# ---- ram_dump_reader ----
`src/rtl/eater_pkg.sv`:
```
// ============================================================================
// Module      : eater_pkg
// Description : Shared constants and types for the 8-bit computer's RAM
//               subsystem (RAM, programming path, dump reader).
// Revision    : 1.0 - initial release
// ============================================================================
`default_nettype none

package eater_pkg;

   // RAM geometry and frame header shared by RAM, programmer and reader
   localparam int         RAM_ADDR_W = 4;
   localparam int         RAM_DEPTH  = 1 << RAM_ADDR_W;
   localparam int         RAM_DATA_W = 8;
   localparam logic [7:0] RAM_HEADER = 8'hA5;

   // Dump reader FSM states
   typedef enum logic [2:0] {
      ST_IDLE = 3'd0,
      ST_HDR  = 3'd1,
      ST_RD   = 3'd2,
      ST_CAP  = 3'd3,
      ST_SEND = 3'd4,
      ST_SUM  = 3'd5
   } dump_state_t;

endpackage : eater_pkg

`default_nettype wire

```
`src/rtl/ram_dump_reader.sv`:
```
// ============================================================================
// Module      : ram_dump_reader
// Description : Reads a contiguous, wrapping range of RAM through a
//               one-cycle-latency read port and streams it out as a frame:
//               header byte, data bytes, 8-bit checksum of the data bytes.
// Ports       : clk, rst_n            - clock, async active-low reset
//               start, base_addr,
//               length                - dump request (length 0 means full RAM)
//               ram_re, ram_addr,
//               ram_rdata             - RAM read port (data one cycle later)
//               out_data, out_valid,
//               out_ready             - valid/ready byte stream
//               busy, done            - frame in progress / completion pulse
// Revision    : 1.0 - initial release
// ============================================================================
`default_nettype none

module ram_dump_reader
   import eater_pkg::*;
#(
   parameter int                ADDR_W = RAM_ADDR_W,
   parameter int                DATA_W = RAM_DATA_W,
   parameter logic [DATA_W-1:0] HEADER = DATA_W'(RAM_HEADER)
) (
   input  logic              clk,
   input  logic              rst_n,
   input  logic              start,
   input  logic [ADDR_W-1:0] base_addr,
   input  logic [ADDR_W:0]   length,
   output logic              ram_re,
   output logic [ADDR_W-1:0] ram_addr,
   input  logic [DATA_W-1:0] ram_rdata,
   output logic [DATA_W-1:0] out_data,
   output logic              out_valid,
   input  logic              out_ready,
   output logic              busy,
   output logic              done
);

   localparam logic [ADDR_W:0]   FULL_LEN = (ADDR_W+1)'(1 << ADDR_W);
   localparam logic [ADDR_W:0]   ONE_LEN  = (ADDR_W+1)'(1);
   localparam logic [ADDR_W-1:0] ONE_ADDR = ADDR_W'(1);

   dump_state_t       state_q,    state_d;
   logic [ADDR_W-1:0] addr_q,     addr_d;
   logic [ADDR_W:0]   rem_q,      rem_d;
   logic [DATA_W-1:0] sum_q,      sum_d;
   logic [DATA_W-1:0] out_data_q, out_data_d;
   logic              done_q,     done_d;

   always_ff @(posedge clk or negedge rst_n) begin
      if (!rst_n) begin
         state_q    <= ST_IDLE;
         addr_q     <= '0;
         rem_q      <= '0;
         sum_q      <= '0;
         out_data_q <= '0;
         done_q     <= 1'b0;
      end else begin
         state_q    <= state_d;
         addr_q     <= addr_d;
         rem_q      <= rem_d;
         sum_q      <= sum_d;
         out_data_q <= out_data_d;
         done_q     <= done_d;
      end
   end

   always_comb begin
      state_d    = state_q;
      addr_d     = addr_q;
      rem_d      = rem_q;
      sum_d      = sum_q;
      out_data_d = out_data_q;
      done_d     = 1'b0;

      case (state_q)
         ST_IDLE: begin
            // The FSM is already back in IDLE while done is high; a start
            // overlapping the done pulse belongs to the finished frame.
            if (start && !done_q) begin
               addr_d     = base_addr;
               rem_d      = (length == '0) ? FULL_LEN : length;
               sum_d      = '0;
               out_data_d = HEADER;
               state_d    = ST_HDR;
            end
         end
         ST_HDR: begin
            if (out_ready) state_d = ST_RD;
         end
         ST_RD: begin
            state_d = ST_CAP;
         end
         ST_CAP: begin
            out_data_d = ram_rdata;
            sum_d      = sum_q + ram_rdata;
            state_d    = ST_SEND;
         end
         ST_SEND: begin
            if (out_ready) begin
               rem_d  = rem_q - ONE_LEN;
               addr_d = addr_q + ONE_ADDR;
               if (rem_q == ONE_LEN) begin
                  // sum_q already includes this last byte (added in CAP)
                  out_data_d = sum_q;
                  state_d    = ST_SUM;
               end else begin
                  state_d = ST_RD;
               end
            end
         end
         ST_SUM: begin
            if (out_ready) begin
               done_d  = 1'b1;
               state_d = ST_IDLE;
            end
         end
         default: state_d = ST_IDLE;
      endcase
   end

   // Outputs decode directly from registered state so an async reset clears
   // them immediately.
   assign ram_re    = (state_q == ST_RD);
   assign ram_addr  = addr_q;
   assign out_data  = out_data_q;
   assign out_valid = (state_q == ST_HDR) || (state_q == ST_SEND) || (state_q == ST_SUM);
   assign busy      = (state_q != ST_IDLE);
   assign done      = done_q;

endmodule : ram_dump_reader

`default_nettype wire
```
`config.mk`:
```
export PLATFORM = sky130hd
export DESIGN_NAME = ram_dump_reader
export DESIGN_NICKNAME = d
export VERILOG_FILES = /design/src/rtl/eater_pkg.sv /design/src/rtl/ram_dump_reader.sv
export SDC_FILE = /design/constraint.sdc
export NUM_CORES = 1
export LEC_CHECK = 0
export CAP_MARGIN = 10
export CORE_MARGIN = 1
export CORE_UTILIZATION = 30
export DETAILED_ROUTE_END_ITERATION = 8
export SKIP_LAST_GASP = 1
export SLEW_MARGIN = 15
export SYNTH_ARGS = -nofsm -noshare
export SYNTH_HDL_FRONTEND = slang
export SYNTH_SLANG_ARGS = --single-unit
```
`constraint.sdc`:
```
create_clock -name clk -period 3.5 [get_ports clk]
set_clock_uncertainty 0.15 [all_clocks]
set_input_delay 0.875 -clock clk [delete_from_list [all_inputs] [get_ports clk]]
set_output_delay 0.875 -clock clk [all_outputs]
set_load 0.01 [all_outputs]
```
ram_dump_reader/cell_classes.png
Scale: 4 px per µm. Fill, decap, tap and diode cells in grey.
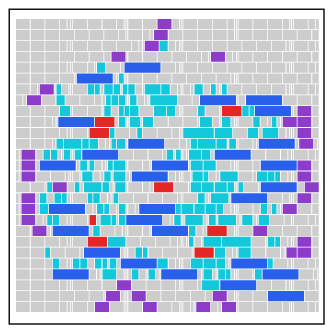
legend:
  other buffers and delay cells:
    colour: purple
    cells: 37
  clock drivers and dummy loads:
    colour: red
    cells: 8
  flip-flops:
    colour: blue
    cells: 29
  all other logic:
    colour: cyan
    cells: 149

ram_dump_reader/met3.png
Scale: 6 px per µm.
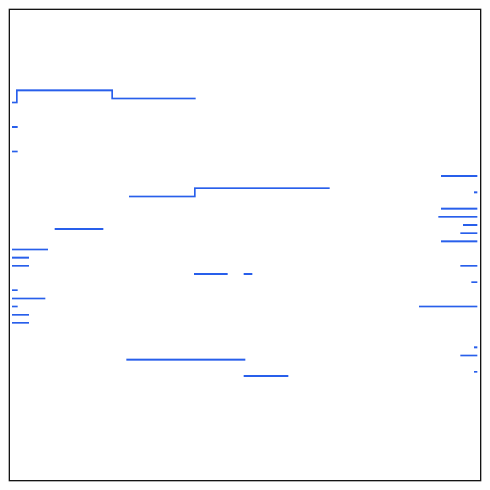
main direction: horizontal
wire length on this layer: 177 µm
met3 GRT Util: 5.12%
final WL: 3900 µm
Vias: 1461

==> results.py <==
# Physical implementation metrics
metrics = {
    "timing": {
        "final.setup.tns_ns": 0,
        "timing.final.ws_setup_ns": 0.569,
    },
    "synth": {
        "ys_cells": 188,
        "yosysTopAreaCell": "dfrtp_1",
        "ys_seq_share_pct": 41.5,
        "synth_area_um2": 1750,
        "yosys.cell_count.top_type": "dfrtp_1",
    },
    "setup_path": {
        "cpMaxStageDelayCell": "clkdlybuf4s50_1",
        "critPathCaptureType": "flop",
        "crit_required_ns": 3.53,
        "crit_type": "in2reg",
        "crit_top_cell": "a21o_1",
        "worstPathArrival_ns": 2.96,
    },
    "pwr": {
        "p_sw_uw": 750,
        "powerDensity_nw_per_um2": 830,
    },
    "clock_network": {
        "cts_tree": "yes",
    },
    "route": {
        "final_antenna_net_count": 0,
    },
    "placed_design": {
        "placed_area_um2": 2140,
    },
    "final_layout": {
        "clkCellAreaFrac_pct": 4.53,
        "final_cells": 295,
        "regArea_um2": 726,
        "logic_area_um2": 932,
    },
    "status": {
        "status": "finished, final reports clean",
    },
}

# ---- riscv_fwd_scoreboard ----
--- config.mk ---
export PLATFORM = sky130hd
export DESIGN_NAME = riscv_fwd_scoreboard
export DESIGN_NICKNAME = d
export VERILOG_FILES = /design/src/rtl/riscv_fwd_scoreboard.sv
export SDC_FILE = /design/constraint.sdc
export NUM_CORES = 1
export LEC_CHECK = 0
export CAP_MARGIN = 25
export CELL_PAD_IN_SITES_DETAIL_PLACEMENT = 1
export CELL_PAD_IN_SITES_GLOBAL_PLACEMENT = 1
export CORE_ASPECT_RATIO = 0.5
export CORE_UTILIZATION = 30
export DETAILED_ROUTE_END_ITERATION = 6
export GPL_ROUTABILITY_DRIVEN = 0
export HOLD_SLACK_MARGIN = 0.05
export PLACE_DENSITY = 0.86
export SLEW_MARGIN = 20
export SYNTH_ARGS = -nofsm -noshare
export SYNTH_HDL_FRONTEND = slang
export SYNTH_SLANG_ARGS = --single-unit
--- constraint.sdc ---
create_clock -name clk -period 3.67 [get_ports clk]
set_input_delay 0.5505 -clock clk [delete_from_list [all_inputs] [get_ports clk]]
set_output_delay 0.5505 -clock clk [all_outputs]
set_load 0.01 [all_outputs]
--- src/rtl/riscv_fwd_scoreboard.sv ---
`default_nettype none
// ============================================================================
//  Module   : riscv_fwd_scoreboard
//  Brief    : ID-stage operand forwarding and hazard unit. Forwards from EX,
//             MEM, the long-latency completion bus and WB; tracks outstanding
//             long-latency destinations in a per-register scoreboard; raises
//             stall on load-use, scoreboard, WAW and full hazards; watches for
//             runaway stalls with a saturating counter and a sticky flag.
//  Revision : 1.0 - initial release
// ============================================================================
module riscv_fwd_scoreboard #(
  parameter int NUM_RP   = 2,
  parameter int AW       = 5,
  parameter int DW       = 32,
  parameter int MAX_OUT  = 4,
  parameter int CNT_W    = 8,
  parameter int STALL_TO = 200
) (
  input  logic                         clk,
  input  logic                         rst,
  // ID source operands
  input  logic [NUM_RP*AW-1:0]         rs_idx_i,
  input  logic [NUM_RP*DW-1:0]         rs_val_reg_i,
  output logic [NUM_RP*DW-1:0]         rs_val_o,
  // EX producer
  input  logic                         ex_we_i,
  input  logic [AW-1:0]                ex_idx_i,
  input  logic [DW-1:0]                ex_val_i,
  input  logic                         ex_is_load_i,
  // MEM producer
  input  logic                         mem_we_i,
  input  logic [AW-1:0]                mem_idx_i,
  input  logic                         mem_re_i,
  input  logic [DW-1:0]                mem_addr_i,
  input  logic [DW-1:0]                mem_data_i,
  // WB producer
  input  logic                         wb_we_i,
  input  logic [AW-1:0]                wb_idx_i,
  input  logic [DW-1:0]                wb_val_i,
  // Long-latency completion bus
  input  logic                         ll_done_i,
  input  logic [AW-1:0]                ll_idx_i,
  input  logic [DW-1:0]                ll_val_i,
  // Issuing instruction
  input  logic                         id_issue_i,
  input  logic                         id_ll_i,
  input  logic [AW-1:0]                id_rd_idx_i,
  // Status
  output logic                         stall_o,
  output logic [$clog2(MAX_OUT+1)-1:0] outstanding_o,
  output logic [CNT_W-1:0]             stall_cycles_o,
  output logic                         timeout_o
);

  localparam int                c_nreg      = 2**AW;
  localparam int                c_ow        = $clog2(MAX_OUT+1);
  localparam logic [c_ow-1:0]   c_out_max   = c_ow'(MAX_OUT);
  localparam logic [c_ow-1:0]   c_out_one   = c_ow'(1);
  localparam logic [CNT_W-1:0]  c_cnt_max   = '1;
  localparam logic [CNT_W-1:0]  c_cnt_one   = CNT_W'(1);
  localparam logic [CNT_W-1:0]  c_to_thresh = CNT_W'(STALL_TO-1);

  // --------------------------------------------------------------------------
  // State
  // --------------------------------------------------------------------------
  logic [c_nreg-1:0] r_pending;
  logic [c_ow-1:0]   r_outstanding;
  logic [CNT_W-1:0]  r_stall_cnt;
  logic              r_timeout;

  // --------------------------------------------------------------------------
  // Shared combinational terms
  // --------------------------------------------------------------------------
  logic [DW-1:0]     w_mem_val;
  logic [NUM_RP-1:0] w_lu_hit;
  logic [NUM_RP-1:0] w_sb_hit;
  logic              w_rd_completing;
  logic              w_waw;
  logic              w_full;
  logic              w_stall;
  logic              w_accept;
  logic              w_done_valid;

  // A MEM-stage load supplies its data; any other MEM op supplies its ALU result
  assign w_mem_val = mem_re_i ? mem_data_i : mem_addr_i;

  // --------------------------------------------------------------------------
  // Per read port: source match, forwarding mux and hazard detection
  // --------------------------------------------------------------------------
  for (genvar p = 0; p < NUM_RP; p++) begin : g_port
    logic [AW-1:0] w_src;
    logic          w_src_nz;
    logic          w_ex_hit;
    logic          w_mem_hit;
    logic          w_ll_hit;
    logic          w_wb_hit;
    logic [DW-1:0] w_fwd;

    assign w_src     = rs_idx_i[p*AW +: AW];
    assign w_src_nz  = |w_src;
    assign w_ex_hit  = ex_we_i   & w_src_nz & (ex_idx_i  == w_src);
    assign w_mem_hit = mem_we_i  & w_src_nz & (mem_idx_i == w_src);
    assign w_ll_hit  = ll_done_i & w_src_nz & (ll_idx_i  == w_src);
    assign w_wb_hit  = wb_we_i   & w_src_nz & (wb_idx_i  == w_src);

    // Youngest producer wins; x0 always reads as zero
    always_comb begin
      w_fwd = rs_val_reg_i[p*DW +: DW];
      if (!w_src_nz) begin
        w_fwd = '0;
      end else if (w_ex_hit) begin
        w_fwd = ex_val_i;
      end else if (w_mem_hit) begin
        w_fwd = w_mem_val;
      end else if (w_ll_hit) begin
        w_fwd = ll_val_i;
      end else if (w_wb_hit) begin
        w_fwd = wb_val_i;
      end
    end

    assign rs_val_o[p*DW +: DW] = w_fwd;

    // Load data is not ready in EX; the consumer must wait one cycle
    assign w_lu_hit[p] = w_ex_hit & ex_is_load_i;
    // Pending long-latency result, unless it is being delivered right now
    assign w_sb_hit[p] = r_pending[w_src] & ~w_ll_hit;
  end

  // --------------------------------------------------------------------------
  // Issue-side hazards
  // --------------------------------------------------------------------------
  // A destination completing this cycle frees its scoreboard slot for a new writer
  assign w_rd_completing = ll_done_i & (ll_idx_i == id_rd_idx_i);
  assign w_waw           = id_ll_i & r_pending[id_rd_idx_i] & ~w_rd_completing;
  // Full is judged on the registered count only, so the counter can never exceed MAX_OUT
  assign w_full          = id_ll_i & (r_outstanding == c_out_max);

  assign w_stall = id_issue_i & ((|w_lu_hit) | (|w_sb_hit) | w_waw | w_full);
  assign stall_o = w_stall;

  // x0 destinations are never tracked
  assign w_accept     = id_issue_i & id_ll_i & ~w_stall & (|id_rd_idx_i);
  // Completions to registers not on the scoreboard are stray and ignored
  assign w_done_valid = ll_done_i & r_pending[ll_idx_i];

  // --------------------------------------------------------------------------
  // Scoreboard bits: clear on completion, then set on issue so set wins
  // --------------------------------------------------------------------------
  always_ff @(posedge clk or posedge rst) begin
    if (rst) begin
      r_pending <= '0;
    end else begin
      if (w_done_valid) begin
        r_pending[ll_idx_i] <= 1'b0;
      end
      if (w_accept) begin
        r_pending[id_rd_idx_i] <= 1'b1;
      end
    end
  end

  // Outstanding count moves only when exactly one of issue/completion happens
  always_ff @(posedge clk or posedge rst) begin
    if (rst) begin
      r_outstanding <= '0;
    end else if (w_accept && !w_done_valid) begin
      r_outstanding <= r_outstanding + c_out_one;
    end else if (!w_accept && w_done_valid && (r_outstanding != '0)) begin
      r_outstanding <= r_outstanding - c_out_one;
    end
  end

  assign outstanding_o = r_outstanding;

  // --------------------------------------------------------------------------
  // Stall watchdog
  // --------------------------------------------------------------------------
  // Consecutive stall cycles, saturating, cleared by any non-stall cycle
  always_ff @(posedge clk or posedge rst) begin
    if (rst) begin
      r_stall_cnt <= '0;
    end else if (!w_stall) begin
      r_stall_cnt <= '0;
    end else if (r_stall_cnt != c_cnt_max) begin
      r_stall_cnt <= r_stall_cnt + c_cnt_one;
    end
  end

  // Sticky flag raised on the edge that takes the counter to STALL_TO
  always_ff @(posedge clk or posedge rst) begin
    if (rst) begin
      r_timeout <= 1'b0;
    end else if (w_stall && (r_stall_cnt == c_to_thresh)) begin
      r_timeout <= 1'b1;
    end
  end

  assign stall_cycles_o = r_stall_cnt;
  assign timeout_o      = r_timeout;

endmodule
`default_nettype wire

riscv_fwd_scoreboard/cell_classes.png
Scale: 2 px per µm. Fill, decap, tap and diode cells in grey.
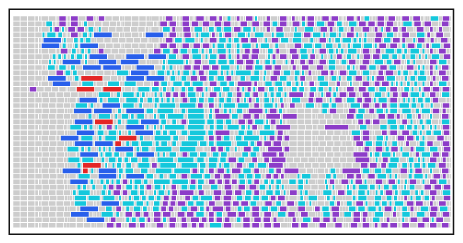
legend:
  other buffers and delay cells:
    colour: purple
    cells: 486
  all other logic:
    colour: cyan
    cells: 742
  clock drivers and dummy loads:
    colour: red
    cells: 8
  flip-flops:
    colour: blue
    cells: 44
post-route core utilization: 52.6%
Core Region: 23200 µm²
Rows: 39
Design Area, Final: 12200 µm²

==> results.py <==
# Physical implementation metrics
metrics = {
    "status": {
        "status": "finished, final reports clean",
    },
    "setup_path": {
        "critPathCaptureType": "primary output",
        "worstPathArrival_ns": 3.08,
        "cp_max_fo": 31,
    },
    "synth": {
        "edf_count": 0,
        "synth_flops": 44,
        "xor_area_share_pct": 5.82,
        "synth_nets": 1148,
        "yosys.area_share.aoi_pct": 31.5,
    },
    "clock_network": {
        "cts.clk_slew.worst_paths_ns": 0.07,
        "clock_sinks": 44,
        "clockRootBuffer": "clkbuf_16",
        "numCtsBuffers": 5,
        "cts_buffer_depth": 2,
    },
    "route": {
        "viasPerCell": 6.00,
    },
    "worst_hold_path": {
        "worstHoldEndpoint": "timeout_o",
    },
    "pwr": {
        "seq-power_uw": 700,
    },
    "timing": {
        "timing.final.crit_share_pct": 98.9,
    },
    "global_routing": {
        "grt_max_degree": 45,
    },
    "final_layout": {
        "final_cells": 1590,
    },
    "flow_run": {
        "drv_cap": 0,
    },
}
riscv_fwd_scoreboard/final_congestion.png
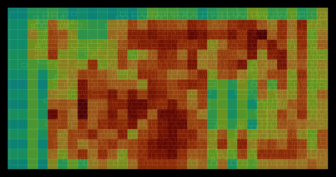
met2 Resource Use GR: 55.0%
gr usage total: 30.6%
met3 GRT Util: 4.17%
most used routing layer in global routing: met2
routing usage on met1: 36.1%


# ---- accum_bank ----
accum_bank/gate_families.png
Scale: 2 px per µm.
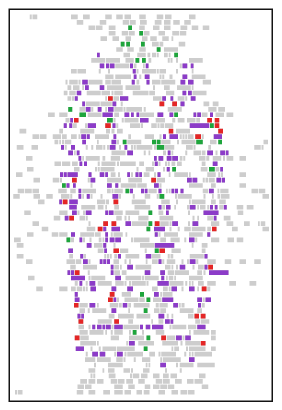
accum_bank/drive_strength.png
Scale: 2 px per µm.
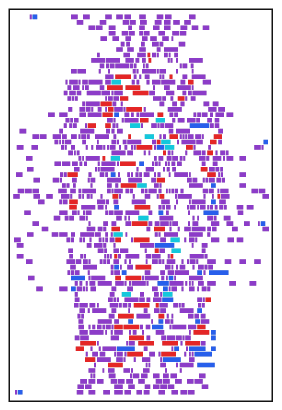
File: config.mk
export PLATFORM = sky130hd
export DESIGN_NAME = accum_bank
export DESIGN_NICKNAME = d
export VERILOG_FILES = /design/src/rtl/accum_bank.sv
export SDC_FILE = /design/constraint.sdc
export NUM_CORES = 1
export LEC_CHECK = 0
export CAP_MARGIN = 30
export CORE_ASPECT_RATIO = 1.5
export CORE_UTILIZATION = 25
export CTS_BUF_LIST = sky130_fd_sc_hd__clkbuf_4 sky130_fd_sc_hd__clkbuf_8
export DETAILED_ROUTE_END_ITERATION = 12
export GPL_TIMING_DRIVEN = 0
export PLACE_DENSITY = 0.6
export SETUP_SLACK_MARGIN = 0.15
export SLEW_MARGIN = 20
export SYNTH_ARGS = -nofsm -noshare
export SYNTH_HDL_FRONTEND = slang
export SYNTH_SLANG_ARGS = --single-unit
File: constraint.sdc
create_clock -name clk -period 2.7 [get_ports clk]
set_input_delay 0.27 -clock clk [delete_from_list [all_inputs] [get_ports clk]]
set_output_delay 0.27 -clock clk [all_outputs]
set_load 0.03 [all_outputs]
File: src/rtl/accum_bank.sv
`default_nettype none
// ============================================================================
//  Module   : accum_bank
//  Purpose  : Multi-channel signed accumulator. CH lanes share one input beat
//             stream: each lane is preloaded with a per-channel bias on
//             start, adds one beat per accepted handshake, and after the
//             beat flagged in_last the lane results are drained one channel
//             at a time over a valid/ready port.
//  Build    : ACCUM_SAT_EN defined   -> lanes saturate on overflow and set
//                                       the sticky per-lane ovf flag.
//             ACCUM_SAT_EN undefined -> lanes wrap modulo 2^DATA_W, ovf = 0.
//  Ports    : clk, rst              clock, synchronous active-high reset
//             start                 begin burst (IDLE only), loads bias_in
//             bias_in[CH*DATA_W]    per-lane bias, lane k at [k*DATA_W +: DATA_W]
//             in_valid/in_ready     input beat handshake (ready only in ACC)
//             in_data[CH*DATA_W]    one addend per lane, packed like bias_in
//             in_last               final beat of the burst
//             out_valid/out_ready   drain handshake (valid only in DRAIN)
//             out_data/out_ch       lane value and its channel index
//             out_last              high while channel CH-1 is presented
//             busy                  any state other than IDLE
//             ovf[CH]               sticky per-lane overflow (saturating build)
//  Revision : 1.0  initial release
// ============================================================================
module accum_bank #(
  parameter int DATA_W = 16,
  parameter int CH     = 4,
  parameter int CH_W   = $clog2(CH)
) (
  input  logic                 clk,
  input  logic                 rst,
  input  logic                 start,
  input  logic [CH*DATA_W-1:0] bias_in,
  input  logic                 in_valid,
  output logic                 in_ready,
  input  logic [CH*DATA_W-1:0] in_data,
  input  logic                 in_last,
  output logic                 out_valid,
  input  logic                 out_ready,
  output logic [DATA_W-1:0]    out_data,
  output logic [CH_W-1:0]      out_ch,
  output logic                 out_last,
  output logic                 busy,
  output logic [CH-1:0]        ovf
);

  typedef enum logic [1:0] {
    S_IDLE  = 2'd0,
    S_ACC   = 2'd1,
    S_DRAIN = 2'd2
  } state_t;

  localparam logic [CH_W-1:0] C_LAST_IDX = CH_W'(CH - 1);

  state_t            r_state;
  logic [CH_W-1:0]   r_idx;

  logic              w_load;
  logic              w_beat;
  logic [DATA_W-1:0] w_lane [CH];

  // start is only honoured in IDLE; beats are only accepted in ACC.
  assign w_load = (r_state == S_IDLE) && start;
  assign w_beat = (r_state == S_ACC) && in_valid;

  // --------------------------------------------------------------------------
  // Control FSM
  // --------------------------------------------------------------------------
  always_ff @(posedge clk) begin
    if (rst) begin
      r_state <= S_IDLE;
      r_idx   <= '0;
    end else begin
      case (r_state)
        S_IDLE: begin
          if (start) begin
            r_state <= S_ACC;
          end
        end
        S_ACC: begin
          if (in_valid && in_last) begin
            r_state <= S_DRAIN;
            r_idx   <= '0;
          end
        end
        S_DRAIN: begin
          if (out_ready) begin
            if (r_idx == C_LAST_IDX) begin
              r_state <= S_IDLE;
              r_idx   <= '0;
            end else begin
              r_idx <= r_idx + 1'b1;
            end
          end
        end
        default: begin
          r_state <= S_IDLE;
          r_idx   <= '0;
        end
      endcase
    end
  end

  // --------------------------------------------------------------------------
  // Lanes
  // --------------------------------------------------------------------------
  for (genvar k = 0; k < CH; k++) begin : g_lane
    logic [DATA_W-1:0] r_acc;
    logic [DATA_W-1:0] w_add;
    logic [DATA_W-1:0] w_res;

    assign w_add = in_data[k*DATA_W +: DATA_W];

`ifdef ACCUM_SAT_EN
    logic [DATA_W:0] w_sum;
    logic            w_of;
    logic            r_ovf;

    // Sign-extended add: the two top bits disagree exactly on overflow, and
    // the extra top bit carries the true sign of the sum.
    assign w_sum = {r_acc[DATA_W-1], r_acc} + {w_add[DATA_W-1], w_add};
    assign w_of  = w_sum[DATA_W] ^ w_sum[DATA_W-1];
    assign w_res = !w_of        ? w_sum[DATA_W-1:0] :
                   w_sum[DATA_W] ? {1'b1, {(DATA_W-1){1'b0}}} :
                                   {1'b0, {(DATA_W-1){1'b1}}};

    always_ff @(posedge clk) begin
      if (rst) begin
        r_ovf <= 1'b0;
      end else if (w_load) begin
        r_ovf <= 1'b0;
      end else if (w_beat && w_of) begin
        r_ovf <= 1'b1;
      end
    end

    assign ovf[k] = r_ovf;
`else
    assign w_res  = r_acc + w_add;
    assign ovf[k] = 1'b0;
`endif

    always_ff @(posedge clk) begin
      if (rst) begin
        r_acc <= '0;
      end else if (w_load) begin
        r_acc <= bias_in[k*DATA_W +: DATA_W];
      end else if (w_beat) begin
        r_acc <= w_res;
      end
    end

    assign w_lane[k] = r_acc;
  end : g_lane

  // --------------------------------------------------------------------------
  // Outputs (decoded from registered state/index only)
  // --------------------------------------------------------------------------
  assign in_ready  = (r_state == S_ACC);
  assign out_valid = (r_state == S_DRAIN);
  assign busy      = (r_state != S_IDLE);
  assign out_ch    = r_idx;
  assign out_last  = (r_state == S_DRAIN) && (r_idx == C_LAST_IDX);
  assign out_data  = (r_state == S_DRAIN) ? w_lane[r_idx] : '0;

endmodule : accum_bank
`default_nettype wire

==> results.py <==
# Physical implementation metrics
metrics = {
    "synth": {
        "ys_seq_share_pct": 21.9,
        "xor_area_share_pct": 6.19,
        "topCellsByArea": "dfxtp_1 (22%), ha_1 (12%), nand2_1 (5.9%)",
        "mux_share_pct": 6.94,
        "yosys.area_share.aoi_pct": 27.7,
        "ys_area_um2": 6220,
    },
    "clock_network": {
        "numCtsBuffers": 9,
        "postCtsHoldBufs": 0,
        "cts_buffer_depth": 2,
        "clock_sinks": 68,
    },
    "final_layout": {
        "nFillCells": 2541,
        "layout_top_cells": "clkdlybuf4s50_1 (133), nand2_1 (97), nor2_1 (81)",
        "design.seq.count": 68,
        "logic_area_um2": 4850,
    },
    "pwr": {
        "share_comb_of_total_power_pct": 46.2,
        "p_seq_share_pct": 32.8,
        "p_sw_uw": 1450,
    },
    "global_routing": {
        "grt_overflow_total": 0,
        "top_usage_layer": "met2",
    },
    "setup_path": {
        "r2r-end": "g_lane[0].r_acc[14]",
        "r2r_start": "g_lane[0].r_acc[0]",
        "worstPathArrival_ns": 2.87,
        "cp-startpoint": "g_lane[0].r_acc[0]",
        "critPathTopFamily": "AND-OR/OR-AND gates",
    },
    "route": {
        "remaining_drc_errors": 0,
        "routed.top_layer": "met4",
        "wirelength_met1_um": 9760,
    },
    "die": {
        "die_w_um": 131,
    },
    "status": {
        "status": "finished, final reports clean",
    },
}
About accum_bank/gate_families.png:
legend:
  AND and OR gates:
    colour: green
    cells: 36
  AND-OR and OR-AND gates:
    colour: red
    cells: 36
  inverting AOI/OAI gates:
    colour: purple
    cells: 214

About accum_bank/drive_strength.png:
legend:
  drive 2:
    colour: red
    cells: 70
    share: 7.3%
    most_used: mux4_2
  drive 1 or less:
    colour: purple
    cells: 837
    share: 87%
    most_used: clkdlybuf4s50_1
  drive 3 to 4:
    colour: blue
    cells: 39
    share: 4.1%
    most_used: buf_4
  drive 6 and up:
    colour: cyan
    cells: 14
    share: 1.5%
    most_used: clkbuf_8


# ---- handshake_merge ----
`config.mk`:
```
export PLATFORM = sky130hd
export DESIGN_NAME = handshake_merge
export DESIGN_NICKNAME = d
export VERILOG_FILES = /design/src/rtl/handshake_merge.sv
export SDC_FILE = /design/constraint.sdc
export NUM_CORES = 1
export LEC_CHECK = 0
export CAP_MARGIN = 20
export CORE_MARGIN = 2
export CORE_UTILIZATION = 45
export CTS_CLUSTER_DIAMETER = 60
export DETAILED_ROUTE_END_ITERATION = 10
export PLACE_DENSITY = 0.7
export SYNTH_ARGS = -nofsm -noshare
export SYNTH_HDL_FRONTEND = slang
export SYNTH_SLANG_ARGS = --single-unit
```
`constraint.sdc`:
```
create_clock -name clk -period 6.75 [get_ports clk]
set_input_delay 0.675 -clock clk [delete_from_list [all_inputs] [get_ports clk]]
set_output_delay 0.675 -clock clk [all_outputs]
set_load 0.02 [all_outputs]
```
`src/rtl/handshake_merge.sv`:
```
// Merges NUM_IN return-to-zero en/ack input channels into one tagged en/ack output
// through round-robin arbitration and a DEPTH-entry FIFO.
module handshake_merge #(
  parameter int WIDTH  = 32,
  parameter int NUM_IN = 2,
  parameter int DEPTH  = 4,
  parameter int SRC_W  = $clog2(NUM_IN),
  parameter int LVL_W  = $clog2(DEPTH) + 1
) (
  input  logic                    clk,
  input  logic                    rst,
  input  logic [NUM_IN*WIDTH-1:0] channel_in_data,
  input  logic [NUM_IN-1:0]       channel_in_en,
  output logic [NUM_IN-1:0]       channel_in_ack,
  output logic [WIDTH-1:0]        channel_out_data,
  output logic [SRC_W-1:0]        channel_out_src,
  output logic                    channel_out_en,
  input  logic                    channel_out_ack,
  output logic [LVL_W-1:0]        fifo_level
);

  localparam int PTR_W = $clog2(DEPTH);

  typedef enum logic [1:0] {IDLE, ACK, WAIT_LOW} in_state_t;
  typedef enum logic [1:0] {O_IDLE, O_VALID, O_GAP} out_state_t;

  in_state_t             in_state      [NUM_IN];
  in_state_t             in_state_next [NUM_IN];
  out_state_t            out_state;
  out_state_t            out_state_next;

  logic [SRC_W-1:0]      rr_ptr;
  logic [NUM_IN-1:0]     grant;
  logic [SRC_W-1:0]      grant_idx;
  logic                  grant_any;
  logic [SRC_W-1:0]      sel;
  int                    ack_cnt;
  int                    idx;

  logic                  push;
  logic [WIDTH-1:0]      push_data;
  logic [SRC_W-1:0]      push_src;
  logic                  pop;

  logic [WIDTH-1:0]      mem     [DEPTH];
  logic [SRC_W-1:0]      src_mem [DEPTH];
  logic [PTR_W-1:0]      wr_ptr;
  logic [PTR_W-1:0]      rd_ptr;

  logic                  out_en_next;
  logic [WIDTH-1:0]      out_data_next;
  logic [SRC_W-1:0]      out_src_next;

  // Grant only when the FIFO can absorb every ACK already in flight plus this one.
  always_comb begin
    grant     = '0;
    grant_idx = '0;
    grant_any = 1'b0;
    sel       = '0;
    ack_cnt   = 0;
    idx       = 0;
    for (int i = 0; i < NUM_IN; i++) begin
      if (in_state[i] == ACK) ack_cnt = ack_cnt + 1;
    end
    if (int'(fifo_level) + ack_cnt < DEPTH) begin
      for (int off = 0; off < NUM_IN; off++) begin
        idx = int'(rr_ptr) + off;
        if (idx >= NUM_IN) idx = idx - NUM_IN;
        sel = SRC_W'(idx);
        if (!grant_any && in_state[sel] == IDLE && channel_in_en[sel]) begin
          grant_any = 1'b1;
          grant_idx = sel;
        end
      end
    end
    if (grant_any) grant[grant_idx] = 1'b1;
  end

  always_comb begin
    push      = 1'b0;
    push_data = '0;
    push_src  = '0;
    for (int i = 0; i < NUM_IN; i++) begin
      channel_in_ack[i] = (in_state[i] == ACK);
      if (in_state[i] == ACK && channel_in_en[i]) begin
        push      = 1'b1;
        push_data = channel_in_data[i*WIDTH +: WIDTH];
        push_src  = SRC_W'(i);
      end
    end
  end

  always_comb begin
    for (int i = 0; i < NUM_IN; i++) begin
      in_state_next[i] = in_state[i];
      case (in_state[i])
        IDLE:     if (grant[i]) in_state_next[i] = ACK;
        ACK:      in_state_next[i] = channel_in_en[i] ? WAIT_LOW : IDLE;
        WAIT_LOW: if (!channel_in_en[i]) in_state_next[i] = IDLE;
        default:  in_state_next[i] = IDLE;
      endcase
    end
  end

  // O_GAP already drives en low for its cycle, so it loads the next head directly
  // to sustain one word every two cycles.
  always_comb begin
    out_state_next = out_state;
    out_en_next    = channel_out_en;
    out_data_next  = channel_out_data;
    out_src_next   = channel_out_src;
    pop            = 1'b0;
    case (out_state)
      O_IDLE, O_GAP: begin
        out_state_next = O_IDLE;
        if (fifo_level != '0) begin
          out_state_next = O_VALID;
          out_en_next    = 1'b1;
          out_data_next  = mem[rd_ptr];
          out_src_next   = src_mem[rd_ptr];
        end
      end
      O_VALID: begin
        if (channel_out_ack) begin
          pop            = 1'b1;
          out_en_next    = 1'b0;
          out_state_next = O_GAP;
        end
      end
      default: out_state_next = O_IDLE;
    endcase
  end

  always_ff @(posedge clk or posedge rst) begin
    if (rst) begin
      for (int i = 0; i < NUM_IN; i++) in_state[i] <= IDLE;
      out_state        <= O_IDLE;
      rr_ptr           <= '0;
      wr_ptr           <= '0;
      rd_ptr           <= '0;
      fifo_level       <= '0;
      channel_out_en   <= 1'b0;
      channel_out_data <= '0;
      channel_out_src  <= '0;
    end else begin
      for (int i = 0; i < NUM_IN; i++) in_state[i] <= in_state_next[i];
      out_state        <= out_state_next;
      channel_out_en   <= out_en_next;
      channel_out_data <= out_data_next;
      channel_out_src  <= out_src_next;
      if (grant_any) begin
        rr_ptr <= (int'(grant_idx) == NUM_IN - 1) ? '0 : grant_idx + SRC_W'(1);
      end
      if (push) wr_ptr <= wr_ptr + PTR_W'(1);
      if (pop)  rd_ptr <= rd_ptr + PTR_W'(1);
      case ({push, pop})
        2'b10:   fifo_level <= fifo_level + LVL_W'(1);
        2'b01:   fifo_level <= fifo_level - LVL_W'(1);
        default: fifo_level <= fifo_level;
      endcase
    end
  end

  always_ff @(posedge clk) begin
    if (push) begin
      mem[wr_ptr]     <= push_data;
      src_mem[wr_ptr] <= push_src;
    end
  end

endmodule
```
handshake_merge/cell_classes.png
Scale: 3 px per µm. Fill, decap, tap and diode cells in grey.
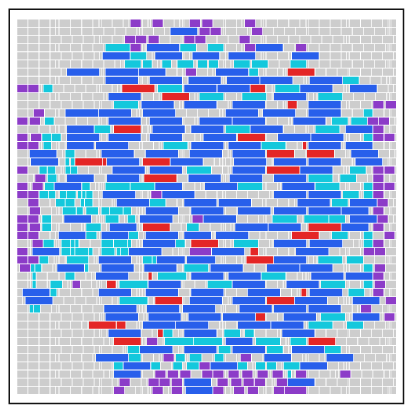
legend:
  clock drivers and dummy loads:
    colour: red
    cells: 32
  other buffers and delay cells:
    colour: purple
    cells: 110
  all other logic:
    colour: cyan
    cells: 158
  flip-flops:
    colour: blue
    cells: 180

handshake_merge/met3.png
Scale: 4 px per µm.
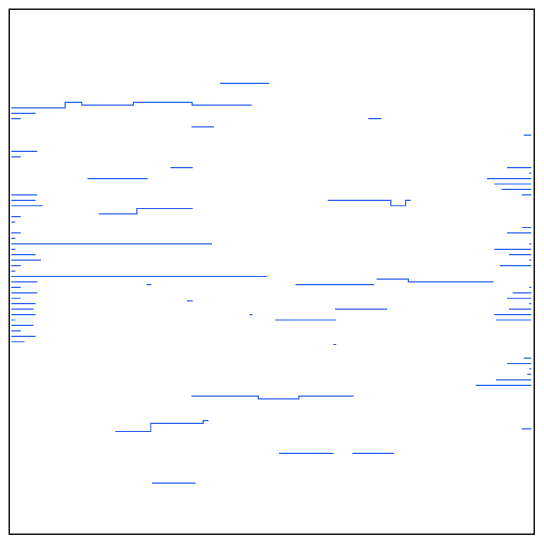
share of all routed wire: 5.2%
main direction: horizontal
wire length on this layer: 686 µm
longest straight run: 63.7 µm
nets with wire on the layer: 67
Vias: 3599
met3 GRT Util: 4.68%

==> results.py <==
# Physical implementation metrics
metrics = {
    "status": {
        "status": "finished, final reports clean",
    },
    "timing": {
        "final-setup-viol-count": 0,
        "timing.final.crit_share_pct": 43.3,
        "rsz0062_at_grt": "false",
    },
    "pwr": {
        "p_leak_uw": 0.00331,
    },
    "synth": {
        "yosys.cell_count.top_type": "edfxtp_1",
        "top_cell_area_share_pct": 54.7,
        "topCellsByArea": "edfxtp_1 (55%), dfrtp_1 (17%), mux4_2 (8.7%)",
    },
    "clock_network": {
        "clock_sinks": 180,
    },
    "global_routing": {
        "grt_usage_pct": 16.8,
        "grt.met1_usage_pct": 20.7,
    },
    "die": {
        "io_pins": 108,
    },
    "final_layout": {
        "regArea_um2": 5170,
        "area_dominant_class": "registers",
        "nets": 543,
        "regMostFlops": "mem",
        "seq-cell-share_pct": 56.5,
        "buf_share_pct": 12.2,
        "synthToLayoutAreaGrowth_pct": 26.2,
    },
    "route": {
        "wirelength_met1_um": 5630,
        "firstDrtPassIters": 5,
    },
}
handshake_merge/drive_strength.png
Scale: 3 px per µm.
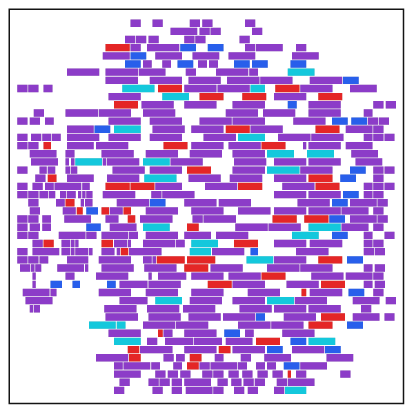
legend:
  drive 3 to 4:
    colour: blue
    cells: 35
    share: 7.3%
    most_used: mux2_4
  drive 1 or less:
    colour: purple
    cells: 371
    share: 77%
    most_used: edfxtp_1
  drive 6 and up:
    colour: cyan
    cells: 25
    share: 5.2%
    most_used: clkbuf_16
  drive 2:
    colour: red
    cells: 49
    share: 10%
    most_used: mux4_2
Design Area, Final: 9140 µm²
setup slack after layout: 3.83 ns


# ---- risc_control_unit ----
File: config.mk
export PLATFORM = sky130hd
export DESIGN_NAME = risc_control_unit
export DESIGN_NICKNAME = d
export VERILOG_FILES = /design/src/rtl/risc_spm_pkg.sv /design/src/rtl/reg_load_decode.sv /design/src/rtl/risc_control_unit.sv
export SDC_FILE = /design/constraint.sdc
export NUM_CORES = 1
export LEC_CHECK = 0
export CORE_MARGIN = 2
export CORE_UTILIZATION = 46
export DETAILED_ROUTE_END_ITERATION = 8
export PLACE_DENSITY = 0.82
export SLEW_MARGIN = 25
export SYNTH_ARGS = -nofsm -noshare
export SYNTH_HDL_FRONTEND = slang
export SYNTH_SLANG_ARGS = --single-unit
File: constraint.sdc
create_clock -name clk -period 1.93 [get_ports clk]
set_input_delay 0.386 -clock clk [delete_from_list [all_inputs] [get_ports clk]]
set_output_delay 0.386 -clock clk [all_outputs]
set_load 0.005 [all_outputs]
File: src/rtl/risc_spm_pkg.sv
// Shared definitions for the 8-bit processing unit sequencer:
// opcodes, FSM states, bus select codes and error codes.
package risc_spm_pkg;

   localparam logic [3:0] OP_NOP  = 4'h0;
   localparam logic [3:0] OP_ADD  = 4'h1;
   localparam logic [3:0] OP_SUB  = 4'h2;
   localparam logic [3:0] OP_AND  = 4'h3;
   localparam logic [3:0] OP_NOT  = 4'h4;
   localparam logic [3:0] OP_RD   = 4'h5;
   localparam logic [3:0] OP_WR   = 4'h6;
   localparam logic [3:0] OP_BR   = 4'h7;
   localparam logic [3:0] OP_BRZ  = 4'h8;
   localparam logic [3:0] OP_BROV = 4'h9;
   localparam logic [3:0] OP_MUL  = 4'hA;
   localparam logic [3:0] OP_HALT = 4'hF;

   typedef enum logic [3:0] {
      S_IDLE,
      S_FET1,
      S_FET2,
      S_DEC,
      S_EX1,
      S_RD1,
      S_RD2,
      S_WR1,
      S_WR2,
      S_BR1,
      S_BR2,
      S_MUL_WAIT,
      S_MUL_LO,
      S_MUL_HI,
      S_HALT
   } state_t;

   localparam logic [2:0] SEL1_PC     = 3'd4;

   localparam logic [2:0] SEL2_ALU    = 3'd0;
   localparam logic [2:0] SEL2_BUS1   = 3'd1;
   localparam logic [2:0] SEL2_MEM    = 3'd2;
   localparam logic [2:0] SEL2_MUL_LO = 3'd3;
   localparam logic [2:0] SEL2_MUL_HI = 3'd4;

   localparam logic [1:0] ERR_NONE        = 2'd0;
   localparam logic [1:0] ERR_ILLEGAL     = 2'd1;
   localparam logic [1:0] ERR_MUL_TIMEOUT = 2'd2;

endpackage

File: src/rtl/reg_load_decode.sv
// Turns a 2-bit register index plus enable into one-hot register load strobes.
module reg_load_decode (
   input  logic       en,
   input  logic [1:0] idx,
   output logic [3:0] load_r
);

   always_comb begin
      load_r = 4'b0000;
      if (en) load_r[idx] = 1'b1;
   end

endmodule

File: src/rtl/risc_control_unit.sv
// Moore sequencer for the 8-bit processing unit: fetch/decode/execute,
// bus mux selects, register/flag load strobes and the multiply handshake.
//
// state      | meaning
// S_IDLE     | waiting for run
// S_FET1     | PC -> address register
// S_FET2     | memory -> IR, PC++
// S_DEC      | decode opcode, first operand step
// S_EX1      | ALU result -> dest, flags
// S_RD1/RD2  | fetch operand address, memory -> dest
// S_WR1/WR2  | fetch operand address, src -> memory
// S_BR1/BR2  | fetch branch target, target -> PC
// S_MUL_WAIT | wait for registered multiply-done, bounded by MUL_TIMEOUT
// S_MUL_LO   | product LSB -> dest
// S_MUL_HI   | product MSB -> src
// S_HALT     | stopped until rst
module risc_control_unit
   import risc_spm_pkg::*;
#(
   parameter int word_size   = 8,
   parameter int op_size     = 4,
   parameter int Sel1_size   = 3,
   parameter int Sel2_size   = 3,
   parameter int MUL_TIMEOUT = 16
) (
   input  logic                 clk,
   input  logic                 rst,
   input  logic                 run,
   input  logic [word_size-1:0] instruction,
   input  logic                 Zflag,
   input  logic                 ovflag,
   input  logic                 mdflag,
   output logic                 Load_R0,
   output logic                 Load_R1,
   output logic                 Load_R2,
   output logic                 Load_R3,
   output logic                 Load_PC,
   output logic                 Inc_PC,
   output logic [Sel1_size-1:0] Sel_Bus_1_Mux,
   output logic [Sel2_size-1:0] Sel_Bus_2_Mux,
   output logic                 Load_IR,
   output logic                 Load_Add_R,
   output logic                 Load_Reg_Y,
   output logic                 Load_Reg_Z,
   output logic                 Load_Reg_ov,
   output logic                 Load_Reg_md,
   output logic                 write,
   output logic                 halted,
   output logic [1:0]           err
);

   localparam int CNT_W = $clog2(MUL_TIMEOUT) + 1;

   state_t           state, state_next;
   logic [CNT_W-1:0] mul_cnt;
   logic             mul_clr, mul_inc;
   logic [1:0]       err_next;
   logic             load_r_en;
   logic [1:0]       load_r_idx;
   logic [3:0]       load_r;

   logic [op_size-1:0] opcode;
   logic [1:0]         src, dest;

   assign opcode = instruction[word_size-1 -: op_size];
   assign src    = instruction[3:2];
   assign dest   = instruction[1:0];

   always_comb begin
      state_next    = state;
      mul_clr       = 1'b0;
      mul_inc       = 1'b0;
      err_next      = err;
      load_r_en     = 1'b0;
      load_r_idx    = dest;
      Load_PC       = 1'b0;
      Inc_PC        = 1'b0;
      Sel_Bus_1_Mux = '0;
      Sel_Bus_2_Mux = '0;
      Load_IR       = 1'b0;
      Load_Add_R    = 1'b0;
      Load_Reg_Y    = 1'b0;
      Load_Reg_Z    = 1'b0;
      Load_Reg_ov   = 1'b0;
      Load_Reg_md   = 1'b0;
      write         = 1'b0;

      case (state)
         S_IDLE: if (run) state_next = S_FET1;
         S_FET1: begin
            Sel_Bus_1_Mux = Sel1_size'(SEL1_PC);
            Sel_Bus_2_Mux = Sel2_size'(SEL2_BUS1);
            Load_Add_R    = 1'b1;
            state_next    = S_FET2;
         end
         S_FET2: begin
            Sel_Bus_2_Mux = Sel2_size'(SEL2_MEM);
            Load_IR       = 1'b1;
            Inc_PC        = 1'b1;
            state_next    = S_DEC;
         end
         S_DEC: begin
            case (opcode)
               OP_NOP: state_next = S_FET1;
               OP_ADD, OP_SUB, OP_AND: begin
                  Sel_Bus_1_Mux = Sel1_size'(src);
                  Sel_Bus_2_Mux = Sel2_size'(SEL2_BUS1);
                  Load_Reg_Y    = 1'b1;
                  state_next    = S_EX1;
               end
               OP_NOT: state_next = S_EX1;
               OP_RD, OP_WR, OP_BR, OP_BRZ, OP_BROV: begin
                  // A conditional branch not taken just skips its operand word.
                  if ((opcode == OP_BRZ && !Zflag) || (opcode == OP_BROV && !ovflag)) begin
                     Inc_PC     = 1'b1;
                     state_next = S_FET1;
                  end else begin
                     Sel_Bus_1_Mux = Sel1_size'(SEL1_PC);
                     Sel_Bus_2_Mux = Sel2_size'(SEL2_BUS1);
                     Load_Add_R    = 1'b1;
                     if (opcode == OP_RD)      state_next = S_RD1;
                     else if (opcode == OP_WR) state_next = S_WR1;
                     else                      state_next = S_BR1;
                  end
               end
               OP_MUL: begin
                  Sel_Bus_1_Mux = Sel1_size'(src);
                  Sel_Bus_2_Mux = Sel2_size'(SEL2_BUS1);
                  Load_Reg_Y    = 1'b1;
                  mul_clr       = 1'b1;
                  state_next    = S_MUL_WAIT;
               end
               OP_HALT: state_next = S_HALT;
               default: begin
                  err_next   = ERR_ILLEGAL;
                  state_next = S_HALT;
               end
            endcase
         end
         S_EX1: begin
            Sel_Bus_1_Mux = (opcode == OP_NOT) ? Sel1_size'(src) : Sel1_size'(dest);
            Sel_Bus_2_Mux = Sel2_size'(SEL2_ALU);
            load_r_en     = 1'b1;
            Load_Reg_Z    = 1'b1;
            Load_Reg_ov   = (opcode == OP_ADD) || (opcode == OP_SUB);
            state_next    = S_FET1;
         end
         S_RD1, S_WR1: begin
            Sel_Bus_2_Mux = Sel2_size'(SEL2_MEM);
            Load_Add_R    = 1'b1;
            Inc_PC        = 1'b1;
            state_next    = (state == S_RD1) ? S_RD2 : S_WR2;
         end
         S_RD2: begin
            Sel_Bus_2_Mux = Sel2_size'(SEL2_MEM);
            load_r_en     = 1'b1;
            state_next    = S_FET1;
         end
         S_WR2: begin
            Sel_Bus_1_Mux = Sel1_size'(src);
            write         = 1'b1;
            state_next    = S_FET1;
         end
         S_BR1: begin
            Sel_Bus_2_Mux = Sel2_size'(SEL2_MEM);
            Load_Add_R    = 1'b1;
            state_next    = S_BR2;
         end
         S_BR2: begin
            Sel_Bus_2_Mux = Sel2_size'(SEL2_MEM);
            Load_PC       = 1'b1;
            state_next    = S_FET1;
         end
         S_MUL_WAIT: begin
            Sel_Bus_1_Mux = Sel1_size'(dest);
            Load_Reg_md   = 1'b1;
            mul_inc       = 1'b1;
            if (mdflag) begin
               state_next = S_MUL_LO;
            end else if (mul_cnt == CNT_W'(MUL_TIMEOUT - 1)) begin
               err_next   = ERR_MUL_TIMEOUT;
               state_next = S_HALT;
            end
         end
         S_MUL_LO: begin
            Sel_Bus_2_Mux = Sel2_size'(SEL2_MUL_LO);
            load_r_en     = 1'b1;
            state_next    = S_MUL_HI;
         end
         S_MUL_HI: begin
            // With src == dest the MSB simply overwrites the LSB.
            Sel_Bus_2_Mux = Sel2_size'(SEL2_MUL_HI);
            load_r_en     = 1'b1;
            load_r_idx    = src;
            Load_Reg_ov   = 1'b1;
            state_next    = S_FET1;
         end
         S_HALT:  state_next = S_HALT;
         default: state_next = S_IDLE;
      endcase
   end

   always_ff @(posedge clk) begin
      if (rst) begin
         state   <= S_IDLE;
         mul_cnt <= '0;
         halted  <= 1'b0;
         err     <= ERR_NONE;
      end else begin
         state  <= state_next;
         halted <= (state_next == S_HALT);
         err    <= err_next;
         if (mul_clr)      mul_cnt <= '0;
         else if (mul_inc) mul_cnt <= mul_cnt + 1'b1;
      end
   end

   reg_load_decode u_reg_load_decode (
      .en     (load_r_en),
      .idx    (load_r_idx),
      .load_r (load_r)
   );

   assign {Load_R3, Load_R2, Load_R1, Load_R0} = load_r;

endmodule

risc_control_unit/drive_strength.png
Scale: 8 px per µm.
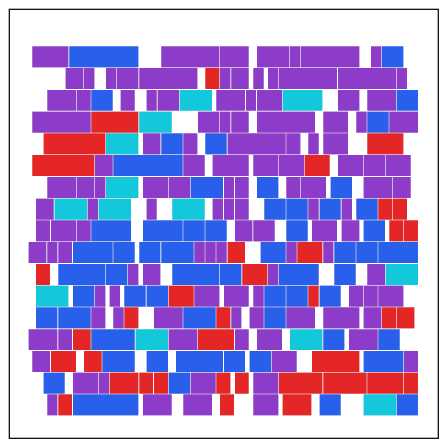
legend:
  drive 6 and up:
    colour: cyan
    cells: 13
    share: 5.6%
    most_used: buf_6
  drive 3 to 4:
    colour: blue
    cells: 59
    share: 26%
    most_used: buf_4
  drive 1 or less:
    colour: purple
    cells: 122
    share: 53%
  drive 2:
    colour: red
    cells: 37
    share: 16%
    most_used: buf_2

==> results.py <==
# Physical implementation metrics
metrics = {
    "timing": {
        "finalClockSkew_ns": 0.00328,
        "timing.final.ws_setup_ns": -0.170,
        "worst_pin_slew_ns": 0.317,
        "final-setup-viol-count": 8,
    },
    "pwr": {
        "clockPowerShare_pct": 18.1,
    },
    "status": {
        "violations": "negative setup slack",
        "status": "finished with violations",
    },
    "die": {
        "io_pins": 36,
    },
    "route": {
        "wl_um": 5010,
    },
    "worst_hold_path": {
        "whs_path_depth": 2,
    },
    "synth": {
        "ys_cells": 157,
        "synth_nets": 173,
        "yosysTopAreaCell": "dfxtp_1",
    },
    "placed_design": {
        "dpl.cell_count": 248,
    },
    "setup_path": {
        "ff2ff_setup_slack_ns": 0.05,
    },
}
risc_control_unit/gate_families.png
Scale: 8 px per µm.
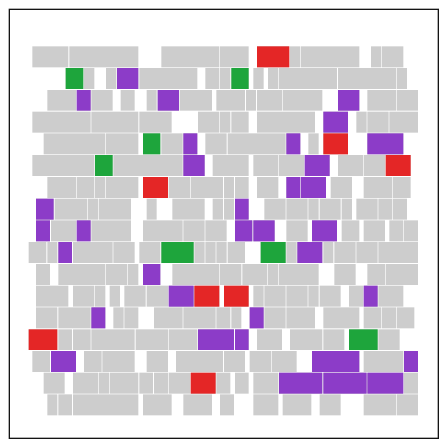
legend:
  AND-OR and OR-AND gates:
    colour: red
    cells: 8
  AND and OR gates:
    colour: green
    cells: 7
  inverting AOI/OAI gates:
    colour: purple
    cells: 34


# ---- mem_port_arbiter ----
mem_port_arbiter/cell_classes.png
Scale: 2 px per µm. Fill, decap, tap and diode cells in grey.
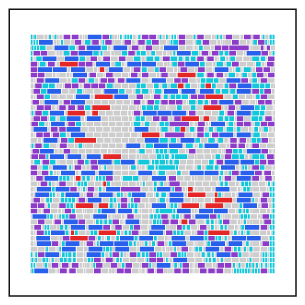
$ cat config.mk
export PLATFORM = sky130hd
export DESIGN_NAME = mem_port_arbiter
export DESIGN_NICKNAME = d
export VERILOG_FILES = /design/src/rtl/mem_arb_pkg.sv /design/src/rtl/mem_arb_grant.sv /design/src/rtl/mem_port_arbiter.sv
export SDC_FILE = /design/constraint.sdc
export NUM_CORES = 1
export LEC_CHECK = 0
export CORE_MARGIN = 10
export CORE_UTILIZATION = 41
export CTS_CLUSTER_DIAMETER = 60
export DETAILED_ROUTE_END_ITERATION = 8
export GPL_ROUTABILITY_DRIVEN = 0
export GPL_TIMING_DRIVEN = 0
export MAX_ROUTING_LAYER = met4
export PLACE_DENSITY_LB_ADDON = 0.08
export REMOVE_ABC_BUFFERS = 1
export SLEW_MARGIN = 25
export SYNTH_ARGS = -nofsm -noshare
export SYNTH_HDL_FRONTEND = slang
export SYNTH_SLANG_ARGS = --single-unit
$ cat constraint.sdc
create_clock -name clk -period 3.3 [get_ports clk]
set_clock_uncertainty 0.05 [all_clocks]
set_input_delay 0.495 -clock clk [delete_from_list [all_inputs] [get_ports clk]]
set_output_delay 0.495 -clock clk [all_outputs]
set_load 0.01 [all_outputs]
$ cat src/rtl/mem_arb_pkg.sv
// Shared types and sizing helpers for the unified-memory port arbiter.
package mem_arb_pkg;

  typedef enum logic [1:0] {
    IDLE = 2'd0,
    WAIT = 2'd1,
    RESP = 2'd2
  } state_e;

  typedef enum logic {
    GNT_IF = 1'b0,
    GNT_DM = 1'b1
  } grant_e;

  // Bits needed for a counter holding 0..max_val (LAT_CNT_W = cnt_w(MEM_LATENCY)).
  function automatic int cnt_w(input int max_val);
    return (max_val < 1) ? 1 : $clog2(max_val + 1);
  endfunction

endpackage

$ cat src/rtl/mem_arb_grant.sv
// Priority pick between IF and DM with a starvation guard that forces IF to win
// once DM has been granted STARVE_LIMIT times in a row while IF was waiting.
module mem_arb_grant
  import mem_arb_pkg::*;
#(
  parameter int STARVE_LIMIT = 4,
  parameter int STARVE_W     = cnt_w(STARVE_LIMIT)
) (
  input  logic                clk,
  input  logic                reset,
  input  logic                if_req,
  input  logic                dm_req,
  input  logic                arbitrate,
  output grant_e              grant,
  output logic [STARVE_W-1:0] starve_cnt
);

  localparam logic [STARVE_W-1:0] LIMIT = STARVE_W'(STARVE_LIMIT);

  logic [STARVE_W-1:0] starve_cnt_q, starve_cnt_d;

  always_comb begin
    grant = GNT_DM;
    if (!dm_req) begin
      grant = GNT_IF;
    end else if (if_req && (starve_cnt_q == LIMIT)) begin
      grant = GNT_IF;
    end
  end

  // NOTE: every variable assigned in always_comb gets a default first, so no
  // path leaves it unassigned and no latch is inferred.
  always_comb begin
    starve_cnt_d = starve_cnt_q;
    if (arbitrate && (if_req || dm_req)) begin
      if (grant == GNT_IF) begin
        starve_cnt_d = '0;
      end else if (if_req && (starve_cnt_q != LIMIT)) begin
        starve_cnt_d = starve_cnt_q + 1'b1;
      end
    end
  end

  // NOTE: sequential state uses non-blocking assignments so every flop samples
  // the pre-edge values regardless of statement order.
  always_ff @(posedge clk) begin
    if (!reset) begin
      starve_cnt_q <= '0;
    end else begin
      starve_cnt_q <= starve_cnt_d;
    end
  end

  assign starve_cnt = starve_cnt_q;

endmodule

$ cat src/rtl/mem_port_arbiter.sv
// Shares one fixed-latency single-port memory between IF and DM requesters.
// Optional performance counters are built when MEM_ARB_PERF_EN is defined.
module mem_port_arbiter
  import mem_arb_pkg::*;
#(
  parameter int ADDR_W       = 32,
  parameter int DATA_W       = 32,
  parameter int MEM_LATENCY  = 1,
  parameter int STARVE_LIMIT = 4
) (
  input  logic              clk,
  input  logic              reset,
  input  logic              if_req,
  input  logic [ADDR_W-1:0] if_addr,
  output logic [DATA_W-1:0] if_rdata,
  output logic              if_ready,
  output logic              if_stall,
  input  logic              dm_req,
  input  logic              dm_we,
  input  logic [ADDR_W-1:0] dm_addr,
  input  logic [DATA_W-1:0] dm_wdata,
  output logic [DATA_W-1:0] dm_rdata,
  output logic              dm_ready,
  output logic              dm_stall,
  output logic              mem_en,
  output logic              mem_we,
  output logic [ADDR_W-3:0] mem_addr,
  output logic [DATA_W-1:0] mem_wdata,
  input  logic [DATA_W-1:0] mem_rdata,
  output logic [31:0]       perf_if_grants,
  output logic [31:0]       perf_dm_grants,
  output logic [31:0]       perf_stall_cycles
);

  localparam int LAT_CNT_W = cnt_w(MEM_LATENCY);
  localparam int STARVE_W  = cnt_w(STARVE_LIMIT);

  state_e                state_q, state_d;
  grant_e                gnt_q, gnt_d, arb_gnt;
  logic                  txn_we_q, txn_we_d;
  logic [LAT_CNT_W-1:0]  lat_cnt_q, lat_cnt_d;
  logic                  mem_en_q, mem_en_d, mem_we_q, mem_we_d;
  logic [ADDR_W-3:0]     mem_addr_q, mem_addr_d;
  logic [DATA_W-1:0]     mem_wdata_q, mem_wdata_d;
  logic [DATA_W-1:0]     if_rdata_q, if_rdata_d, dm_rdata_q, dm_rdata_d;
  logic                  if_ready_q, if_ready_d, dm_ready_q, dm_ready_d;
  logic                  arbitrate, any_req;
  logic [STARVE_W-1:0]   starve_cnt;
  logic                  unused_ok;

  assign any_req   = if_req | dm_req;
  assign arbitrate = (state_q == IDLE);

  mem_arb_grant #(
    .STARVE_LIMIT (STARVE_LIMIT),
    .STARVE_W     (STARVE_W)
  ) u_grant (
    .clk        (clk),
    .reset      (reset),
    .if_req     (if_req),
    .dm_req     (dm_req),
    .arbitrate  (arbitrate),
    .grant      (arb_gnt),
    .starve_cnt (starve_cnt)
  );

  // NOTE: the data registers are reset too, because abandoned transactions
  // must leave every output at zero after reset.
  always_ff @(posedge clk) begin
    if (!reset) begin
      state_q     <= IDLE;
      gnt_q       <= GNT_IF;
      txn_we_q    <= 1'b0;
      lat_cnt_q   <= '0;
      mem_en_q    <= 1'b0;
      mem_we_q    <= 1'b0;
      mem_addr_q  <= '0;
      mem_wdata_q <= '0;
      if_rdata_q  <= '0;
      dm_rdata_q  <= '0;
      if_ready_q  <= 1'b0;
      dm_ready_q  <= 1'b0;
    end else begin
      state_q     <= state_d;
      gnt_q       <= gnt_d;
      txn_we_q    <= txn_we_d;
      lat_cnt_q   <= lat_cnt_d;
      mem_en_q    <= mem_en_d;
      mem_we_q    <= mem_we_d;
      mem_addr_q  <= mem_addr_d;
      mem_wdata_q <= mem_wdata_d;
      if_rdata_q  <= if_rdata_d;
      dm_rdata_q  <= dm_rdata_d;
      if_ready_q  <= if_ready_d;
      dm_ready_q  <= dm_ready_d;
    end
  end

  always_comb begin
    state_d = state_q;
    case (state_q)
      IDLE:    if (any_req) state_d = WAIT;
      WAIT:    if (lat_cnt_q == '0) state_d = RESP;
      RESP:    state_d = IDLE;
      default: state_d = IDLE;
    endcase
  end

  always_comb begin
    gnt_d       = gnt_q;
    txn_we_d    = txn_we_q;
    lat_cnt_d   = lat_cnt_q;
    mem_en_d    = 1'b0;
    mem_we_d    = 1'b0;
    mem_addr_d  = mem_addr_q;
    mem_wdata_d = mem_wdata_q;
    if_rdata_d  = if_rdata_q;
    dm_rdata_d  = dm_rdata_q;
    if_ready_d  = 1'b0;
    dm_ready_d  = 1'b0;
    case (state_q)
      IDLE: begin
        if (any_req) begin
          gnt_d     = arb_gnt;
          lat_cnt_d = LAT_CNT_W'(MEM_LATENCY);
          mem_en_d  = 1'b1;
          if (arb_gnt == GNT_DM) begin
            txn_we_d    = dm_we;
            mem_we_d    = dm_we;
            mem_addr_d  = dm_addr[ADDR_W-1:2];
            mem_wdata_d = dm_wdata;
          end else begin
            txn_we_d    = 1'b0;
            mem_addr_d  = if_addr[ADDR_W-1:2];
            mem_wdata_d = '0;
          end
        end
      end
      // The counter hits zero in the cycle mem_rdata is valid for this access.
      WAIT: begin
        if (lat_cnt_q == '0) begin
          if (gnt_q == GNT_IF) begin
            if_rdata_d = mem_rdata;
            if_ready_d = 1'b1;
          end else begin
            if (!txn_we_q) dm_rdata_d = mem_rdata;
            dm_ready_d = 1'b1;
          end
        end else begin
          lat_cnt_d = lat_cnt_q - 1'b1;
        end
      end
      default: ;
    endcase
  end

  assign mem_en    = mem_en_q;
  assign mem_we    = mem_we_q;
  assign mem_addr  = mem_addr_q;
  assign mem_wdata = mem_wdata_q;
  assign if_rdata  = if_rdata_q;
  assign dm_rdata  = dm_rdata_q;
  assign if_ready  = if_ready_q;
  assign dm_ready  = dm_ready_q;
  assign if_stall  = if_req & ~if_ready_q;
  assign dm_stall  = dm_req & ~dm_ready_q;

`ifdef MEM_ARB_PERF_EN
  logic [31:0] perf_if_q, perf_if_d, perf_dm_q, perf_dm_d, perf_stall_q, perf_stall_d;

  always_comb begin
    perf_if_d    = perf_if_q;
    perf_dm_d    = perf_dm_q;
    perf_stall_d = perf_stall_q + {31'd0, (if_stall | dm_stall)};
    if (arbitrate && any_req) begin
      if (arb_gnt == GNT_DM) perf_dm_d = perf_dm_q + 32'd1;
      else                   perf_if_d = perf_if_q + 32'd1;
    end
  end

  always_ff @(posedge clk) begin
    if (!reset) begin
      perf_if_q    <= '0;
      perf_dm_q    <= '0;
      perf_stall_q <= '0;
    end else begin
      perf_if_q    <= perf_if_d;
      perf_dm_q    <= perf_dm_d;
      perf_stall_q <= perf_stall_d;
    end
  end

  assign perf_if_grants    = perf_if_q;
  assign perf_dm_grants    = perf_dm_q;
  assign perf_stall_cycles = perf_stall_q;
`else
  assign perf_if_grants    = '0;
  assign perf_dm_grants    = '0;
  assign perf_stall_cycles = '0;
`endif

  // Byte-offset bits are ignored by design; the starvation count is observational.
  assign unused_ok = ^{if_addr[1:0], dm_addr[1:0], starve_cnt};

endmodule

==> results.py <==
# Physical implementation metrics
metrics = {
    "final_layout": {
        "final_cells": 1106,
        "design.seq.count": 138,
        "n_all_buffers": 268,
        "nonClockInverterCount": 4,
        "num-multi-input-gates": 480,
        "area_dominant_class": "combinational gates",
    },
    "die": {
        "tap_cells": 184,
    },
    "worst_hold_path": {
        "min-delay-start": "if_rdata[2]",
    },
    "timing": {
        "timing.final.crit_share_pct": 78.0,
        "worst_pin_slew_ns": 0.855,
    },
    "pwr": {
        "p_sw_uw": 1270,
        "clockPowerShare_pct": 39.9,
        "power.total_uw": 4680,
    },
    "synth": {
        "synth_flops": 138,
        "netlist_instances": 687,
        "syn-mean-instance-area_um2": 8.98,
        "common_cells": "dfxtp_1 (138), buf_4 (96), a21oi_1 (69), nand2_1 (66), clkbuf_1 (47)",
    },
    "clock_network": {
        "clkLatencyLatePin_ns": 0.41,
        "cts_buffer_depth": 2,
        "cts_resized": 0,
        "cts.clk_slew.worst_paths_ns": 0.06,
    },
    "setup_path": {
        "start_kind": "primary input",
        "r2r-end": "mem_wdata[23]",
        "crit_type": "in2reg",
    },
    "global_routing": {
        "grt_usage_pct": 21.0,
    },
    "route": {
        "dr_wl_met2_um": 10800,
    },
    "status": {
        "status": "finished, final reports clean",
    },
}
About mem_port_arbiter/cell_classes.png:
legend:
  clock drivers and dummy loads:
    colour: red
    cells: 32
  other buffers and delay cells:
    colour: purple
    cells: 268
  all other logic:
    colour: cyan
    cells: 484
  flip-flops:
    colour: blue
    cells: 138
Rows: 44
Seq area share: 30.2%


# ---- sqrt_ctrl_16bit ----
sqrt_ctrl_16bit/gate_families.png
Scale: 3 px per µm.
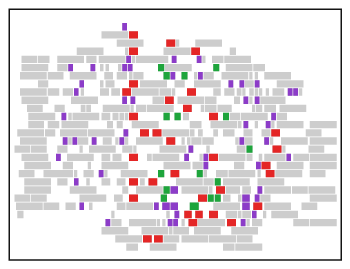
sqrt_ctrl_16bit/final_congestion.png
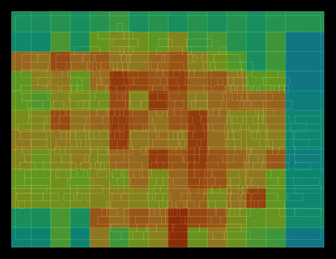
sqrt_ctrl_16bit/drive_strength.png
Scale: 3 px per µm.
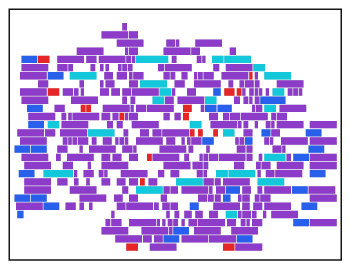
File: src/rtl/sqrt_ctrl_16bit.sv
// Integer square root controller: odd-number subtraction driving a shared
// AddSubMax ALU; returns floor(sqrt(N)) and remainder.
module sqrt_ctrl_16bit #(
  parameter int W = 16
) (
  input  logic         clk,
  input  logic         rst,
  input  logic         start,
  input  logic [W-1:0] din,
  input  logic [W-1:0] alu_m,
  output logic [W-1:0] alu_a,
  output logic [W-1:0] alu_b,
  output logic [1:0]   alu_op,
  output logic [7:0]   root,
  output logic [W-1:0] rem,
  output logic         busy,
  output logic         done
);

  typedef enum logic [2:0] {
    S_IDLE = 3'd0,
    S_CMP  = 3'd1,
    S_SUB  = 3'd2,
    S_INCO = 3'd3,
    S_INCQ = 3'd4,
    S_DONE = 3'd5
  } state_t;

  localparam logic [1:0] OP_PASS = 2'b00;
  localparam logic [1:0] OP_ADD  = 2'b01;
  localparam logic [1:0] OP_SUB  = 2'b10;
  localparam logic [1:0] OP_MAX  = 2'b11;

  state_t       state;
  logic [W-1:0] r_q;
  logic [W-1:0] odd_q;
  logic [W-1:0] q_q;

  always_comb begin
    alu_a  = '0;
    alu_b  = '0;
    alu_op = OP_PASS;
    unique case (state)
      S_CMP: begin
        alu_op = OP_MAX;
        alu_a  = r_q;
        alu_b  = odd_q;
      end
      S_SUB: begin
        alu_op = OP_SUB;
        alu_a  = r_q;
        alu_b  = odd_q;
      end
      S_INCO: begin
        alu_op = OP_ADD;
        alu_a  = odd_q;
        alu_b  = W'(2);
      end
      S_INCQ: begin
        alu_op = OP_ADD;
        alu_a  = q_q;
        alu_b  = W'(1);
      end
      default: begin
        alu_op = OP_PASS;
        alu_a  = '0;
        alu_b  = '0;
      end
    endcase
  end

  always_ff @(posedge clk or posedge rst) begin
    if (rst) begin
      state <= S_IDLE;
      r_q   <= '0;
      odd_q <= '0;
      q_q   <= '0;
      root  <= '0;
      rem   <= '0;
      busy  <= 1'b0;
      done  <= 1'b0;
    end else begin
      unique case (state)
        S_IDLE: begin
          done <= 1'b0;
          if (start) begin
            r_q   <= din;
            odd_q <= W'(1);
            q_q   <= '0;
            busy  <= 1'b1;
            state <= S_CMP;
          end
        end
        // max(R,odd)==R means R>=odd, so another odd fits
        S_CMP: begin
          if (alu_m == r_q) begin
            state <= S_SUB;
          end else begin
            done  <= 1'b1;
            state <= S_DONE;
          end
        end
        S_SUB: begin
          r_q   <= alu_m;
          state <= S_INCO;
        end
        S_INCO: begin
          odd_q <= alu_m;
          state <= S_INCQ;
        end
        S_INCQ: begin
          q_q   <= alu_m;
          state <= S_CMP;
        end
        S_DONE: begin
          root  <= q_q[7:0];
          rem   <= r_q;
          busy  <= 1'b0;
          done  <= 1'b0;
          state <= S_IDLE;
        end
        default: begin
          busy  <= 1'b0;
          done  <= 1'b0;
          state <= S_IDLE;
        end
      endcase
    end
  end

endmodule

File: config.mk
export PLATFORM = sky130hd
export DESIGN_NAME = sqrt_ctrl_16bit
export DESIGN_NICKNAME = d
export VERILOG_FILES = /design/src/rtl/sqrt_ctrl_16bit.sv
export SDC_FILE = /design/constraint.sdc
export NUM_CORES = 1
export LEC_CHECK = 0
export CAP_MARGIN = 20
export CORE_ASPECT_RATIO = 0.75
export CORE_UTILIZATION = 45
export CTS_BUF_LIST = sky130_fd_sc_hd__clkbuf_16
export DETAILED_ROUTE_END_ITERATION = 16
export DONT_BUFFER_PORTS = 1
export GPL_TIMING_DRIVEN = 0
export PLACE_DENSITY = 0.69
export SYNTH_ARGS = -nofsm -noshare
export SYNTH_HDL_FRONTEND = slang
export SYNTH_SLANG_ARGS = --single-unit
File: constraint.sdc
create_clock -name clk -period 3.54 [get_ports clk]
set_input_delay 0.708 -clock clk [delete_from_list [all_inputs] [get_ports clk]]
set_output_delay 0.708 -clock clk [all_outputs]
set_load 0.05 [all_outputs]
==> results.py <==
# Physical implementation metrics
metrics = {
    "synth": {
        "fa_ha_area_share_pct": 0,
        "ys_sh_simple_pct": 11.4,
        "common_cells": "dfrtp_1 (77), nand2_1 (35), a22o_1 (31), mux2i_1 (27), o21ai_0 (27)",
        "ys_seq_share_pct": 48.8,
    },
    "final_layout": {
        "final_core_util_pct": 51.9,
        "buf_share_pct": 5.48,
        "logic_area_um2": 1800,
        "num-multi-input-gates": 242,
    },
    "setup_path": {
        "r2r-end": "done",
        "critical_path_cell_count": 6,
        "ff2ff_setup_slack_ns": 1.56,
    },
    "placed_design": {
        "portBuffers": 0,
    },
    "route": {
        "final_antenna_net_count": 0,
        "vias": 2846,
        "routed.top_layer": "met4",
    },
    "pwr": {
        "p_seq_share_pct": 40.5,
        "p_clk_uw": 902,
    },
    "clock_network": {
        "clockRootBuffer": "clkbuf_16",
        "cts_resized": 0,
    },
    "status": {
        "status": "finished, final reports clean",
    },
    "die": {
        "design.core.area_um2": 8490,
    },
    "global_routing": {
        "grt_pass1_vias": 2847,
        "antenna_found_initial": 0,
    },
    "timing": {
        "finalMaxSlewViolations": 0,
    },
}
Notes on sqrt_ctrl_16bit/gate_families.png above:
legend:
  AND-OR and OR-AND gates:
    colour: red
    cells: 34
  inverting AOI/OAI gates:
    colour: purple
    cells: 56
  AND and OR gates:
    colour: green
    cells: 16
logic share of the area: 40.8%
Finished Layout Cells: 472
most frequent logic cell in the layout: dfrtp_1

Notes on sqrt_ctrl_16bit/final_congestion.png above:
gr usage total: 24.8%
met2 Resource Use GR: 33.6%
WL per Instance: 22.6 µm

Notes on sqrt_ctrl_16bit/drive_strength.png above:
legend:
  drive 3 to 4:
    colour: blue
    cells: 31
    share: 8.5%
    most_used: mux2_4
  drive 1 or less:
    colour: purple
    cells: 292
    share: 80%
    most_used: dfrtp_1
  drive 6 and up:
    colour: cyan
    cells: 24
    share: 6.6%
    most_used: buf_6
  drive 2:
    colour: red
    cells: 17
    share: 4.7%
    most_used: buf_2
P&R area growth vs syn: 11.6%
setup slack after layout: 0.468 ns
Non-clock buffers: 26
Design Area, Final: 4400 µm²


# ---- ebus_diag_ctl ----
==> src/rtl/kl10_ebus_pkg.sv <==
// Shared KL10 EBUS definitions: controller state encoding, diag sub-function
// codes and the 36-bit big-endian EBUS word.
package kl10_ebus_pkg;

  typedef enum logic [2:0] {
    ST_IDLE  = 3'd0,
    ST_SETUP = 3'd1,
    ST_LOAD  = 3'd2,
    ST_READ  = 3'd3,
    ST_RESP  = 3'd4
  } ebus_state_e;

  localparam logic [4:6] DIAG_FUNC_0 = 3'b000;
  localparam logic [4:6] DIAG_FUNC_1 = 3'b001;
  localparam logic [4:6] DIAG_FUNC_2 = 3'b010;
  localparam logic [4:6] DIAG_FUNC_3 = 3'b011;
  localparam logic [4:6] DIAG_FUNC_4 = 3'b100;
  localparam logic [4:6] DIAG_FUNC_5 = 3'b101;
  localparam logic [4:6] DIAG_FUNC_6 = 3'b110;
  localparam logic [4:6] DIAG_FUNC_7 = 3'b111;

  typedef logic [0:35] ebus_word_t;

endpackage

==> src/rtl/ebus_diag_ctl.sv <==
// KL10 EBUS diagnostic controller: one load (06X) or read (13X) function per
// command, answered by a single response. Optional macro: EBUS_DIAG_PARITY_EN.
module ebus_diag_ctl
  import kl10_ebus_pkg::*;
#(
  parameter int STROBE_CYCLES  = 2,
  parameter int TIMEOUT_CYCLES = 15
) (
  input  logic       clk,
  input  logic       resetN,
  input  logic       cmdValid,
  output logic       cmdReady,
  input  logic       cmdRead,
  input  logic [4:6] cmdDiag,
  input  ebus_word_t cmdData,
  output logic [4:6] diag,
  output logic       diagLoadFunc06X,
  output logic       diagReadFunc13X,
  output ebus_word_t ebusOut,
  input  ebus_word_t ebusIn,
  input  logic       drivingEBUS,
  output logic       rspValid,
  input  logic       rspReady,
  output ebus_word_t rspData,
  output logic       rspError
`ifdef EBUS_DIAG_PARITY_EN
  ,
  output logic       rspParErr
`endif
);

  localparam int CNT_MAX = (TIMEOUT_CYCLES > STROBE_CYCLES) ? TIMEOUT_CYCLES : STROBE_CYCLES;
  localparam int CNT_W   = $clog2(CNT_MAX + 1);
  localparam logic [CNT_W-1:0] STROBE_LAST  = CNT_W'(STROBE_CYCLES);
  localparam logic [CNT_W-1:0] TIMEOUT_LAST = CNT_W'(TIMEOUT_CYCLES);
  localparam logic [CNT_W-1:0] CNT_ONE      = CNT_W'(1);

  ebus_state_e      state_q, state_d;
  logic [CNT_W-1:0] cnt_q, cnt_d;
  logic             read_q, read_d;
  logic [4:6]       diag_q, diag_d;
  ebus_word_t       data_q, data_d;
  ebus_word_t       rsp_data_q, rsp_data_d;
  logic             rsp_err_q, rsp_err_d;

  always_ff @(posedge clk or negedge resetN) begin
    if (!resetN) begin
      state_q    <= ST_IDLE;
      cnt_q      <= '0;
      read_q     <= 1'b0;
      diag_q     <= DIAG_FUNC_0;
      data_q     <= '0;
      rsp_data_q <= '0;
      rsp_err_q  <= 1'b0;
    end else begin
      state_q    <= state_d;
      cnt_q      <= cnt_d;
      read_q     <= read_d;
      diag_q     <= diag_d;
      data_q     <= data_d;
      rsp_data_q <= rsp_data_d;
      rsp_err_q  <= rsp_err_d;
    end
  end

  // Outputs decode from registered state only, so reset clears them at once.
  always_comb begin
    state_d         = state_q;
    cnt_d           = cnt_q;
    read_d          = read_q;
    diag_d          = diag_q;
    data_d          = data_q;
    rsp_data_d      = rsp_data_q;
    rsp_err_d       = rsp_err_q;
    cmdReady        = 1'b0;
    diag            = DIAG_FUNC_0;
    diagLoadFunc06X = 1'b0;
    diagReadFunc13X = 1'b0;
    ebusOut         = '0;
    rspValid        = 1'b0;
    rspData         = '0;
    rspError        = 1'b0;

    unique case (state_q)
      ST_IDLE: begin
        cmdReady = 1'b1;
        if (cmdValid) begin
          read_d  = cmdRead;
          diag_d  = cmdDiag;
          data_d  = cmdData;
          state_d = ST_SETUP;
        end
      end

      ST_SETUP: begin
        diag    = diag_q;
        ebusOut = read_q ? '0 : data_q;
        cnt_d   = CNT_ONE;
        state_d = read_q ? ST_READ : ST_LOAD;
      end

      ST_LOAD: begin
        diag            = diag_q;
        diagLoadFunc06X = 1'b1;
        ebusOut         = data_q;
        if (cnt_q == STROBE_LAST) begin
          rsp_data_d = '0;
          rsp_err_d  = 1'b0;
          cnt_d      = '0;
          state_d    = ST_RESP;
        end else begin
          cnt_d = cnt_q + CNT_ONE;
        end
      end

      ST_READ: begin
        diag            = diag_q;
        diagReadFunc13X = 1'b1;
        // A responder on the final cycle still wins over the timeout.
        if (drivingEBUS) begin
          rsp_data_d = ebusIn;
          rsp_err_d  = 1'b0;
          cnt_d      = '0;
          state_d    = ST_RESP;
        end else if (cnt_q == TIMEOUT_LAST) begin
          rsp_data_d = '0;
          rsp_err_d  = 1'b1;
          cnt_d      = '0;
          state_d    = ST_RESP;
        end else begin
          cnt_d = cnt_q + CNT_ONE;
        end
      end

      ST_RESP: begin
        rspValid = 1'b1;
        rspData  = rsp_data_q;
        rspError = rsp_err_q;
        if (rspReady) begin
          state_d = ST_IDLE;
        end
      end

      default: begin
        state_d = ST_IDLE;
      end
    endcase
  end

`ifdef EBUS_DIAG_PARITY_EN
  // EBUS words carry odd parity; an even count of ones flags an error.
  assign rspParErr = (state_q == ST_RESP) && read_q && !rsp_err_q && !(^rsp_data_q);
`endif

endmodule

==> config.mk <==
export PLATFORM = sky130hd
export DESIGN_NAME = ebus_diag_ctl
export DESIGN_NICKNAME = d
export VERILOG_FILES = /design/src/rtl/kl10_ebus_pkg.sv /design/src/rtl/ebus_diag_ctl.sv
export SDC_FILE = /design/constraint.sdc
export NUM_CORES = 1
export LEC_CHECK = 0
export ABC_AREA = 1
export ABC_CLOCK_PERIOD_IN_PS = 2500
export CAP_MARGIN = 20
export CORE_MARGIN = 2
export CORE_UTILIZATION = 45
export DETAILED_ROUTE_END_ITERATION = 8
export GPL_TIMING_DRIVEN = 0
export MAX_ROUTING_LAYER = met4
export PLACE_DENSITY = 0.81
export SLEW_MARGIN = 20
export SYNTH_ARGS = -nofsm -noshare
export SYNTH_HDL_FRONTEND = slang
export SYNTH_SLANG_ARGS = --single-unit
==> constraint.sdc <==
create_clock -name clk -period 2.5 [get_ports clk]
set_input_delay 0.5 -clock clk [delete_from_list [all_inputs] [get_ports clk]]
set_output_delay 0.5 -clock clk [all_outputs]
set_load 0.01 [all_outputs]
ebus_diag_ctl/gate_families.png
Scale: 4 px per µm.
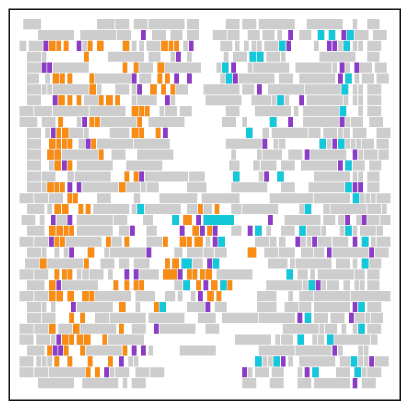
legend:
  NAND gates:
    colour: orange
    cells: 131
  inverting AOI/OAI gates:
    colour: cyan
    cells: 49
  inverters:
    colour: purple
    cells: 90
    where: widely spread
Finished Layout Cells: 807
most frequent logic cell in the layout: nor2_1

==> results.py <==
# Physical implementation metrics
metrics = {
    "pwr": {
        "power-top-group": "combinational logic",
        "power.total_uw": 6330,
    },
    "final_layout": {
        "design.seq.count": 84,
        "regArea_um2": 2100,
        "nFillCells": 704,
        "num-multi-input-gates": 309,
        "reg_top3": "data_q: 36 flops, rsp_data_q: 36 flops, cnt_q: 4 flops",
    },
    "setup_path": {
        "endpoint": "ebusOut[8]",
        "critPathCaptureType": "primary output",
        "critPathTopFamily": "buffers and inverters",
        "worstPathArrival_ns": 1.89,
    },
    "timing": {
        "hold_viol": 0,
        "fin_crit_ns": 2.39,
    },
    "clock_network": {
        "clock_sinks": 84,
        "cts_buffer_depth": 2,
    },
    "synth": {
        "yosys_warnings": 0,
        "yosys.area_share.aoi_pct": 6.92,
        "mux_share_pct": 0,
        "yosys.cell_count.top_type": "nor2_1",
    },
    "status": {
        "status": "finished, final reports clean",
    },
    "global_routing": {
        "grt_usage_pct": 23.7,
        "grt_max_degree": 53,
        "grt.met1_usage_pct": 29.7,
    },
    "die": {
        "tap_cells": 108,
    },
    "route": {
        "dr_wl_met3_um": 906,
    },
}
ebus_diag_ctl/met3.png
Scale: 4 px per µm.
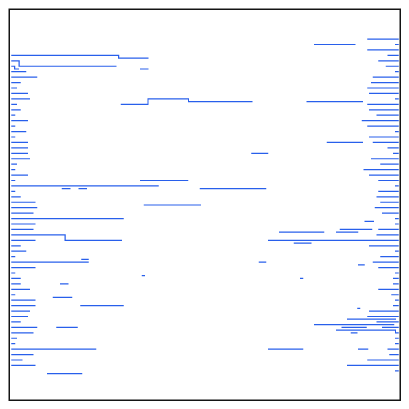
share of all routed wire: 8.4%
wire length on this layer: 907 µm
main direction: horizontal
Vias: 3845
met3 GRT Util: 5.97%
final WL: 10700 µm


# ---- rv_dmem_sram_bridge ----
===== config.mk =====
export PLATFORM = sky130hd
export DESIGN_NAME = rv_dmem_sram_bridge
export DESIGN_NICKNAME = d
export VERILOG_FILES = /design/src/rtl/rv_dmem_sram_bridge.sv
export SDC_FILE = /design/constraint.sdc
export NUM_CORES = 1
export LEC_CHECK = 0
export CAP_MARGIN = 30
export CORE_ASPECT_RATIO = 1.4
export CORE_MARGIN = 4
export CORE_UTILIZATION = 47
export CTS_BUF_LIST = sky130_fd_sc_hd__clkbuf_8
export CTS_CLUSTER_SIZE = 24
export DETAILED_ROUTE_END_ITERATION = 8
export GPL_ROUTABILITY_DRIVEN = 0
export PLACE_DENSITY = 0.83
export SETUP_SLACK_MARGIN = 0.1
export SLEW_MARGIN = 10
export SYNTH_ARGS = -nofsm -noshare
export SYNTH_HDL_FRONTEND = slang
export SYNTH_SLANG_ARGS = --single-unit

===== constraint.sdc =====
create_clock -name clk_i -period 4.05 [get_ports clk_i]
set_input_delay 0.6075 -clock clk_i [delete_from_list [all_inputs] [get_ports clk_i]]
set_output_delay 0.6075 -clock clk_i [all_outputs]
set_load 0.1 [all_outputs]

===== src/rtl/rv_dmem_sram_bridge.sv =====
// Core data-memory port to rv_sram_driver bridge: in-order request FIFO, one SRAM
// transaction at a time, window filtering and exactly one response pulse per request.
module rv_dmem_sram_bridge #(
    parameter int unsigned    XLEN       = 32,
    parameter int unsigned    FIFO_DEPTH = 2,
    parameter logic [XLEN-1:0] SRAM_BASE = 32'h0000_0000,
    parameter logic [XLEN-1:0] SRAM_SIZE = 32'h0020_0000
) (
    input  logic              clk_i,
    input  logic              arstn_i,
    input  logic              core_req_i,
    output logic              core_gnt_o,
    input  logic              core_we_i,
    input  logic [XLEN/8-1:0] core_be_i,
    input  logic [XLEN-1:0]   core_addr_i,
    input  logic [XLEN-1:0]   core_wdata_i,
    output logic              core_rvalid_o,
    output logic [XLEN-1:0]   core_rdata_o,
    output logic              core_err_o,
    output logic              mem_req_o,
    output logic              mem_we_o,
    output logic [XLEN/8-1:0] mem_be_o,
    output logic [XLEN-1:0]   mem_addr_o,
    output logic [XLEN-1:0]   mem_wdata_o,
    input  logic              mem_rvalid_i,
    input  logic [XLEN-1:0]   mem_rdata_i
);
    localparam int unsigned PtrW = $clog2(FIFO_DEPTH);
    localparam int unsigned CntW = PtrW + 1;
    localparam int unsigned BeW  = XLEN / 8;

    typedef enum logic [2:0] {StIdle, StIssue, StWait, StDrain, StResp} state_e;

    state_e state_q, state_d;

    logic            fifo_we_q    [FIFO_DEPTH];
    logic [BeW-1:0]  fifo_be_q    [FIFO_DEPTH];
    logic [XLEN-1:0] fifo_addr_q  [FIFO_DEPTH];
    logic [XLEN-1:0] fifo_wdata_q [FIFO_DEPTH];
    logic            fifo_err_q   [FIFO_DEPTH];

    logic [PtrW-1:0] wptr_q, wptr_d, rptr_q, rptr_d;
    logic [CntW-1:0] cnt_q, cnt_d;
    logic            init_q;
    logic [XLEN-1:0] rdata_q, rdata_d;

    logic            push, pop, hold;
    logic [XLEN-1:0] push_off;
    logic            push_err;
    logic            head_we, head_err;
    logic [BeW-1:0]  head_be;
    logic [XLEN-1:0] head_addr, head_wdata, head_off;

    // Grant waits one cycle after reset release and depends only on fullness.
    assign core_gnt_o = init_q & (cnt_q != CntW'(FIFO_DEPTH));
    assign push       = core_req_i & core_gnt_o;
    assign push_off   = core_addr_i - SRAM_BASE;
    assign push_err   = push_off >= SRAM_SIZE;

    assign head_we    = fifo_we_q[rptr_q];
    assign head_be    = fifo_be_q[rptr_q];
    assign head_addr  = fifo_addr_q[rptr_q];
    assign head_wdata = fifo_wdata_q[rptr_q];
    assign head_err   = fifo_err_q[rptr_q];
    assign head_off   = (head_addr - SRAM_BASE) & (SRAM_SIZE - XLEN'(1)) & ~XLEN'(3);

    always_ff @(posedge clk_i) begin
        if (push) begin
            fifo_we_q[wptr_q]    <= core_we_i;
            fifo_be_q[wptr_q]    <= core_be_i;
            fifo_addr_q[wptr_q]  <= core_addr_i;
            fifo_wdata_q[wptr_q] <= core_wdata_i;
            fifo_err_q[wptr_q]   <= push_err;
        end
    end

    always_comb begin
        wptr_d = push ? wptr_q + PtrW'(1) : wptr_q;
        rptr_d = pop ? rptr_q + PtrW'(1) : rptr_q;
        cnt_d  = cnt_q + CntW'(push) - CntW'(pop);
    end

    always_comb begin
        state_d       = state_q;
        rdata_d       = rdata_q;
        pop           = 1'b0;
        hold          = 1'b0;
        mem_req_o     = 1'b0;
        core_rvalid_o = 1'b0;
        unique case (state_q)
            StIdle: begin
                // A leftover rvalid run from an aborted transaction blocks issue.
                if (cnt_q != '0) begin
                    if (head_err) begin
                        state_d = StResp;
                    end else if (!mem_rvalid_i) begin
                        state_d = StIssue;
                    end
                end
            end
            StIssue: begin
                hold      = 1'b1;
                mem_req_o = 1'b1;
                state_d   = StWait;
            end
            StWait: begin
                hold = 1'b1;
                if (mem_rvalid_i) begin
                    rdata_d = mem_rdata_i;
                    state_d = StDrain;
                end
            end
            StDrain: begin
                hold = 1'b1;
                if (mem_rvalid_i) begin
                    rdata_d = mem_rdata_i;
                end else begin
                    state_d = StResp;
                end
            end
            StResp: begin
                core_rvalid_o = 1'b1;
                pop           = 1'b1;
                state_d       = StIdle;
            end
            default: state_d = StIdle;
        endcase
    end

    assign mem_we_o     = hold & head_we;
    assign mem_be_o     = hold ? head_be : '0;
    assign mem_addr_o   = hold ? head_off : '0;
    assign mem_wdata_o  = hold ? head_wdata : '0;
    assign core_err_o   = core_rvalid_o & head_err;
    assign core_rdata_o = (core_rvalid_o && !head_err && !head_we) ? rdata_q : '0;

    always_ff @(posedge clk_i or negedge arstn_i) begin
        if (!arstn_i) begin
            state_q <= StIdle;
            wptr_q  <= '0;
            rptr_q  <= '0;
            cnt_q   <= '0;
            init_q  <= 1'b0;
            rdata_q <= '0;
        end else begin
            state_q <= state_d;
            wptr_q  <= wptr_d;
            rptr_q  <= rptr_d;
            cnt_q   <= cnt_d;
            init_q  <= 1'b1;
            rdata_q <= rdata_d;
        end
    end

endmodule


rv_dmem_sram_bridge/final_congestion.png
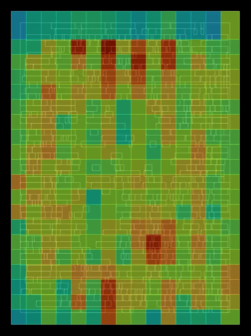
WL per Instance: 17.5 µm
gr usage total: 17.6%

rv_dmem_sram_bridge/met3.png
Scale: 3 px per µm.
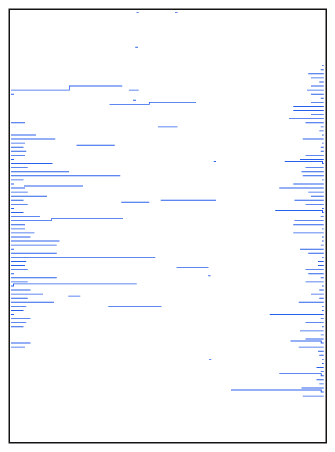
nets with wire on the layer: 140
share of all routed wire: 7.8%
longest straight run: 47.8 µm

==> results.py <==
# Physical implementation metrics
metrics = {
    "route": {
        "vias": 3836,
    },
    "global_routing": {
        "grt_pass1_vias": 4054,
    },
    "clock_network": {
        "clock_sinks": 154,
        "cts_tree": "yes",
        "postCtsHoldBufs": 0,
    },
    "setup_path": {
        "crit_type": "reg2out",
        "ff2ff_setup_slack_ns": 2.18,
        "critPathCaptureType": "primary output",
    },
    "final_layout": {
        "logic_area_um2": 1640,
        "nets": 705,
        "final_cells": 764,
        "synthToLayoutAreaGrowth_pct": 42.0,
    },
    "synth": {
        "yosys.area_share.aoi_pct": 1.19,
        "yosys_warnings": 0,
    },
    "status": {
        "status": "finished, final reports clean",
    },
    "pwr": {
        "powerDensity_nw_per_um2": 820,
        "p_int_uw": 3490,
    },
}

# ---- transceiver_tlp_channel_arbiter_flat ----
$ cat src/rtl/transceiver_tlp_channel_arbiter_if.sv
// Bundle of the per-channel TLP source ports and the merged transmitter write port.
// The arbiter connects through the slave modport; a TLP source/sink model uses the master modport.
interface transceiver_tlp_channel_arbiter_if #(
   parameter int NUM_CH      = 4,
   parameter int TLP_WIDTH   = 64,
   parameter int CH_ID_WIDTH = 2
);
   logic [NUM_CH-1:0]                i_ch_tlp_wr;
   logic [NUM_CH*TLP_WIDTH-1:0]      i_ch_tlp;
   logic [NUM_CH-1:0]                o_ch_tlp_rdy;
   logic [NUM_CH-1:0]                i_ch_en;
   logic [NUM_CH-1:0]                o_ch_overflow;
   logic                             i_tlp_rdy;
   logic                             o_tlp_wr;
   logic [CH_ID_WIDTH+TLP_WIDTH-1:0] o_tlp;
   logic [CH_ID_WIDTH-1:0]           o_grant_ch;
   logic                             o_stall;

   modport master (
      output i_ch_tlp_wr, i_ch_tlp, i_ch_en, i_tlp_rdy,
      input  o_ch_tlp_rdy, o_ch_overflow, o_tlp_wr, o_tlp, o_grant_ch, o_stall
   );

   modport slave (
      input  i_ch_tlp_wr, i_ch_tlp, i_ch_en, i_tlp_rdy,
      output o_ch_tlp_rdy, o_ch_overflow, o_tlp_wr, o_tlp, o_grant_ch, o_stall
   );
endinterface

$ cat src/rtl/transceiver_tlp_channel_arbiter.sv
// N-channel TLP multiplexer: a 2-entry FIFO per channel, round-robin-with-burst or fixed-priority
// selection onto one registered transmitter write port, and a watchdog for a stalled transmitter.
module transceiver_tlp_channel_arbiter #(
   parameter int NUM_CH        = 4,
   parameter int TLP_WIDTH     = 64,
   parameter int CH_ID_WIDTH   = 2,
   parameter int ARB_MODE      = 0,
   parameter int MAX_BURST     = 4,
   parameter int STALL_TIMEOUT = 255
) (
   input  logic                            i_sys_clk_120,
   input  logic                            i_sys_rst,
   transceiver_tlp_channel_arbiter_if.slave bus
);
   localparam logic [7:0]  MAX_BURST_L = 8'(MAX_BURST);
   localparam logic [15:0] STALL_L     = 16'(STALL_TIMEOUT);

   logic [NUM_CH-1:0]                eligible;
   logic [NUM_CH-1:0]                rdy_vec;
   logic [NUM_CH-1:0]                ovf_vec;
   logic [TLP_WIDTH-1:0]             head_or [NUM_CH+1];

   logic                             grant_valid;
   logic [CH_ID_WIDTH-1:0]           grant_idx;
   logic                             grant_cont;
   logic                             pop;
   logic [TLP_WIDTH-1:0]             head_sel;

   logic [CH_ID_WIDTH-1:0]           ptr_reg;
   logic [7:0]                       burst_reg;
   logic [7:0]                       burst_next;
   logic [15:0]                      wd_reg;
   logic [15:0]                      wd_next;
   logic                             stall_reg;
   logic                             stall_next;
   logic                             tlp_wr_reg;
   logic [CH_ID_WIDTH+TLP_WIDTH-1:0] tlp_reg;
   logic [CH_ID_WIDTH-1:0]           grant_reg;

   assign head_or[0] = '0;

   genvar gi;
   generate
      for (gi = 0; gi < NUM_CH; gi++) begin : g_ch
         logic [TLP_WIDTH-1:0] mem_reg [2];
         logic [1:0]           count_reg;
         logic [1:0]           count_next;
         logic                 wr_ptr_reg;
         logic                 rd_ptr_reg;
         logic                 rdy_reg;
         logic                 ovf_reg;
         logic                 push;
         logic                 ch_sel;
         logic                 ch_pop;

         // rdy is registered, so a push is only ever accepted into a free slot.
         assign push   = bus.i_ch_tlp_wr[gi] & rdy_reg;
         assign ch_sel = (grant_idx == CH_ID_WIDTH'(gi));
         assign ch_pop = pop & ch_sel;

         always_comb begin
            count_next = count_reg;
            if (push && !ch_pop) begin
               count_next = count_reg + 2'd1;
            end else if (!push && ch_pop) begin
               count_next = count_reg - 2'd1;
            end
         end

         always_ff @(posedge i_sys_clk_120) begin
            if (i_sys_rst) begin
               count_reg  <= 2'd0;
               wr_ptr_reg <= 1'b0;
               rd_ptr_reg <= 1'b0;
               rdy_reg    <= 1'b1;
               ovf_reg    <= 1'b0;
            end else begin
               count_reg <= count_next;
               rdy_reg   <= (count_next < 2'd2);
               if (push) begin
                  mem_reg[wr_ptr_reg] <= bus.i_ch_tlp[gi*TLP_WIDTH +: TLP_WIDTH];
                  wr_ptr_reg          <= ~wr_ptr_reg;
               end
               if (ch_pop) begin
                  rd_ptr_reg <= ~rd_ptr_reg;
               end
               if (bus.i_ch_tlp_wr[gi] && !rdy_reg) begin
                  ovf_reg <= 1'b1;
               end
            end
         end

         assign eligible[gi]  = (count_reg != 2'd0) & bus.i_ch_en[gi];
         assign rdy_vec[gi]   = rdy_reg;
         assign ovf_vec[gi]   = ovf_reg;
         assign head_or[gi+1] = head_or[gi] | (ch_sel ? mem_reg[rd_ptr_reg] : '0);
      end
   endgenerate

   assign head_sel = head_or[NUM_CH];

   // Candidate selection. In round-robin mode the scan runs from the highest offset down so the
   // nearest eligible channel after the pointer is the last (winning) assignment; offset NUM_CH
   // is the pointer channel itself, which wins only when nothing else is eligible.
   always_comb begin
      logic [NUM_CH-1:0] sel;
      int                idx;
      sel         = '0;
      idx         = 0;
      grant_valid = 1'b0;
      grant_idx   = '0;
      grant_cont  = 1'b0;
      if (ARB_MODE == 1) begin
         for (int i = NUM_CH - 1; i >= 0; i--) begin
            sel = eligible >> i;
            if (sel[0]) begin
               grant_valid = 1'b1;
               grant_idx   = CH_ID_WIDTH'(i);
            end
         end
      end else begin
         sel = eligible >> ptr_reg;
         // burst_reg = 0 means no burst is open yet, so ch0 wins the first grant after reset.
         if (sel[0] && (burst_reg != 8'd0) && (burst_reg < MAX_BURST_L)) begin
            grant_valid = 1'b1;
            grant_idx   = ptr_reg;
            grant_cont  = 1'b1;
         end else begin
            for (int i = NUM_CH; i >= 1; i--) begin
               idx = int'(ptr_reg) + i;
               if (idx >= NUM_CH) begin
                  idx = idx - NUM_CH;
               end
               sel = eligible >> idx;
               if (sel[0]) begin
                  grant_valid = 1'b1;
                  grant_idx   = CH_ID_WIDTH'(idx);
               end
            end
         end
      end
   end

   assign pop        = grant_valid & bus.i_tlp_rdy;
   assign burst_next = grant_cont ? (burst_reg + 8'd1) : 8'd1;

   // Watchdog: counts blocked cycles with work pending, saturates, clears on a pop.
   always_comb begin
      wd_next    = wd_reg;
      stall_next = stall_reg;
      if (pop) begin
         wd_next    = '0;
         stall_next = 1'b0;
      end else if (!bus.i_tlp_rdy && (eligible != '0)) begin
         if (wd_reg != STALL_L) begin
            wd_next = wd_reg + 16'd1;
         end
         stall_next = (wd_next == STALL_L);
      end
   end

   always_ff @(posedge i_sys_clk_120) begin
      if (i_sys_rst) begin
         tlp_wr_reg <= 1'b0;
         tlp_reg    <= '0;
         grant_reg  <= '0;
         ptr_reg    <= CH_ID_WIDTH'(NUM_CH - 1);
         burst_reg  <= 8'd0;
         wd_reg     <= 16'd0;
         stall_reg  <= 1'b0;
      end else begin
         tlp_wr_reg <= pop;
         if (pop) begin
            tlp_reg   <= {grant_idx, head_sel};
            grant_reg <= grant_idx;
            ptr_reg   <= grant_idx;
            burst_reg <= burst_next;
         end
         wd_reg    <= wd_next;
         stall_reg <= stall_next;
      end
   end

   assign bus.o_ch_tlp_rdy  = rdy_vec;
   assign bus.o_ch_overflow = ovf_vec;
   assign bus.o_tlp_wr      = tlp_wr_reg;
   assign bus.o_tlp         = tlp_reg;
   assign bus.o_grant_ch    = grant_reg;
   assign bus.o_stall       = stall_reg;
endmodule
$ cat src/flat_wrapper.sv
// flat-port wrapper written by rule: the top's interface ports become plain ports
module transceiver_tlp_channel_arbiter_flat 
#(
   parameter int NUM_CH        = 4,
   parameter int TLP_WIDTH     = 64,
   parameter int CH_ID_WIDTH   = 2,
   parameter int ARB_MODE      = 0,
   parameter int MAX_BURST     = 4,
   parameter int STALL_TIMEOUT = 255
)
  (i_sys_clk_120, i_sys_rst, bus_i_ch_tlp_wr, bus_i_ch_tlp, bus_i_ch_en, bus_i_tlp_rdy, bus_o_ch_tlp_rdy, bus_o_ch_overflow, bus_o_tlp_wr, bus_o_tlp, bus_o_grant_ch, bus_o_stall);
  transceiver_tlp_channel_arbiter_if #(.NUM_CH(NUM_CH), .TLP_WIDTH(TLP_WIDTH), .CH_ID_WIDTH(CH_ID_WIDTH)) bus_i ();
  input  logic i_sys_clk_120;
  input  logic i_sys_rst;
  input wire logic [$bits(bus_i.i_ch_tlp_wr)-1:0] bus_i_ch_tlp_wr;
  input wire logic [$bits(bus_i.i_ch_tlp)-1:0] bus_i_ch_tlp;
  input wire logic [$bits(bus_i.i_ch_en)-1:0] bus_i_ch_en;
  input wire logic [$bits(bus_i.i_tlp_rdy)-1:0] bus_i_tlp_rdy;
  output wire logic [$bits(bus_i.o_ch_tlp_rdy)-1:0] bus_o_ch_tlp_rdy;
  output wire logic [$bits(bus_i.o_ch_overflow)-1:0] bus_o_ch_overflow;
  output wire logic [$bits(bus_i.o_tlp_wr)-1:0] bus_o_tlp_wr;
  output wire logic [$bits(bus_i.o_tlp)-1:0] bus_o_tlp;
  output wire logic [$bits(bus_i.o_grant_ch)-1:0] bus_o_grant_ch;
  output wire logic [$bits(bus_i.o_stall)-1:0] bus_o_stall;
  assign bus_i.i_ch_tlp_wr = bus_i_ch_tlp_wr;
  assign bus_i.i_ch_tlp = bus_i_ch_tlp;
  assign bus_i.i_ch_en = bus_i_ch_en;
  assign bus_i.i_tlp_rdy = bus_i_tlp_rdy;
  assign bus_o_ch_tlp_rdy = bus_i.o_ch_tlp_rdy;
  assign bus_o_ch_overflow = bus_i.o_ch_overflow;
  assign bus_o_tlp_wr = bus_i.o_tlp_wr;
  assign bus_o_tlp = bus_i.o_tlp;
  assign bus_o_grant_ch = bus_i.o_grant_ch;
  assign bus_o_stall = bus_i.o_stall;
  transceiver_tlp_channel_arbiter #(.NUM_CH(NUM_CH), .TLP_WIDTH(TLP_WIDTH), .CH_ID_WIDTH(CH_ID_WIDTH), .ARB_MODE(ARB_MODE), .MAX_BURST(MAX_BURST), .STALL_TIMEOUT(STALL_TIMEOUT)) u_core (.i_sys_clk_120(i_sys_clk_120), .i_sys_rst(i_sys_rst), .bus(bus_i));
endmodule
$ cat config.mk
export PLATFORM = sky130hd
export DESIGN_NAME = transceiver_tlp_channel_arbiter_flat
export DESIGN_NICKNAME = d
export VERILOG_FILES = /design/src/rtl/transceiver_tlp_channel_arbiter_if.sv /design/src/rtl/transceiver_tlp_channel_arbiter.sv /design/src/flat_wrapper.sv
export SDC_FILE = /design/constraint.sdc
export NUM_CORES = 1
export LEC_CHECK = 0
export ABC_AREA = 1
export CORE_MARGIN = 8
export CORE_UTILIZATION = 40
export DETAILED_ROUTE_END_ITERATION = 8
export SLEW_MARGIN = 10
export SYNTH_ARGS = -nofsm -noshare
export SYNTH_HDL_FRONTEND = slang
export SYNTH_SLANG_ARGS = --single-unit
$ cat constraint.sdc
create_clock -name i_sys_clk_120 -period 8.1 [get_ports i_sys_clk_120]
set_input_delay 2.43 -clock i_sys_clk_120 [delete_from_list [all_inputs] [get_ports i_sys_clk_120]]
set_output_delay 2.43 -clock i_sys_clk_120 [all_outputs]
set_load 0.02 [all_outputs]
transceiver_tlp_channel_arbiter_flat/gate_families.png
Scale: 1.5 px per µm.
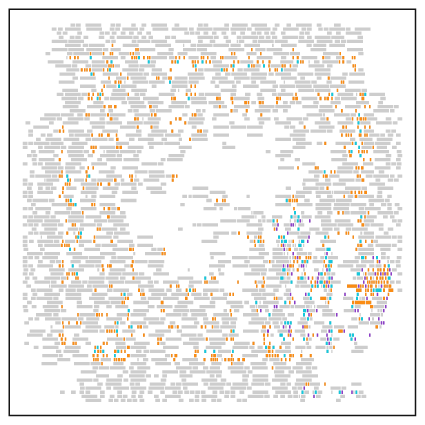
legend:
  inverting AOI/OAI gates:
    colour: cyan
    cells: 132
    where: widely spread
  NAND gates:
    colour: orange
    cells: 624
    where: widely spread
  inverters:
    colour: purple
    cells: 81
logic share of the area: 22.1%
Finished Layout Cells: 3199
most frequent logic cell in the layout: edfxtp_1

transceiver_tlp_channel_arbiter_flat/final_congestion.png
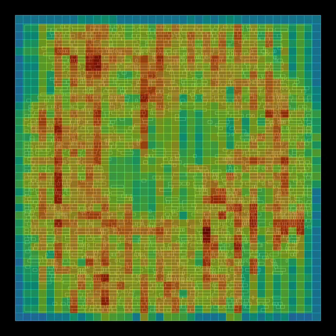
met2 Resource Use GR: 33.5%
WL per Instance: 22.6 µm

transceiver_tlp_channel_arbiter_flat/drive_strength.png
Scale: 1.5 px per µm.
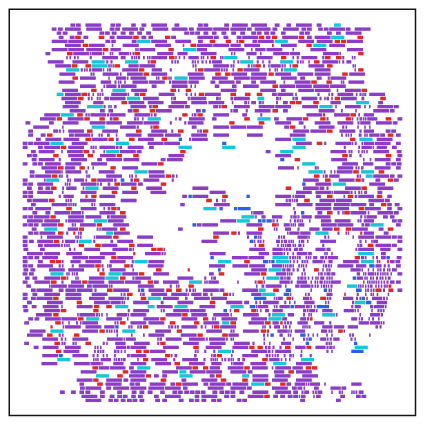
legend:
  drive 3 to 4:
    colour: blue
    cells: 45
    share: 1.9%
    most_used: buf_4
  drive 1 or less:
    colour: purple
    cells: 1916
    share: 82%
    most_used: edfxtp_1
  drive 6 and up:
    colour: cyan
    cells: 91
    share: 3.9%
    most_used: clkbuf_16
  drive 2:
    colour: red
    cells: 284
    share: 12%
    most_used: mux2_2
Non-clock buffers: 369
setup slack after layout: 2.97 ns
P&R area growth vs syn: 25.4%
Design Area, Final: 32300 µm²

==> results.py <==
# Physical implementation metrics
metrics = {
    "synth": {
        "synth_nets": 2245,
        "yosys_warnings": 0,
        "netlist_instances": 1960,
        "yosys.cell_count.top_type": "edfxtp_1",
    },
    "clock_network": {
        "clockRootBuffer": "clkbuf_16",
        "post-cts-setup-buffers": 0,
        "htree_levels": 3,
        "clock_sinks": 634,
    },
    "global_routing": {
        "grt_usage_pct": 19.4,
        "grt.met1_usage_pct": 24.2,
    },
    "timing": {
        "fin_crit_ns": 5.13,
        "hold_viol": 0,
        "timing.hold.ws_ns": 0.450,
    },
    "status": {
        "status": "finished, final reports clean",
    },
    "setup_path": {
        "worst_r2r_path_depth": 18,
        "critPathTopFamily": "buffers and inverters",
        "worstPathCellList": "clkdlybuf4s50_1, nand3_1, nand2_2, nand2_1, nand2_1, inv_2, nand2_1, nand2_1, nand2_1, nand2_4, buf_4, nand4_2, ha_1, nor3_1, a21oi_1, o21ai_0, nand2_1, inv_1",
    },
    "pwr": {
        "p_sw_uw": 5370,
        "share_comb_of_total_power_pct": 42.3,
    },
    "die": {
        "io_pins": 345,
        "design.core.area_um2": 64100,
    },
    "final_layout": {
        "drive_gt1_share_pct": 18.0,
        "largest_reg_flops": 512,
        "clockBufferCount": 99,
    },
    "placed_design": {
        "placed_area_um2": 30000,
    },
}

# ---- enc_collect_seq_flat ----
`config.mk`:
```
export PLATFORM = sky130hd
export DESIGN_NAME = enc_collect_seq_flat
export DESIGN_NICKNAME = d
export VERILOG_FILES = /design/src/rtl/enc_collect_seq_pkg.sv /design/src/rtl/enc_collect_seq_if.sv /design/src/rtl/enc_collect_seq_fifo.sv /design/src/rtl/enc_collect_seq.sv /design/src/flat_wrapper.sv
export SDC_FILE = /design/constraint.sdc
export NUM_CORES = 1
export LEC_CHECK = 0
export ABC_AREA = 0
export CORE_AREA = 2 2 259 261
export DETAILED_ROUTE_END_ITERATION = 10
export DIE_AREA = 0 0 261 263
export GPL_TIMING_DRIVEN = 0
export PLACE_DENSITY = 0.64
export SLEW_MARGIN = 10
export SYNTH_ARGS = -nofsm -noshare
export SYNTH_HDL_FRONTEND = slang
export SYNTH_HIERARCHICAL = 1
export SYNTH_SLANG_ARGS = --single-unit
export TNS_END_PERCENT = 10
```
`constraint.sdc`:
```
create_clock -name sysclk -period 5.7 [get_ports sysclk]
set_input_delay 1.14 -clock sysclk [delete_from_list [all_inputs] [get_ports sysclk]]
set_output_delay 1.14 -clock sysclk [all_outputs]
set_load 0.05 [all_outputs]
```
`src/rtl/enc_collect_seq_pkg.sv`:
```
// enc_collect_seq_pkg
// Shared constants for the encoder collection sequencer:
//   - OFF_BUF_ENC_* type-select codes driven onto buf_data_type
//   - mapping from type_mask bit index to type code
//   - FSM state encoding and FIFO word layout
//   - next-set-bit helpers used to walk the type mask
package enc_collect_seq_pkg;

    localparam int NUM_TYPES = 5;
    localparam int DATA_W    = 32;
    localparam int TAG_W     = 8;

    // Type codes; 0 is left unused so an idle mux select reads as "none".
    localparam logic [3:0] OFF_BUF_ENC_DATA = 4'd1;
    localparam logic [3:0] OFF_BUF_ENC_PER  = 4'd2;
    localparam logic [3:0] OFF_BUF_ENC_QTR1 = 4'd3;
    localparam logic [3:0] OFF_BUF_ENC_QTR5 = 4'd4;
    localparam logic [3:0] OFF_BUF_ENC_RUN  = 4'd5;

    typedef enum logic [1:0] {
        ST_IDLE = 2'd0,
        ST_SEL  = 2'd1,
        ST_WAIT = 2'd2,
        ST_CAP  = 2'd3
    } state_t;

    typedef struct packed {
        logic [DATA_W-1:0] data;
        logic [TAG_W-1:0]  tag;   // {chan[3:0], type[3:0]}
    } fifo_word_t;

    function automatic logic [3:0] type_code(input logic [2:0] idx);
        case (idx)
            3'd0:    return OFF_BUF_ENC_DATA;
            3'd1:    return OFF_BUF_ENC_PER;
            3'd2:    return OFF_BUF_ENC_QTR1;
            3'd3:    return OFF_BUF_ENC_QTR5;
            default: return OFF_BUF_ENC_RUN;
        endcase
    endfunction

    function automatic logic [2:0] lowest_bit(input logic [4:0] m);
        logic [2:0] r;
        r = 3'd0;
        for (int i = NUM_TYPES - 1; i >= 0; i--)
            if (m[i]) r = 3'(i);
        return r;
    endfunction

    // {found, index} of the lowest set bit strictly above cur.
    function automatic logic [3:0] next_bit(input logic [4:0] m, input logic [2:0] cur);
        logic [3:0] r;
        r = 4'd0;
        for (int i = NUM_TYPES - 1; i >= 0; i--)
            if (m[i] && (i > int'(cur))) r = {1'b1, 3'(i)};
        return r;
    endfunction

endpackage

```
`src/rtl/enc_collect_seq_if.sv`:
```
// enc_collect_seq_if
// Output stream from the collection FIFO to the data-buffer writer.
//   out_data  : FIFO head word
//   out_tag   : FIFO head tag {chan, type}
//   out_valid : FIFO non-empty
//   out_ready : consumer pops the head when out_valid & out_ready
interface enc_collect_seq_if;
    import enc_collect_seq_pkg::*;

    logic [DATA_W-1:0] out_data;
    logic [TAG_W-1:0]  out_tag;
    logic              out_valid;
    logic              out_ready;

    modport master (output out_data, out_tag, out_valid, input  out_ready);
    modport slave  (input  out_data, out_tag, out_valid, output out_ready);
endinterface

```
`src/rtl/enc_collect_seq_fifo.sv`:
```
// enc_collect_fifo
// Synchronous FIFO, 40-bit words, 2^AW deep, with a registered head.
//   sysclk/reset : clock, async active-low reset
//   push_i/wdata_i : write request (ignored when full unless popping too)
//   pop_i        : read request (ignored when empty)
//   rdata_o      : registered head word, valid while !empty_o
//   full_o/empty_o : occupancy flags
module enc_collect_fifo
    import enc_collect_seq_pkg::*;
#(
    parameter int AW = 4
) (
    input  logic       sysclk,
    input  logic       reset,
    input  logic       push_i,
    input  fifo_word_t wdata_i,
    input  logic       pop_i,
    output fifo_word_t rdata_o,
    output logic       full_o,
    output logic       empty_o
);
    localparam int DEPTH = 1 << AW;

    fifo_word_t        mem [DEPTH];
    fifo_word_t        head_q, head_d;
    logic [AW-1:0]     wr_ptr_q, rd_ptr_q, rd_ptr_d;
    logic [AW:0]       cnt_q, cnt_d;
    logic              push_ok, pop_ok;

    assign full_o  = (cnt_q == (AW+1)'(DEPTH));
    assign empty_o = (cnt_q == '0);
    assign pop_ok  = pop_i & ~empty_o;
    // A push at full is accepted only when the head leaves in the same cycle.
    assign push_ok = push_i & (~full_o | pop_ok);
    assign rd_ptr_d = rd_ptr_q + AW'(pop_ok);
    assign cnt_d    = cnt_q + (AW+1)'(push_ok) - (AW+1)'(pop_ok);
    assign rdata_o  = head_q;

    // Head register tracks mem[rd_ptr] after this cycle's update; a write that
    // lands on the new head position bypasses the array.
    always_comb begin
        head_d = head_q;
        if (cnt_d != '0)
            head_d = (push_ok && (wr_ptr_q == rd_ptr_d)) ? wdata_i : mem[rd_ptr_d];
    end

    always_ff @(posedge sysclk)
        if (push_ok) mem[wr_ptr_q] <= wdata_i;

    always_ff @(posedge sysclk or negedge reset) begin
        if (!reset) begin
            wr_ptr_q <= '0;
            rd_ptr_q <= '0;
            cnt_q    <= '0;
            head_q   <= '0;
        end else begin
            wr_ptr_q <= wr_ptr_q + AW'(push_ok);
            rd_ptr_q <= rd_ptr_d;
            cnt_q    <= cnt_d;
            head_q   <= head_d;
        end
    end
endmodule

```
`src/rtl/enc_collect_seq.sv`:
```
// enc_collect_seq
// On each trig, walks the encoder buffer mux over channels 1..NUM_CHAN (outer)
// and every type enabled in the latched type_mask (inner), capturing each word
// with its {chan, type} tag into a FIFO. Three cycles per word: SEL, WAIT, CAP.
//   sysclk/reset      : clock, async active-low reset
//   trig/type_mask    : scan start pulse and type enables (latched at trig)
//   clr_stat          : clears ovf_count and trig_missed
//   buf_data_chan/type: registered mux selects
//   buf_collect_data  : selected encoder word
//   out               : FIFO output stream (interface)
//   busy/ovf_count/trig_missed : status
module enc_collect_seq
    import enc_collect_seq_pkg::*;
#(
    parameter int NUM_CHAN = 4,
    parameter int FIFO_AW  = 4
) (
    input  logic                 sysclk,
    input  logic                 reset,
    input  logic                 trig,
    input  logic [4:0]           type_mask,
    input  logic                 clr_stat,
    output logic [3:0]           buf_data_chan,
    output logic [3:0]           buf_data_type,
    input  logic [DATA_W-1:0]    buf_collect_data,
    enc_collect_seq_if.master    out,
    output logic                 busy,
    output logic [15:0]          ovf_count,
    output logic                 trig_missed
);
    localparam logic [3:0] LAST_CHAN = 4'(NUM_CHAN);

    state_t      state_q;
    logic [4:0]  mask_q;
    logic [3:0]  chan_q, type_q;
    logic [2:0]  tidx_q;
    logic        busy_q, missed_q;
    logic [15:0] ovf_q;
    logic [3:0]  nxt;
    logic        push, full, empty, drop;
    fifo_word_t  wdata, rdata;

    assign nxt   = next_bit(mask_q, tidx_q);
    assign push  = (state_q == ST_CAP);
    assign wdata = '{data: buf_collect_data, tag: {chan_q, type_q}};
    // out_valid is asserted whenever full, so ready alone decides the pop.
    assign drop  = push & full & ~out.out_ready;

    always_ff @(posedge sysclk or negedge reset) begin
        if (!reset) begin
            state_q  <= ST_IDLE;
            mask_q   <= '0;
            chan_q   <= '0;
            type_q   <= '0;
            tidx_q   <= '0;
            busy_q   <= 1'b0;
            missed_q <= 1'b0;
            ovf_q    <= '0;
        end else begin
            case (state_q)
                ST_IDLE: begin
                    if (trig && (type_mask != '0)) begin
                        mask_q  <= type_mask;
                        chan_q  <= 4'd1;
                        tidx_q  <= lowest_bit(type_mask);
                        type_q  <= type_code(lowest_bit(type_mask));
                        busy_q  <= 1'b1;
                        state_q <= ST_SEL;
                    end
                end
                ST_SEL:  state_q <= ST_WAIT;
                ST_WAIT: state_q <= ST_CAP;
                ST_CAP: begin
                    if (nxt[3]) begin
                        tidx_q  <= nxt[2:0];
                        type_q  <= type_code(nxt[2:0]);
                        state_q <= ST_SEL;
                    end else if (chan_q == LAST_CHAN) begin
                        chan_q  <= '0;
                        type_q  <= '0;
                        tidx_q  <= '0;
                        busy_q  <= 1'b0;
                        state_q <= ST_IDLE;
                    end else begin
                        chan_q  <= chan_q + 4'd1;
                        tidx_q  <= lowest_bit(mask_q);
                        type_q  <= type_code(lowest_bit(mask_q));
                        state_q <= ST_SEL;
                    end
                end
                default: state_q <= ST_IDLE;
            endcase

            if (clr_stat)                             ovf_q <= '0;
            else if (drop && (ovf_q != 16'hFFFF))      ovf_q <= ovf_q + 16'd1;

            if (clr_stat)              missed_q <= 1'b0;
            else if (trig && busy_q)   missed_q <= 1'b1;
        end
    end

    enc_collect_fifo #(.AW(FIFO_AW)) u_fifo (
        .sysclk  (sysclk),
        .reset   (reset),
        .push_i  (push),
        .wdata_i (wdata),
        .pop_i   (out.out_ready),
        .rdata_o (rdata),
        .full_o  (full),
        .empty_o (empty)
    );

    assign out.out_data  = rdata.data;
    assign out.out_tag   = rdata.tag;
    assign out.out_valid = ~empty;

    assign buf_data_chan = chan_q;
    assign buf_data_type = type_q;
    assign busy          = busy_q;
    assign ovf_count     = ovf_q;
    assign trig_missed   = missed_q;
endmodule
```
`src/flat_wrapper.sv`:
```
// flat-port wrapper written by rule: the top's interface ports become plain ports
module enc_collect_seq_flat import enc_collect_seq_pkg::*;
#(
    parameter int NUM_CHAN = 4,
    parameter int FIFO_AW  = 4
)
  (sysclk, reset, trig, type_mask, clr_stat, buf_data_chan, buf_data_type, buf_collect_data, busy, ovf_count, trig_missed, out_out_data, out_out_tag, out_out_valid, out_out_ready);
  enc_collect_seq_if out_i ();
  input  logic sysclk;
  input  logic reset;
  input  logic trig;
  input  logic [4:0] type_mask;
  input  logic clr_stat;
  output logic [3:0] buf_data_chan;
  output logic [3:0] buf_data_type;
  input  logic [DATA_W-1:0] buf_collect_data;
  output logic busy;
  output logic [15:0] ovf_count;
  output logic trig_missed;
  output wire logic [$bits(out_i.out_data)-1:0] out_out_data;
  output wire logic [$bits(out_i.out_tag)-1:0] out_out_tag;
  output wire logic [$bits(out_i.out_valid)-1:0] out_out_valid;
  input wire logic [$bits(out_i.out_ready)-1:0] out_out_ready;
  assign out_out_data = out_i.out_data;
  assign out_out_tag = out_i.out_tag;
  assign out_out_valid = out_i.out_valid;
  assign out_i.out_ready = out_out_ready;
  enc_collect_seq #(.NUM_CHAN(NUM_CHAN), .FIFO_AW(FIFO_AW)) u_core (.sysclk(sysclk), .reset(reset), .trig(trig), .type_mask(type_mask), .clr_stat(clr_stat), .buf_data_chan(buf_data_chan), .buf_data_type(buf_data_type), .buf_collect_data(buf_collect_data), .out(out_i), .busy(busy), .ovf_count(ovf_count), .trig_missed(trig_missed));
endmodule
```
enc_collect_seq_flat/met3.png
Scale: 2 px per µm.
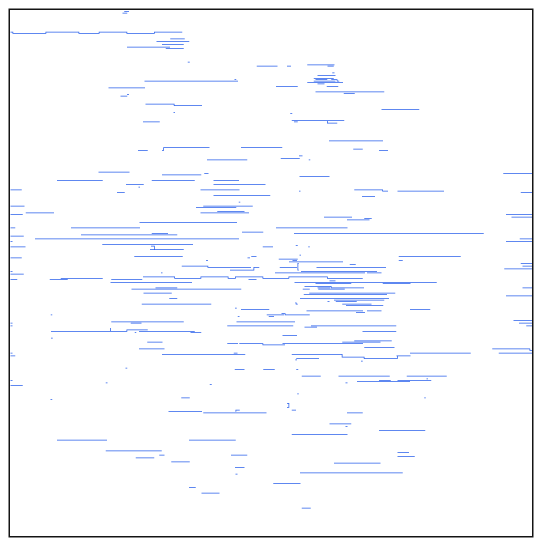
main direction: horizontal
nets with wire on the layer: 149
longest straight run: 102 µm
wire length on this layer: 3670 µm
share of all routed wire: 5.7%
met3 GRT Util: 3.15%
Vias: 14700
final WL: 64300 µm

enc_collect_seq_flat/cell_classes.png
Scale: 1.5 px per µm. Fill, decap, tap and diode cells in grey.
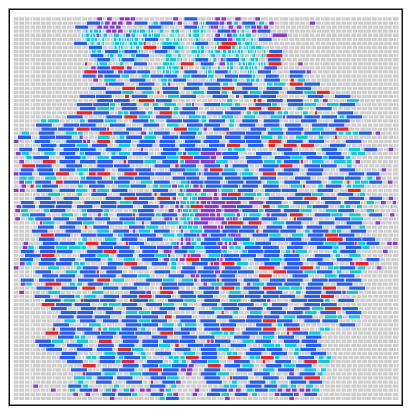
legend:
  flip-flops:
    colour: blue
    cells: 728
  clock drivers and dummy loads:
    colour: red
    cells: 137
  all other logic:
    colour: cyan
    cells: 638
  other buffers and delay cells:
    colour: purple
    cells: 239

enc_collect_seq_flat/gate_families.png
Scale: 1.5 px per µm.
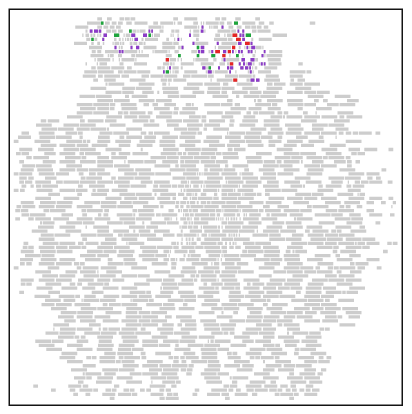
legend:
  AND-OR and OR-AND gates:
    colour: red
    cells: 10
    where: top middle
  inverting AOI/OAI gates:
    colour: purple
    cells: 66
    where: top middle
  AND and OR gates:
    colour: green
    cells: 14
    where: top middle

==> results.py <==
# Physical implementation metrics
metrics = {
    "status": {
        "status": "finished, final reports clean",
    },
    "final_layout": {
        "num-multi-input-gates": 617,
        "synthToLayoutAreaGrowth_pct": 19.6,
        "nets": 1739,
        "nFillCells": 5062,
        "logic_area_um2": 7570,
        "clkCellAreaFrac_pct": 7.19,
    },
    "pwr": {
        "powerDensity_nw_per_um2": 572,
        "p_clk_uw": 4970,
        "p_int_uw": 13400,
        "p_seq_share_pct": 34.5,
    },
    "setup_path": {
        "cp-startpoint": "u_core/u_fifo/cnt_q[2]",
        "worst_r2r_path_depth": 15,
        "cp_max_fo": 10,
        "crit_top_cell": "ha_1",
        "critical_path_cell_count": 15,
        "cpMaxStageDelayCell": "clkbuf_1",
        "r2r-end": "u_core/u_fifo/rdata_o[8]",
    },
    "timing": {
        "timing.final.crit_share_pct": 85.7,
        "rsz0062_at_grt": "false",
    },
    "synth": {
        "xor_area_share_pct": 0.794,
        "edf_count": 640,
        "mux_share_pct": 19.9,
        "yosysTopAreaCell": "edfxtp_1",
        "yosys_warnings": 6,
    },
    "route": {
        "wirelength_met1_um": 27400,
        "final_antenna_net_count": 0,
    },
    "clock_network": {
        "numCtsBuffers": 75,
    },
    "global_routing": {
        "use_met2_pct": 30.9,
    },
}

# ---- rca_slice_seq_adder ----
File: config.mk
export PLATFORM = sky130hd
export DESIGN_NAME = rca_slice_seq_adder
export DESIGN_NICKNAME = d
export VERILOG_FILES = /design/src/rtl/rca_slice_seq_adder.sv
export SDC_FILE = /design/constraint.sdc
export NUM_CORES = 1
export LEC_CHECK = 0
export CAP_MARGIN = 20
export CORE_MARGIN = 3
export CORE_UTILIZATION = 30
export DETAILED_ROUTE_END_ITERATION = 16
export GPL_TIMING_DRIVEN = 0
export HOLD_SLACK_MARGIN = 0.12
export PLACE_DENSITY = 0.54
export SETUP_SLACK_MARGIN = 0.3
export SKIP_CTS_REPAIR_TIMING = 1
export SLEW_MARGIN = 20
export SYNTH_ARGS = -nofsm -noshare
export SYNTH_HDL_FRONTEND = slang
export SYNTH_HIERARCHICAL = 1
export SYNTH_SLANG_ARGS = --single-unit
File: constraint.sdc
create_clock -name clk -period 2.19 [get_ports clk]
set_input_delay 0.438 -clock clk [delete_from_list [all_inputs] [get_ports clk]]
set_output_delay 0.438 -clock clk [all_outputs]
set_load 0.02 [all_outputs]
File: src/rtl/rca_slice_seq_adder.sv
// rtl/rca_slice_seq_adder.sv - multi-cycle WIDTH-bit adder built from one SLICE-bit ripple slice
// Slices are added LSB first; the inter-slice carry is registered so only one SLICE ripple is timed.

module rcax #(
  parameter int W = 4
) (
  input  logic [W-1:0] a,
  input  logic [W-1:0] b,
  input  logic         ci,
  output logic [W-1:0] s,
  output logic         co
);
  logic [W:0] c;

  assign c[0] = ci;

  for (genvar i = 0; i < W; i++) begin : g_fa
    assign s[i]   = a[i] ^ b[i] ^ c[i];
    assign c[i+1] = (a[i] & b[i]) | (c[i] & (a[i] ^ b[i]));
  end

  assign co = c[W];
endmodule

module rca_slice_seq_adder #(
  parameter int WIDTH = 16,
  parameter int SLICE = 4
) (
  input  logic             clk,
  input  logic             rst_n,
  input  logic             in_valid,
  output logic             in_ready,
  input  logic [WIDTH-1:0] a,
  input  logic [WIDTH-1:0] b,
  input  logic             c_i,
  output logic             out_valid,
  input  logic             out_ready,
  output logic [WIDTH-1:0] sum,
  output logic             c_o,
  output logic             busy
);
  localparam int N  = WIDTH / SLICE;
  localparam int CW = (N > 1) ? $clog2(N) : 1;

  typedef enum logic [1:0] {IDLE, RUN, DONE} state_t;

  state_t                 state;
  logic [WIDTH-1:0]       a_q;
  logic [WIDTH-1:0]       b_q;
  logic                   carry_q;
  logic [CW-1:0]          cnt;
  logic [SLICE-1:0]       slice_sum;
  logic                   slice_co;
  logic [WIDTH+SLICE-1:0] sum_cat;

  rcax #(.W(SLICE)) u_rcax (
    .a  (a_q[SLICE-1:0]),
    .b  (b_q[SLICE-1:0]),
    .ci (carry_q),
    .s  (slice_sum),
    .co (slice_co)
  );

  // New slice enters at the MSB end; works unchanged when SLICE == WIDTH.
  assign sum_cat = {slice_sum, sum};

  always_ff @(posedge clk or negedge rst_n) begin
    if (!rst_n) begin
      state   <= IDLE;
      a_q     <= '0;
      b_q     <= '0;
      carry_q <= 1'b0;
      cnt     <= '0;
      sum     <= '0;
      c_o     <= 1'b0;
    end else begin
      case (state)
        IDLE: begin
          if (in_valid) begin
            a_q     <= a;
            b_q     <= b;
            carry_q <= c_i;
            cnt     <= '0;
            state   <= RUN;
          end
        end
        RUN: begin
          sum     <= sum_cat[WIDTH+SLICE-1:SLICE];
          carry_q <= slice_co;
          a_q     <= a_q >> SLICE;
          b_q     <= b_q >> SLICE;
          cnt     <= cnt + 1'b1;
          if (cnt == CW'(N - 1)) begin
            c_o   <= slice_co;
            cnt   <= '0;
            state <= DONE;
          end
        end
        DONE: begin
          if (out_ready) state <= IDLE;
        end
        default: state <= IDLE;
      endcase
    end
  end

  assign in_ready  = (state == IDLE);
  assign out_valid = (state == DONE);
  assign busy      = !in_ready;
endmodule

==> results.py <==
# Physical implementation metrics
metrics = {
    "clock_network": {
        "cts_buffer_depth": 2,
        "clock_sinks": 54,
    },
    "synth": {
        "topCellsByArea": "dfrtp_1 (56%), o22ai_1 (11%), nand2_1 (8.5%)",
    },
    "setup_path": {
        "cpMaxStageDelayCell": "fa_2",
        "cpPeakStageDelay_ns": 0.43,
        "crit_top_cell": "fa_2",
        "worstPathArrival_ns": 2.35,
        "crit_buf_inv": 4,
        "crit_required_ns": 2.45,
    },
    "global_routing": {
        "antenna_found_initial": 0,
        "grt_pass1_vias": 1978,
    },
    "timing": {
        "rsz0062_at_grt": "true",
        "fin_crit_ns": 2.09,
    },
    "route": {
        "viasPerCell": 4.96,
    },
    "final_layout": {
        "comb_area_share_pct": 29.0,
        "final_core_util_pct": 42.9,
    },
    "placed_design": {
        "preCtsSetupSlack_ns": 0.0747,
    },
    "status": {
        "status": "finished, final reports clean",
    },
    "flow_run": {
        "warnings": 28,
    },
}
rca_slice_seq_adder/cell_classes.png
Scale: 4 px per µm. Fill, decap, tap and diode cells in grey.
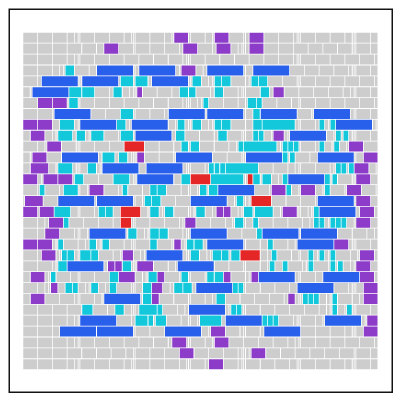
legend:
  other buffers and delay cells:
    colour: purple
    cells: 75
  clock drivers and dummy loads:
    colour: red
    cells: 7
  all other logic:
    colour: cyan
    cells: 167
  flip-flops:
    colour: blue
    cells: 54

rca_slice_seq_adder/met3.png
Scale: 4 px per µm.
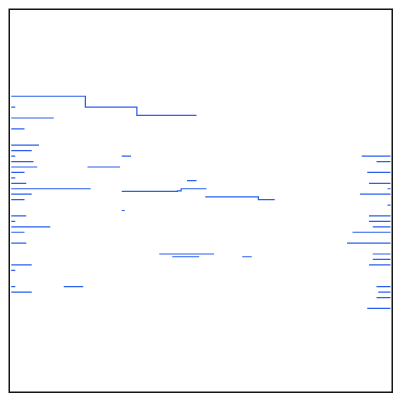
share of all routed wire: 5.3%
main direction: horizontal
longest straight run: 19.6 µm
wire length on this layer: 322 µm
Vias: 1992
final WL: 6100 µm
met3 GRT Util: 2.76%



==> gallery <==
Routing congestion.
(a)
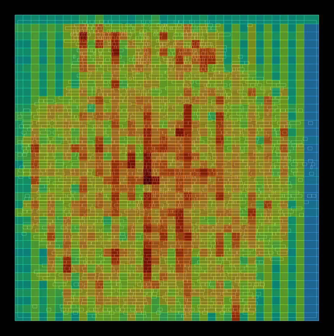
(b)
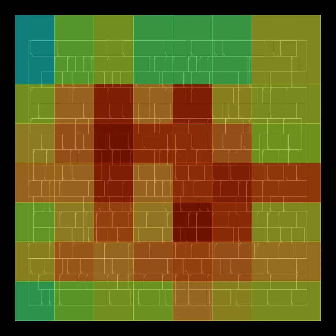
(c)
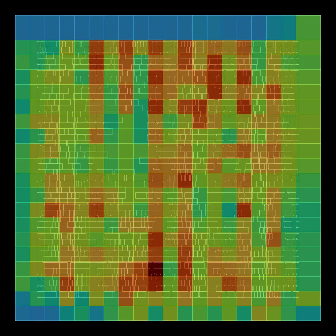
(d)
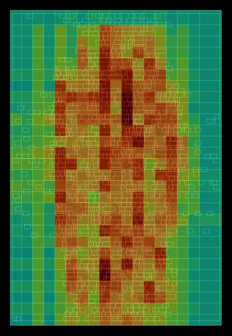
(e)
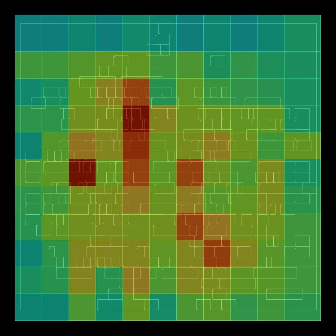
(f)
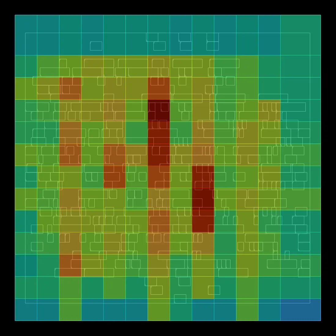
For accum_bank, see (d).
For enc_collect_seq_flat, see (a).
For risc_control_unit, see (b).
For mem_port_arbiter, see (c).
For ram_dump_reader, see (e).
For rca_slice_seq_adder, see (f).


==> layout pictures side by side <==
Cell sizes after repair.
picture 1
Scale: 2 px per µm.
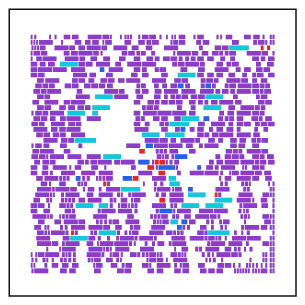
picture 2
Scale: 4 px per µm.
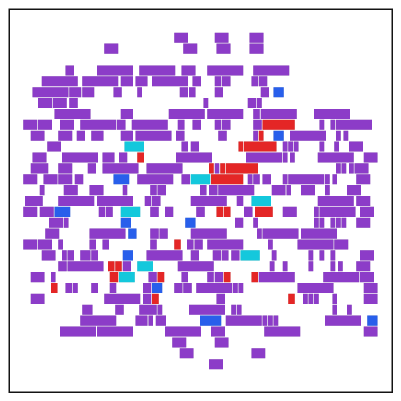
picture 3
Scale: 2 px per µm.
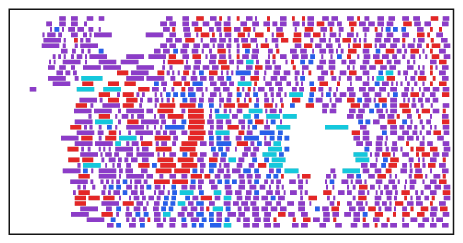
picture 4
Scale: 4 px per µm.
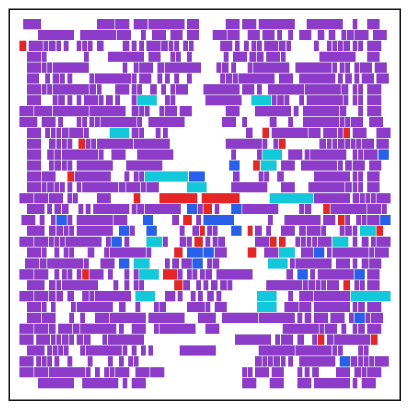
picture 5
Scale: 2 px per µm.
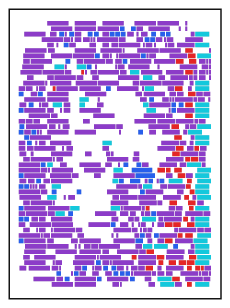
picture 6
Scale: 1.5 px per µm.
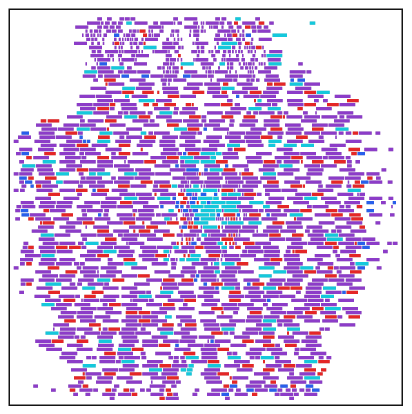
The one with the largest die is picture 6.
The one with the most cells is picture 6.
| picture | from |
|---|---|
| picture 4 | ebus_diag_ctl |
| picture 3 | riscv_fwd_scoreboard |
| picture 2 | rca_slice_seq_adder |
| picture 5 | rv_dmem_sram_bridge |
| picture 1 | mem_port_arbiter |
| picture 6 | enc_collect_seq_flat |

Key to picture 6:
legend:
  drive 6 and up:
    colour: cyan
    cells: 143
    share: 8.2%
    most_used: clkbuf_16
  drive 3 to 4:
    colour: blue
    cells: 70
    share: 4.0%
    most_used: buf_4
  drive 2:
    colour: red
    cells: 265
    share: 15%
    most_used: mux4_2
  drive 1 or less:
    colour: purple
    cells: 1264
    share: 73%
    most_used: edfxtp_1

Power and IR drop assume default switching activity.
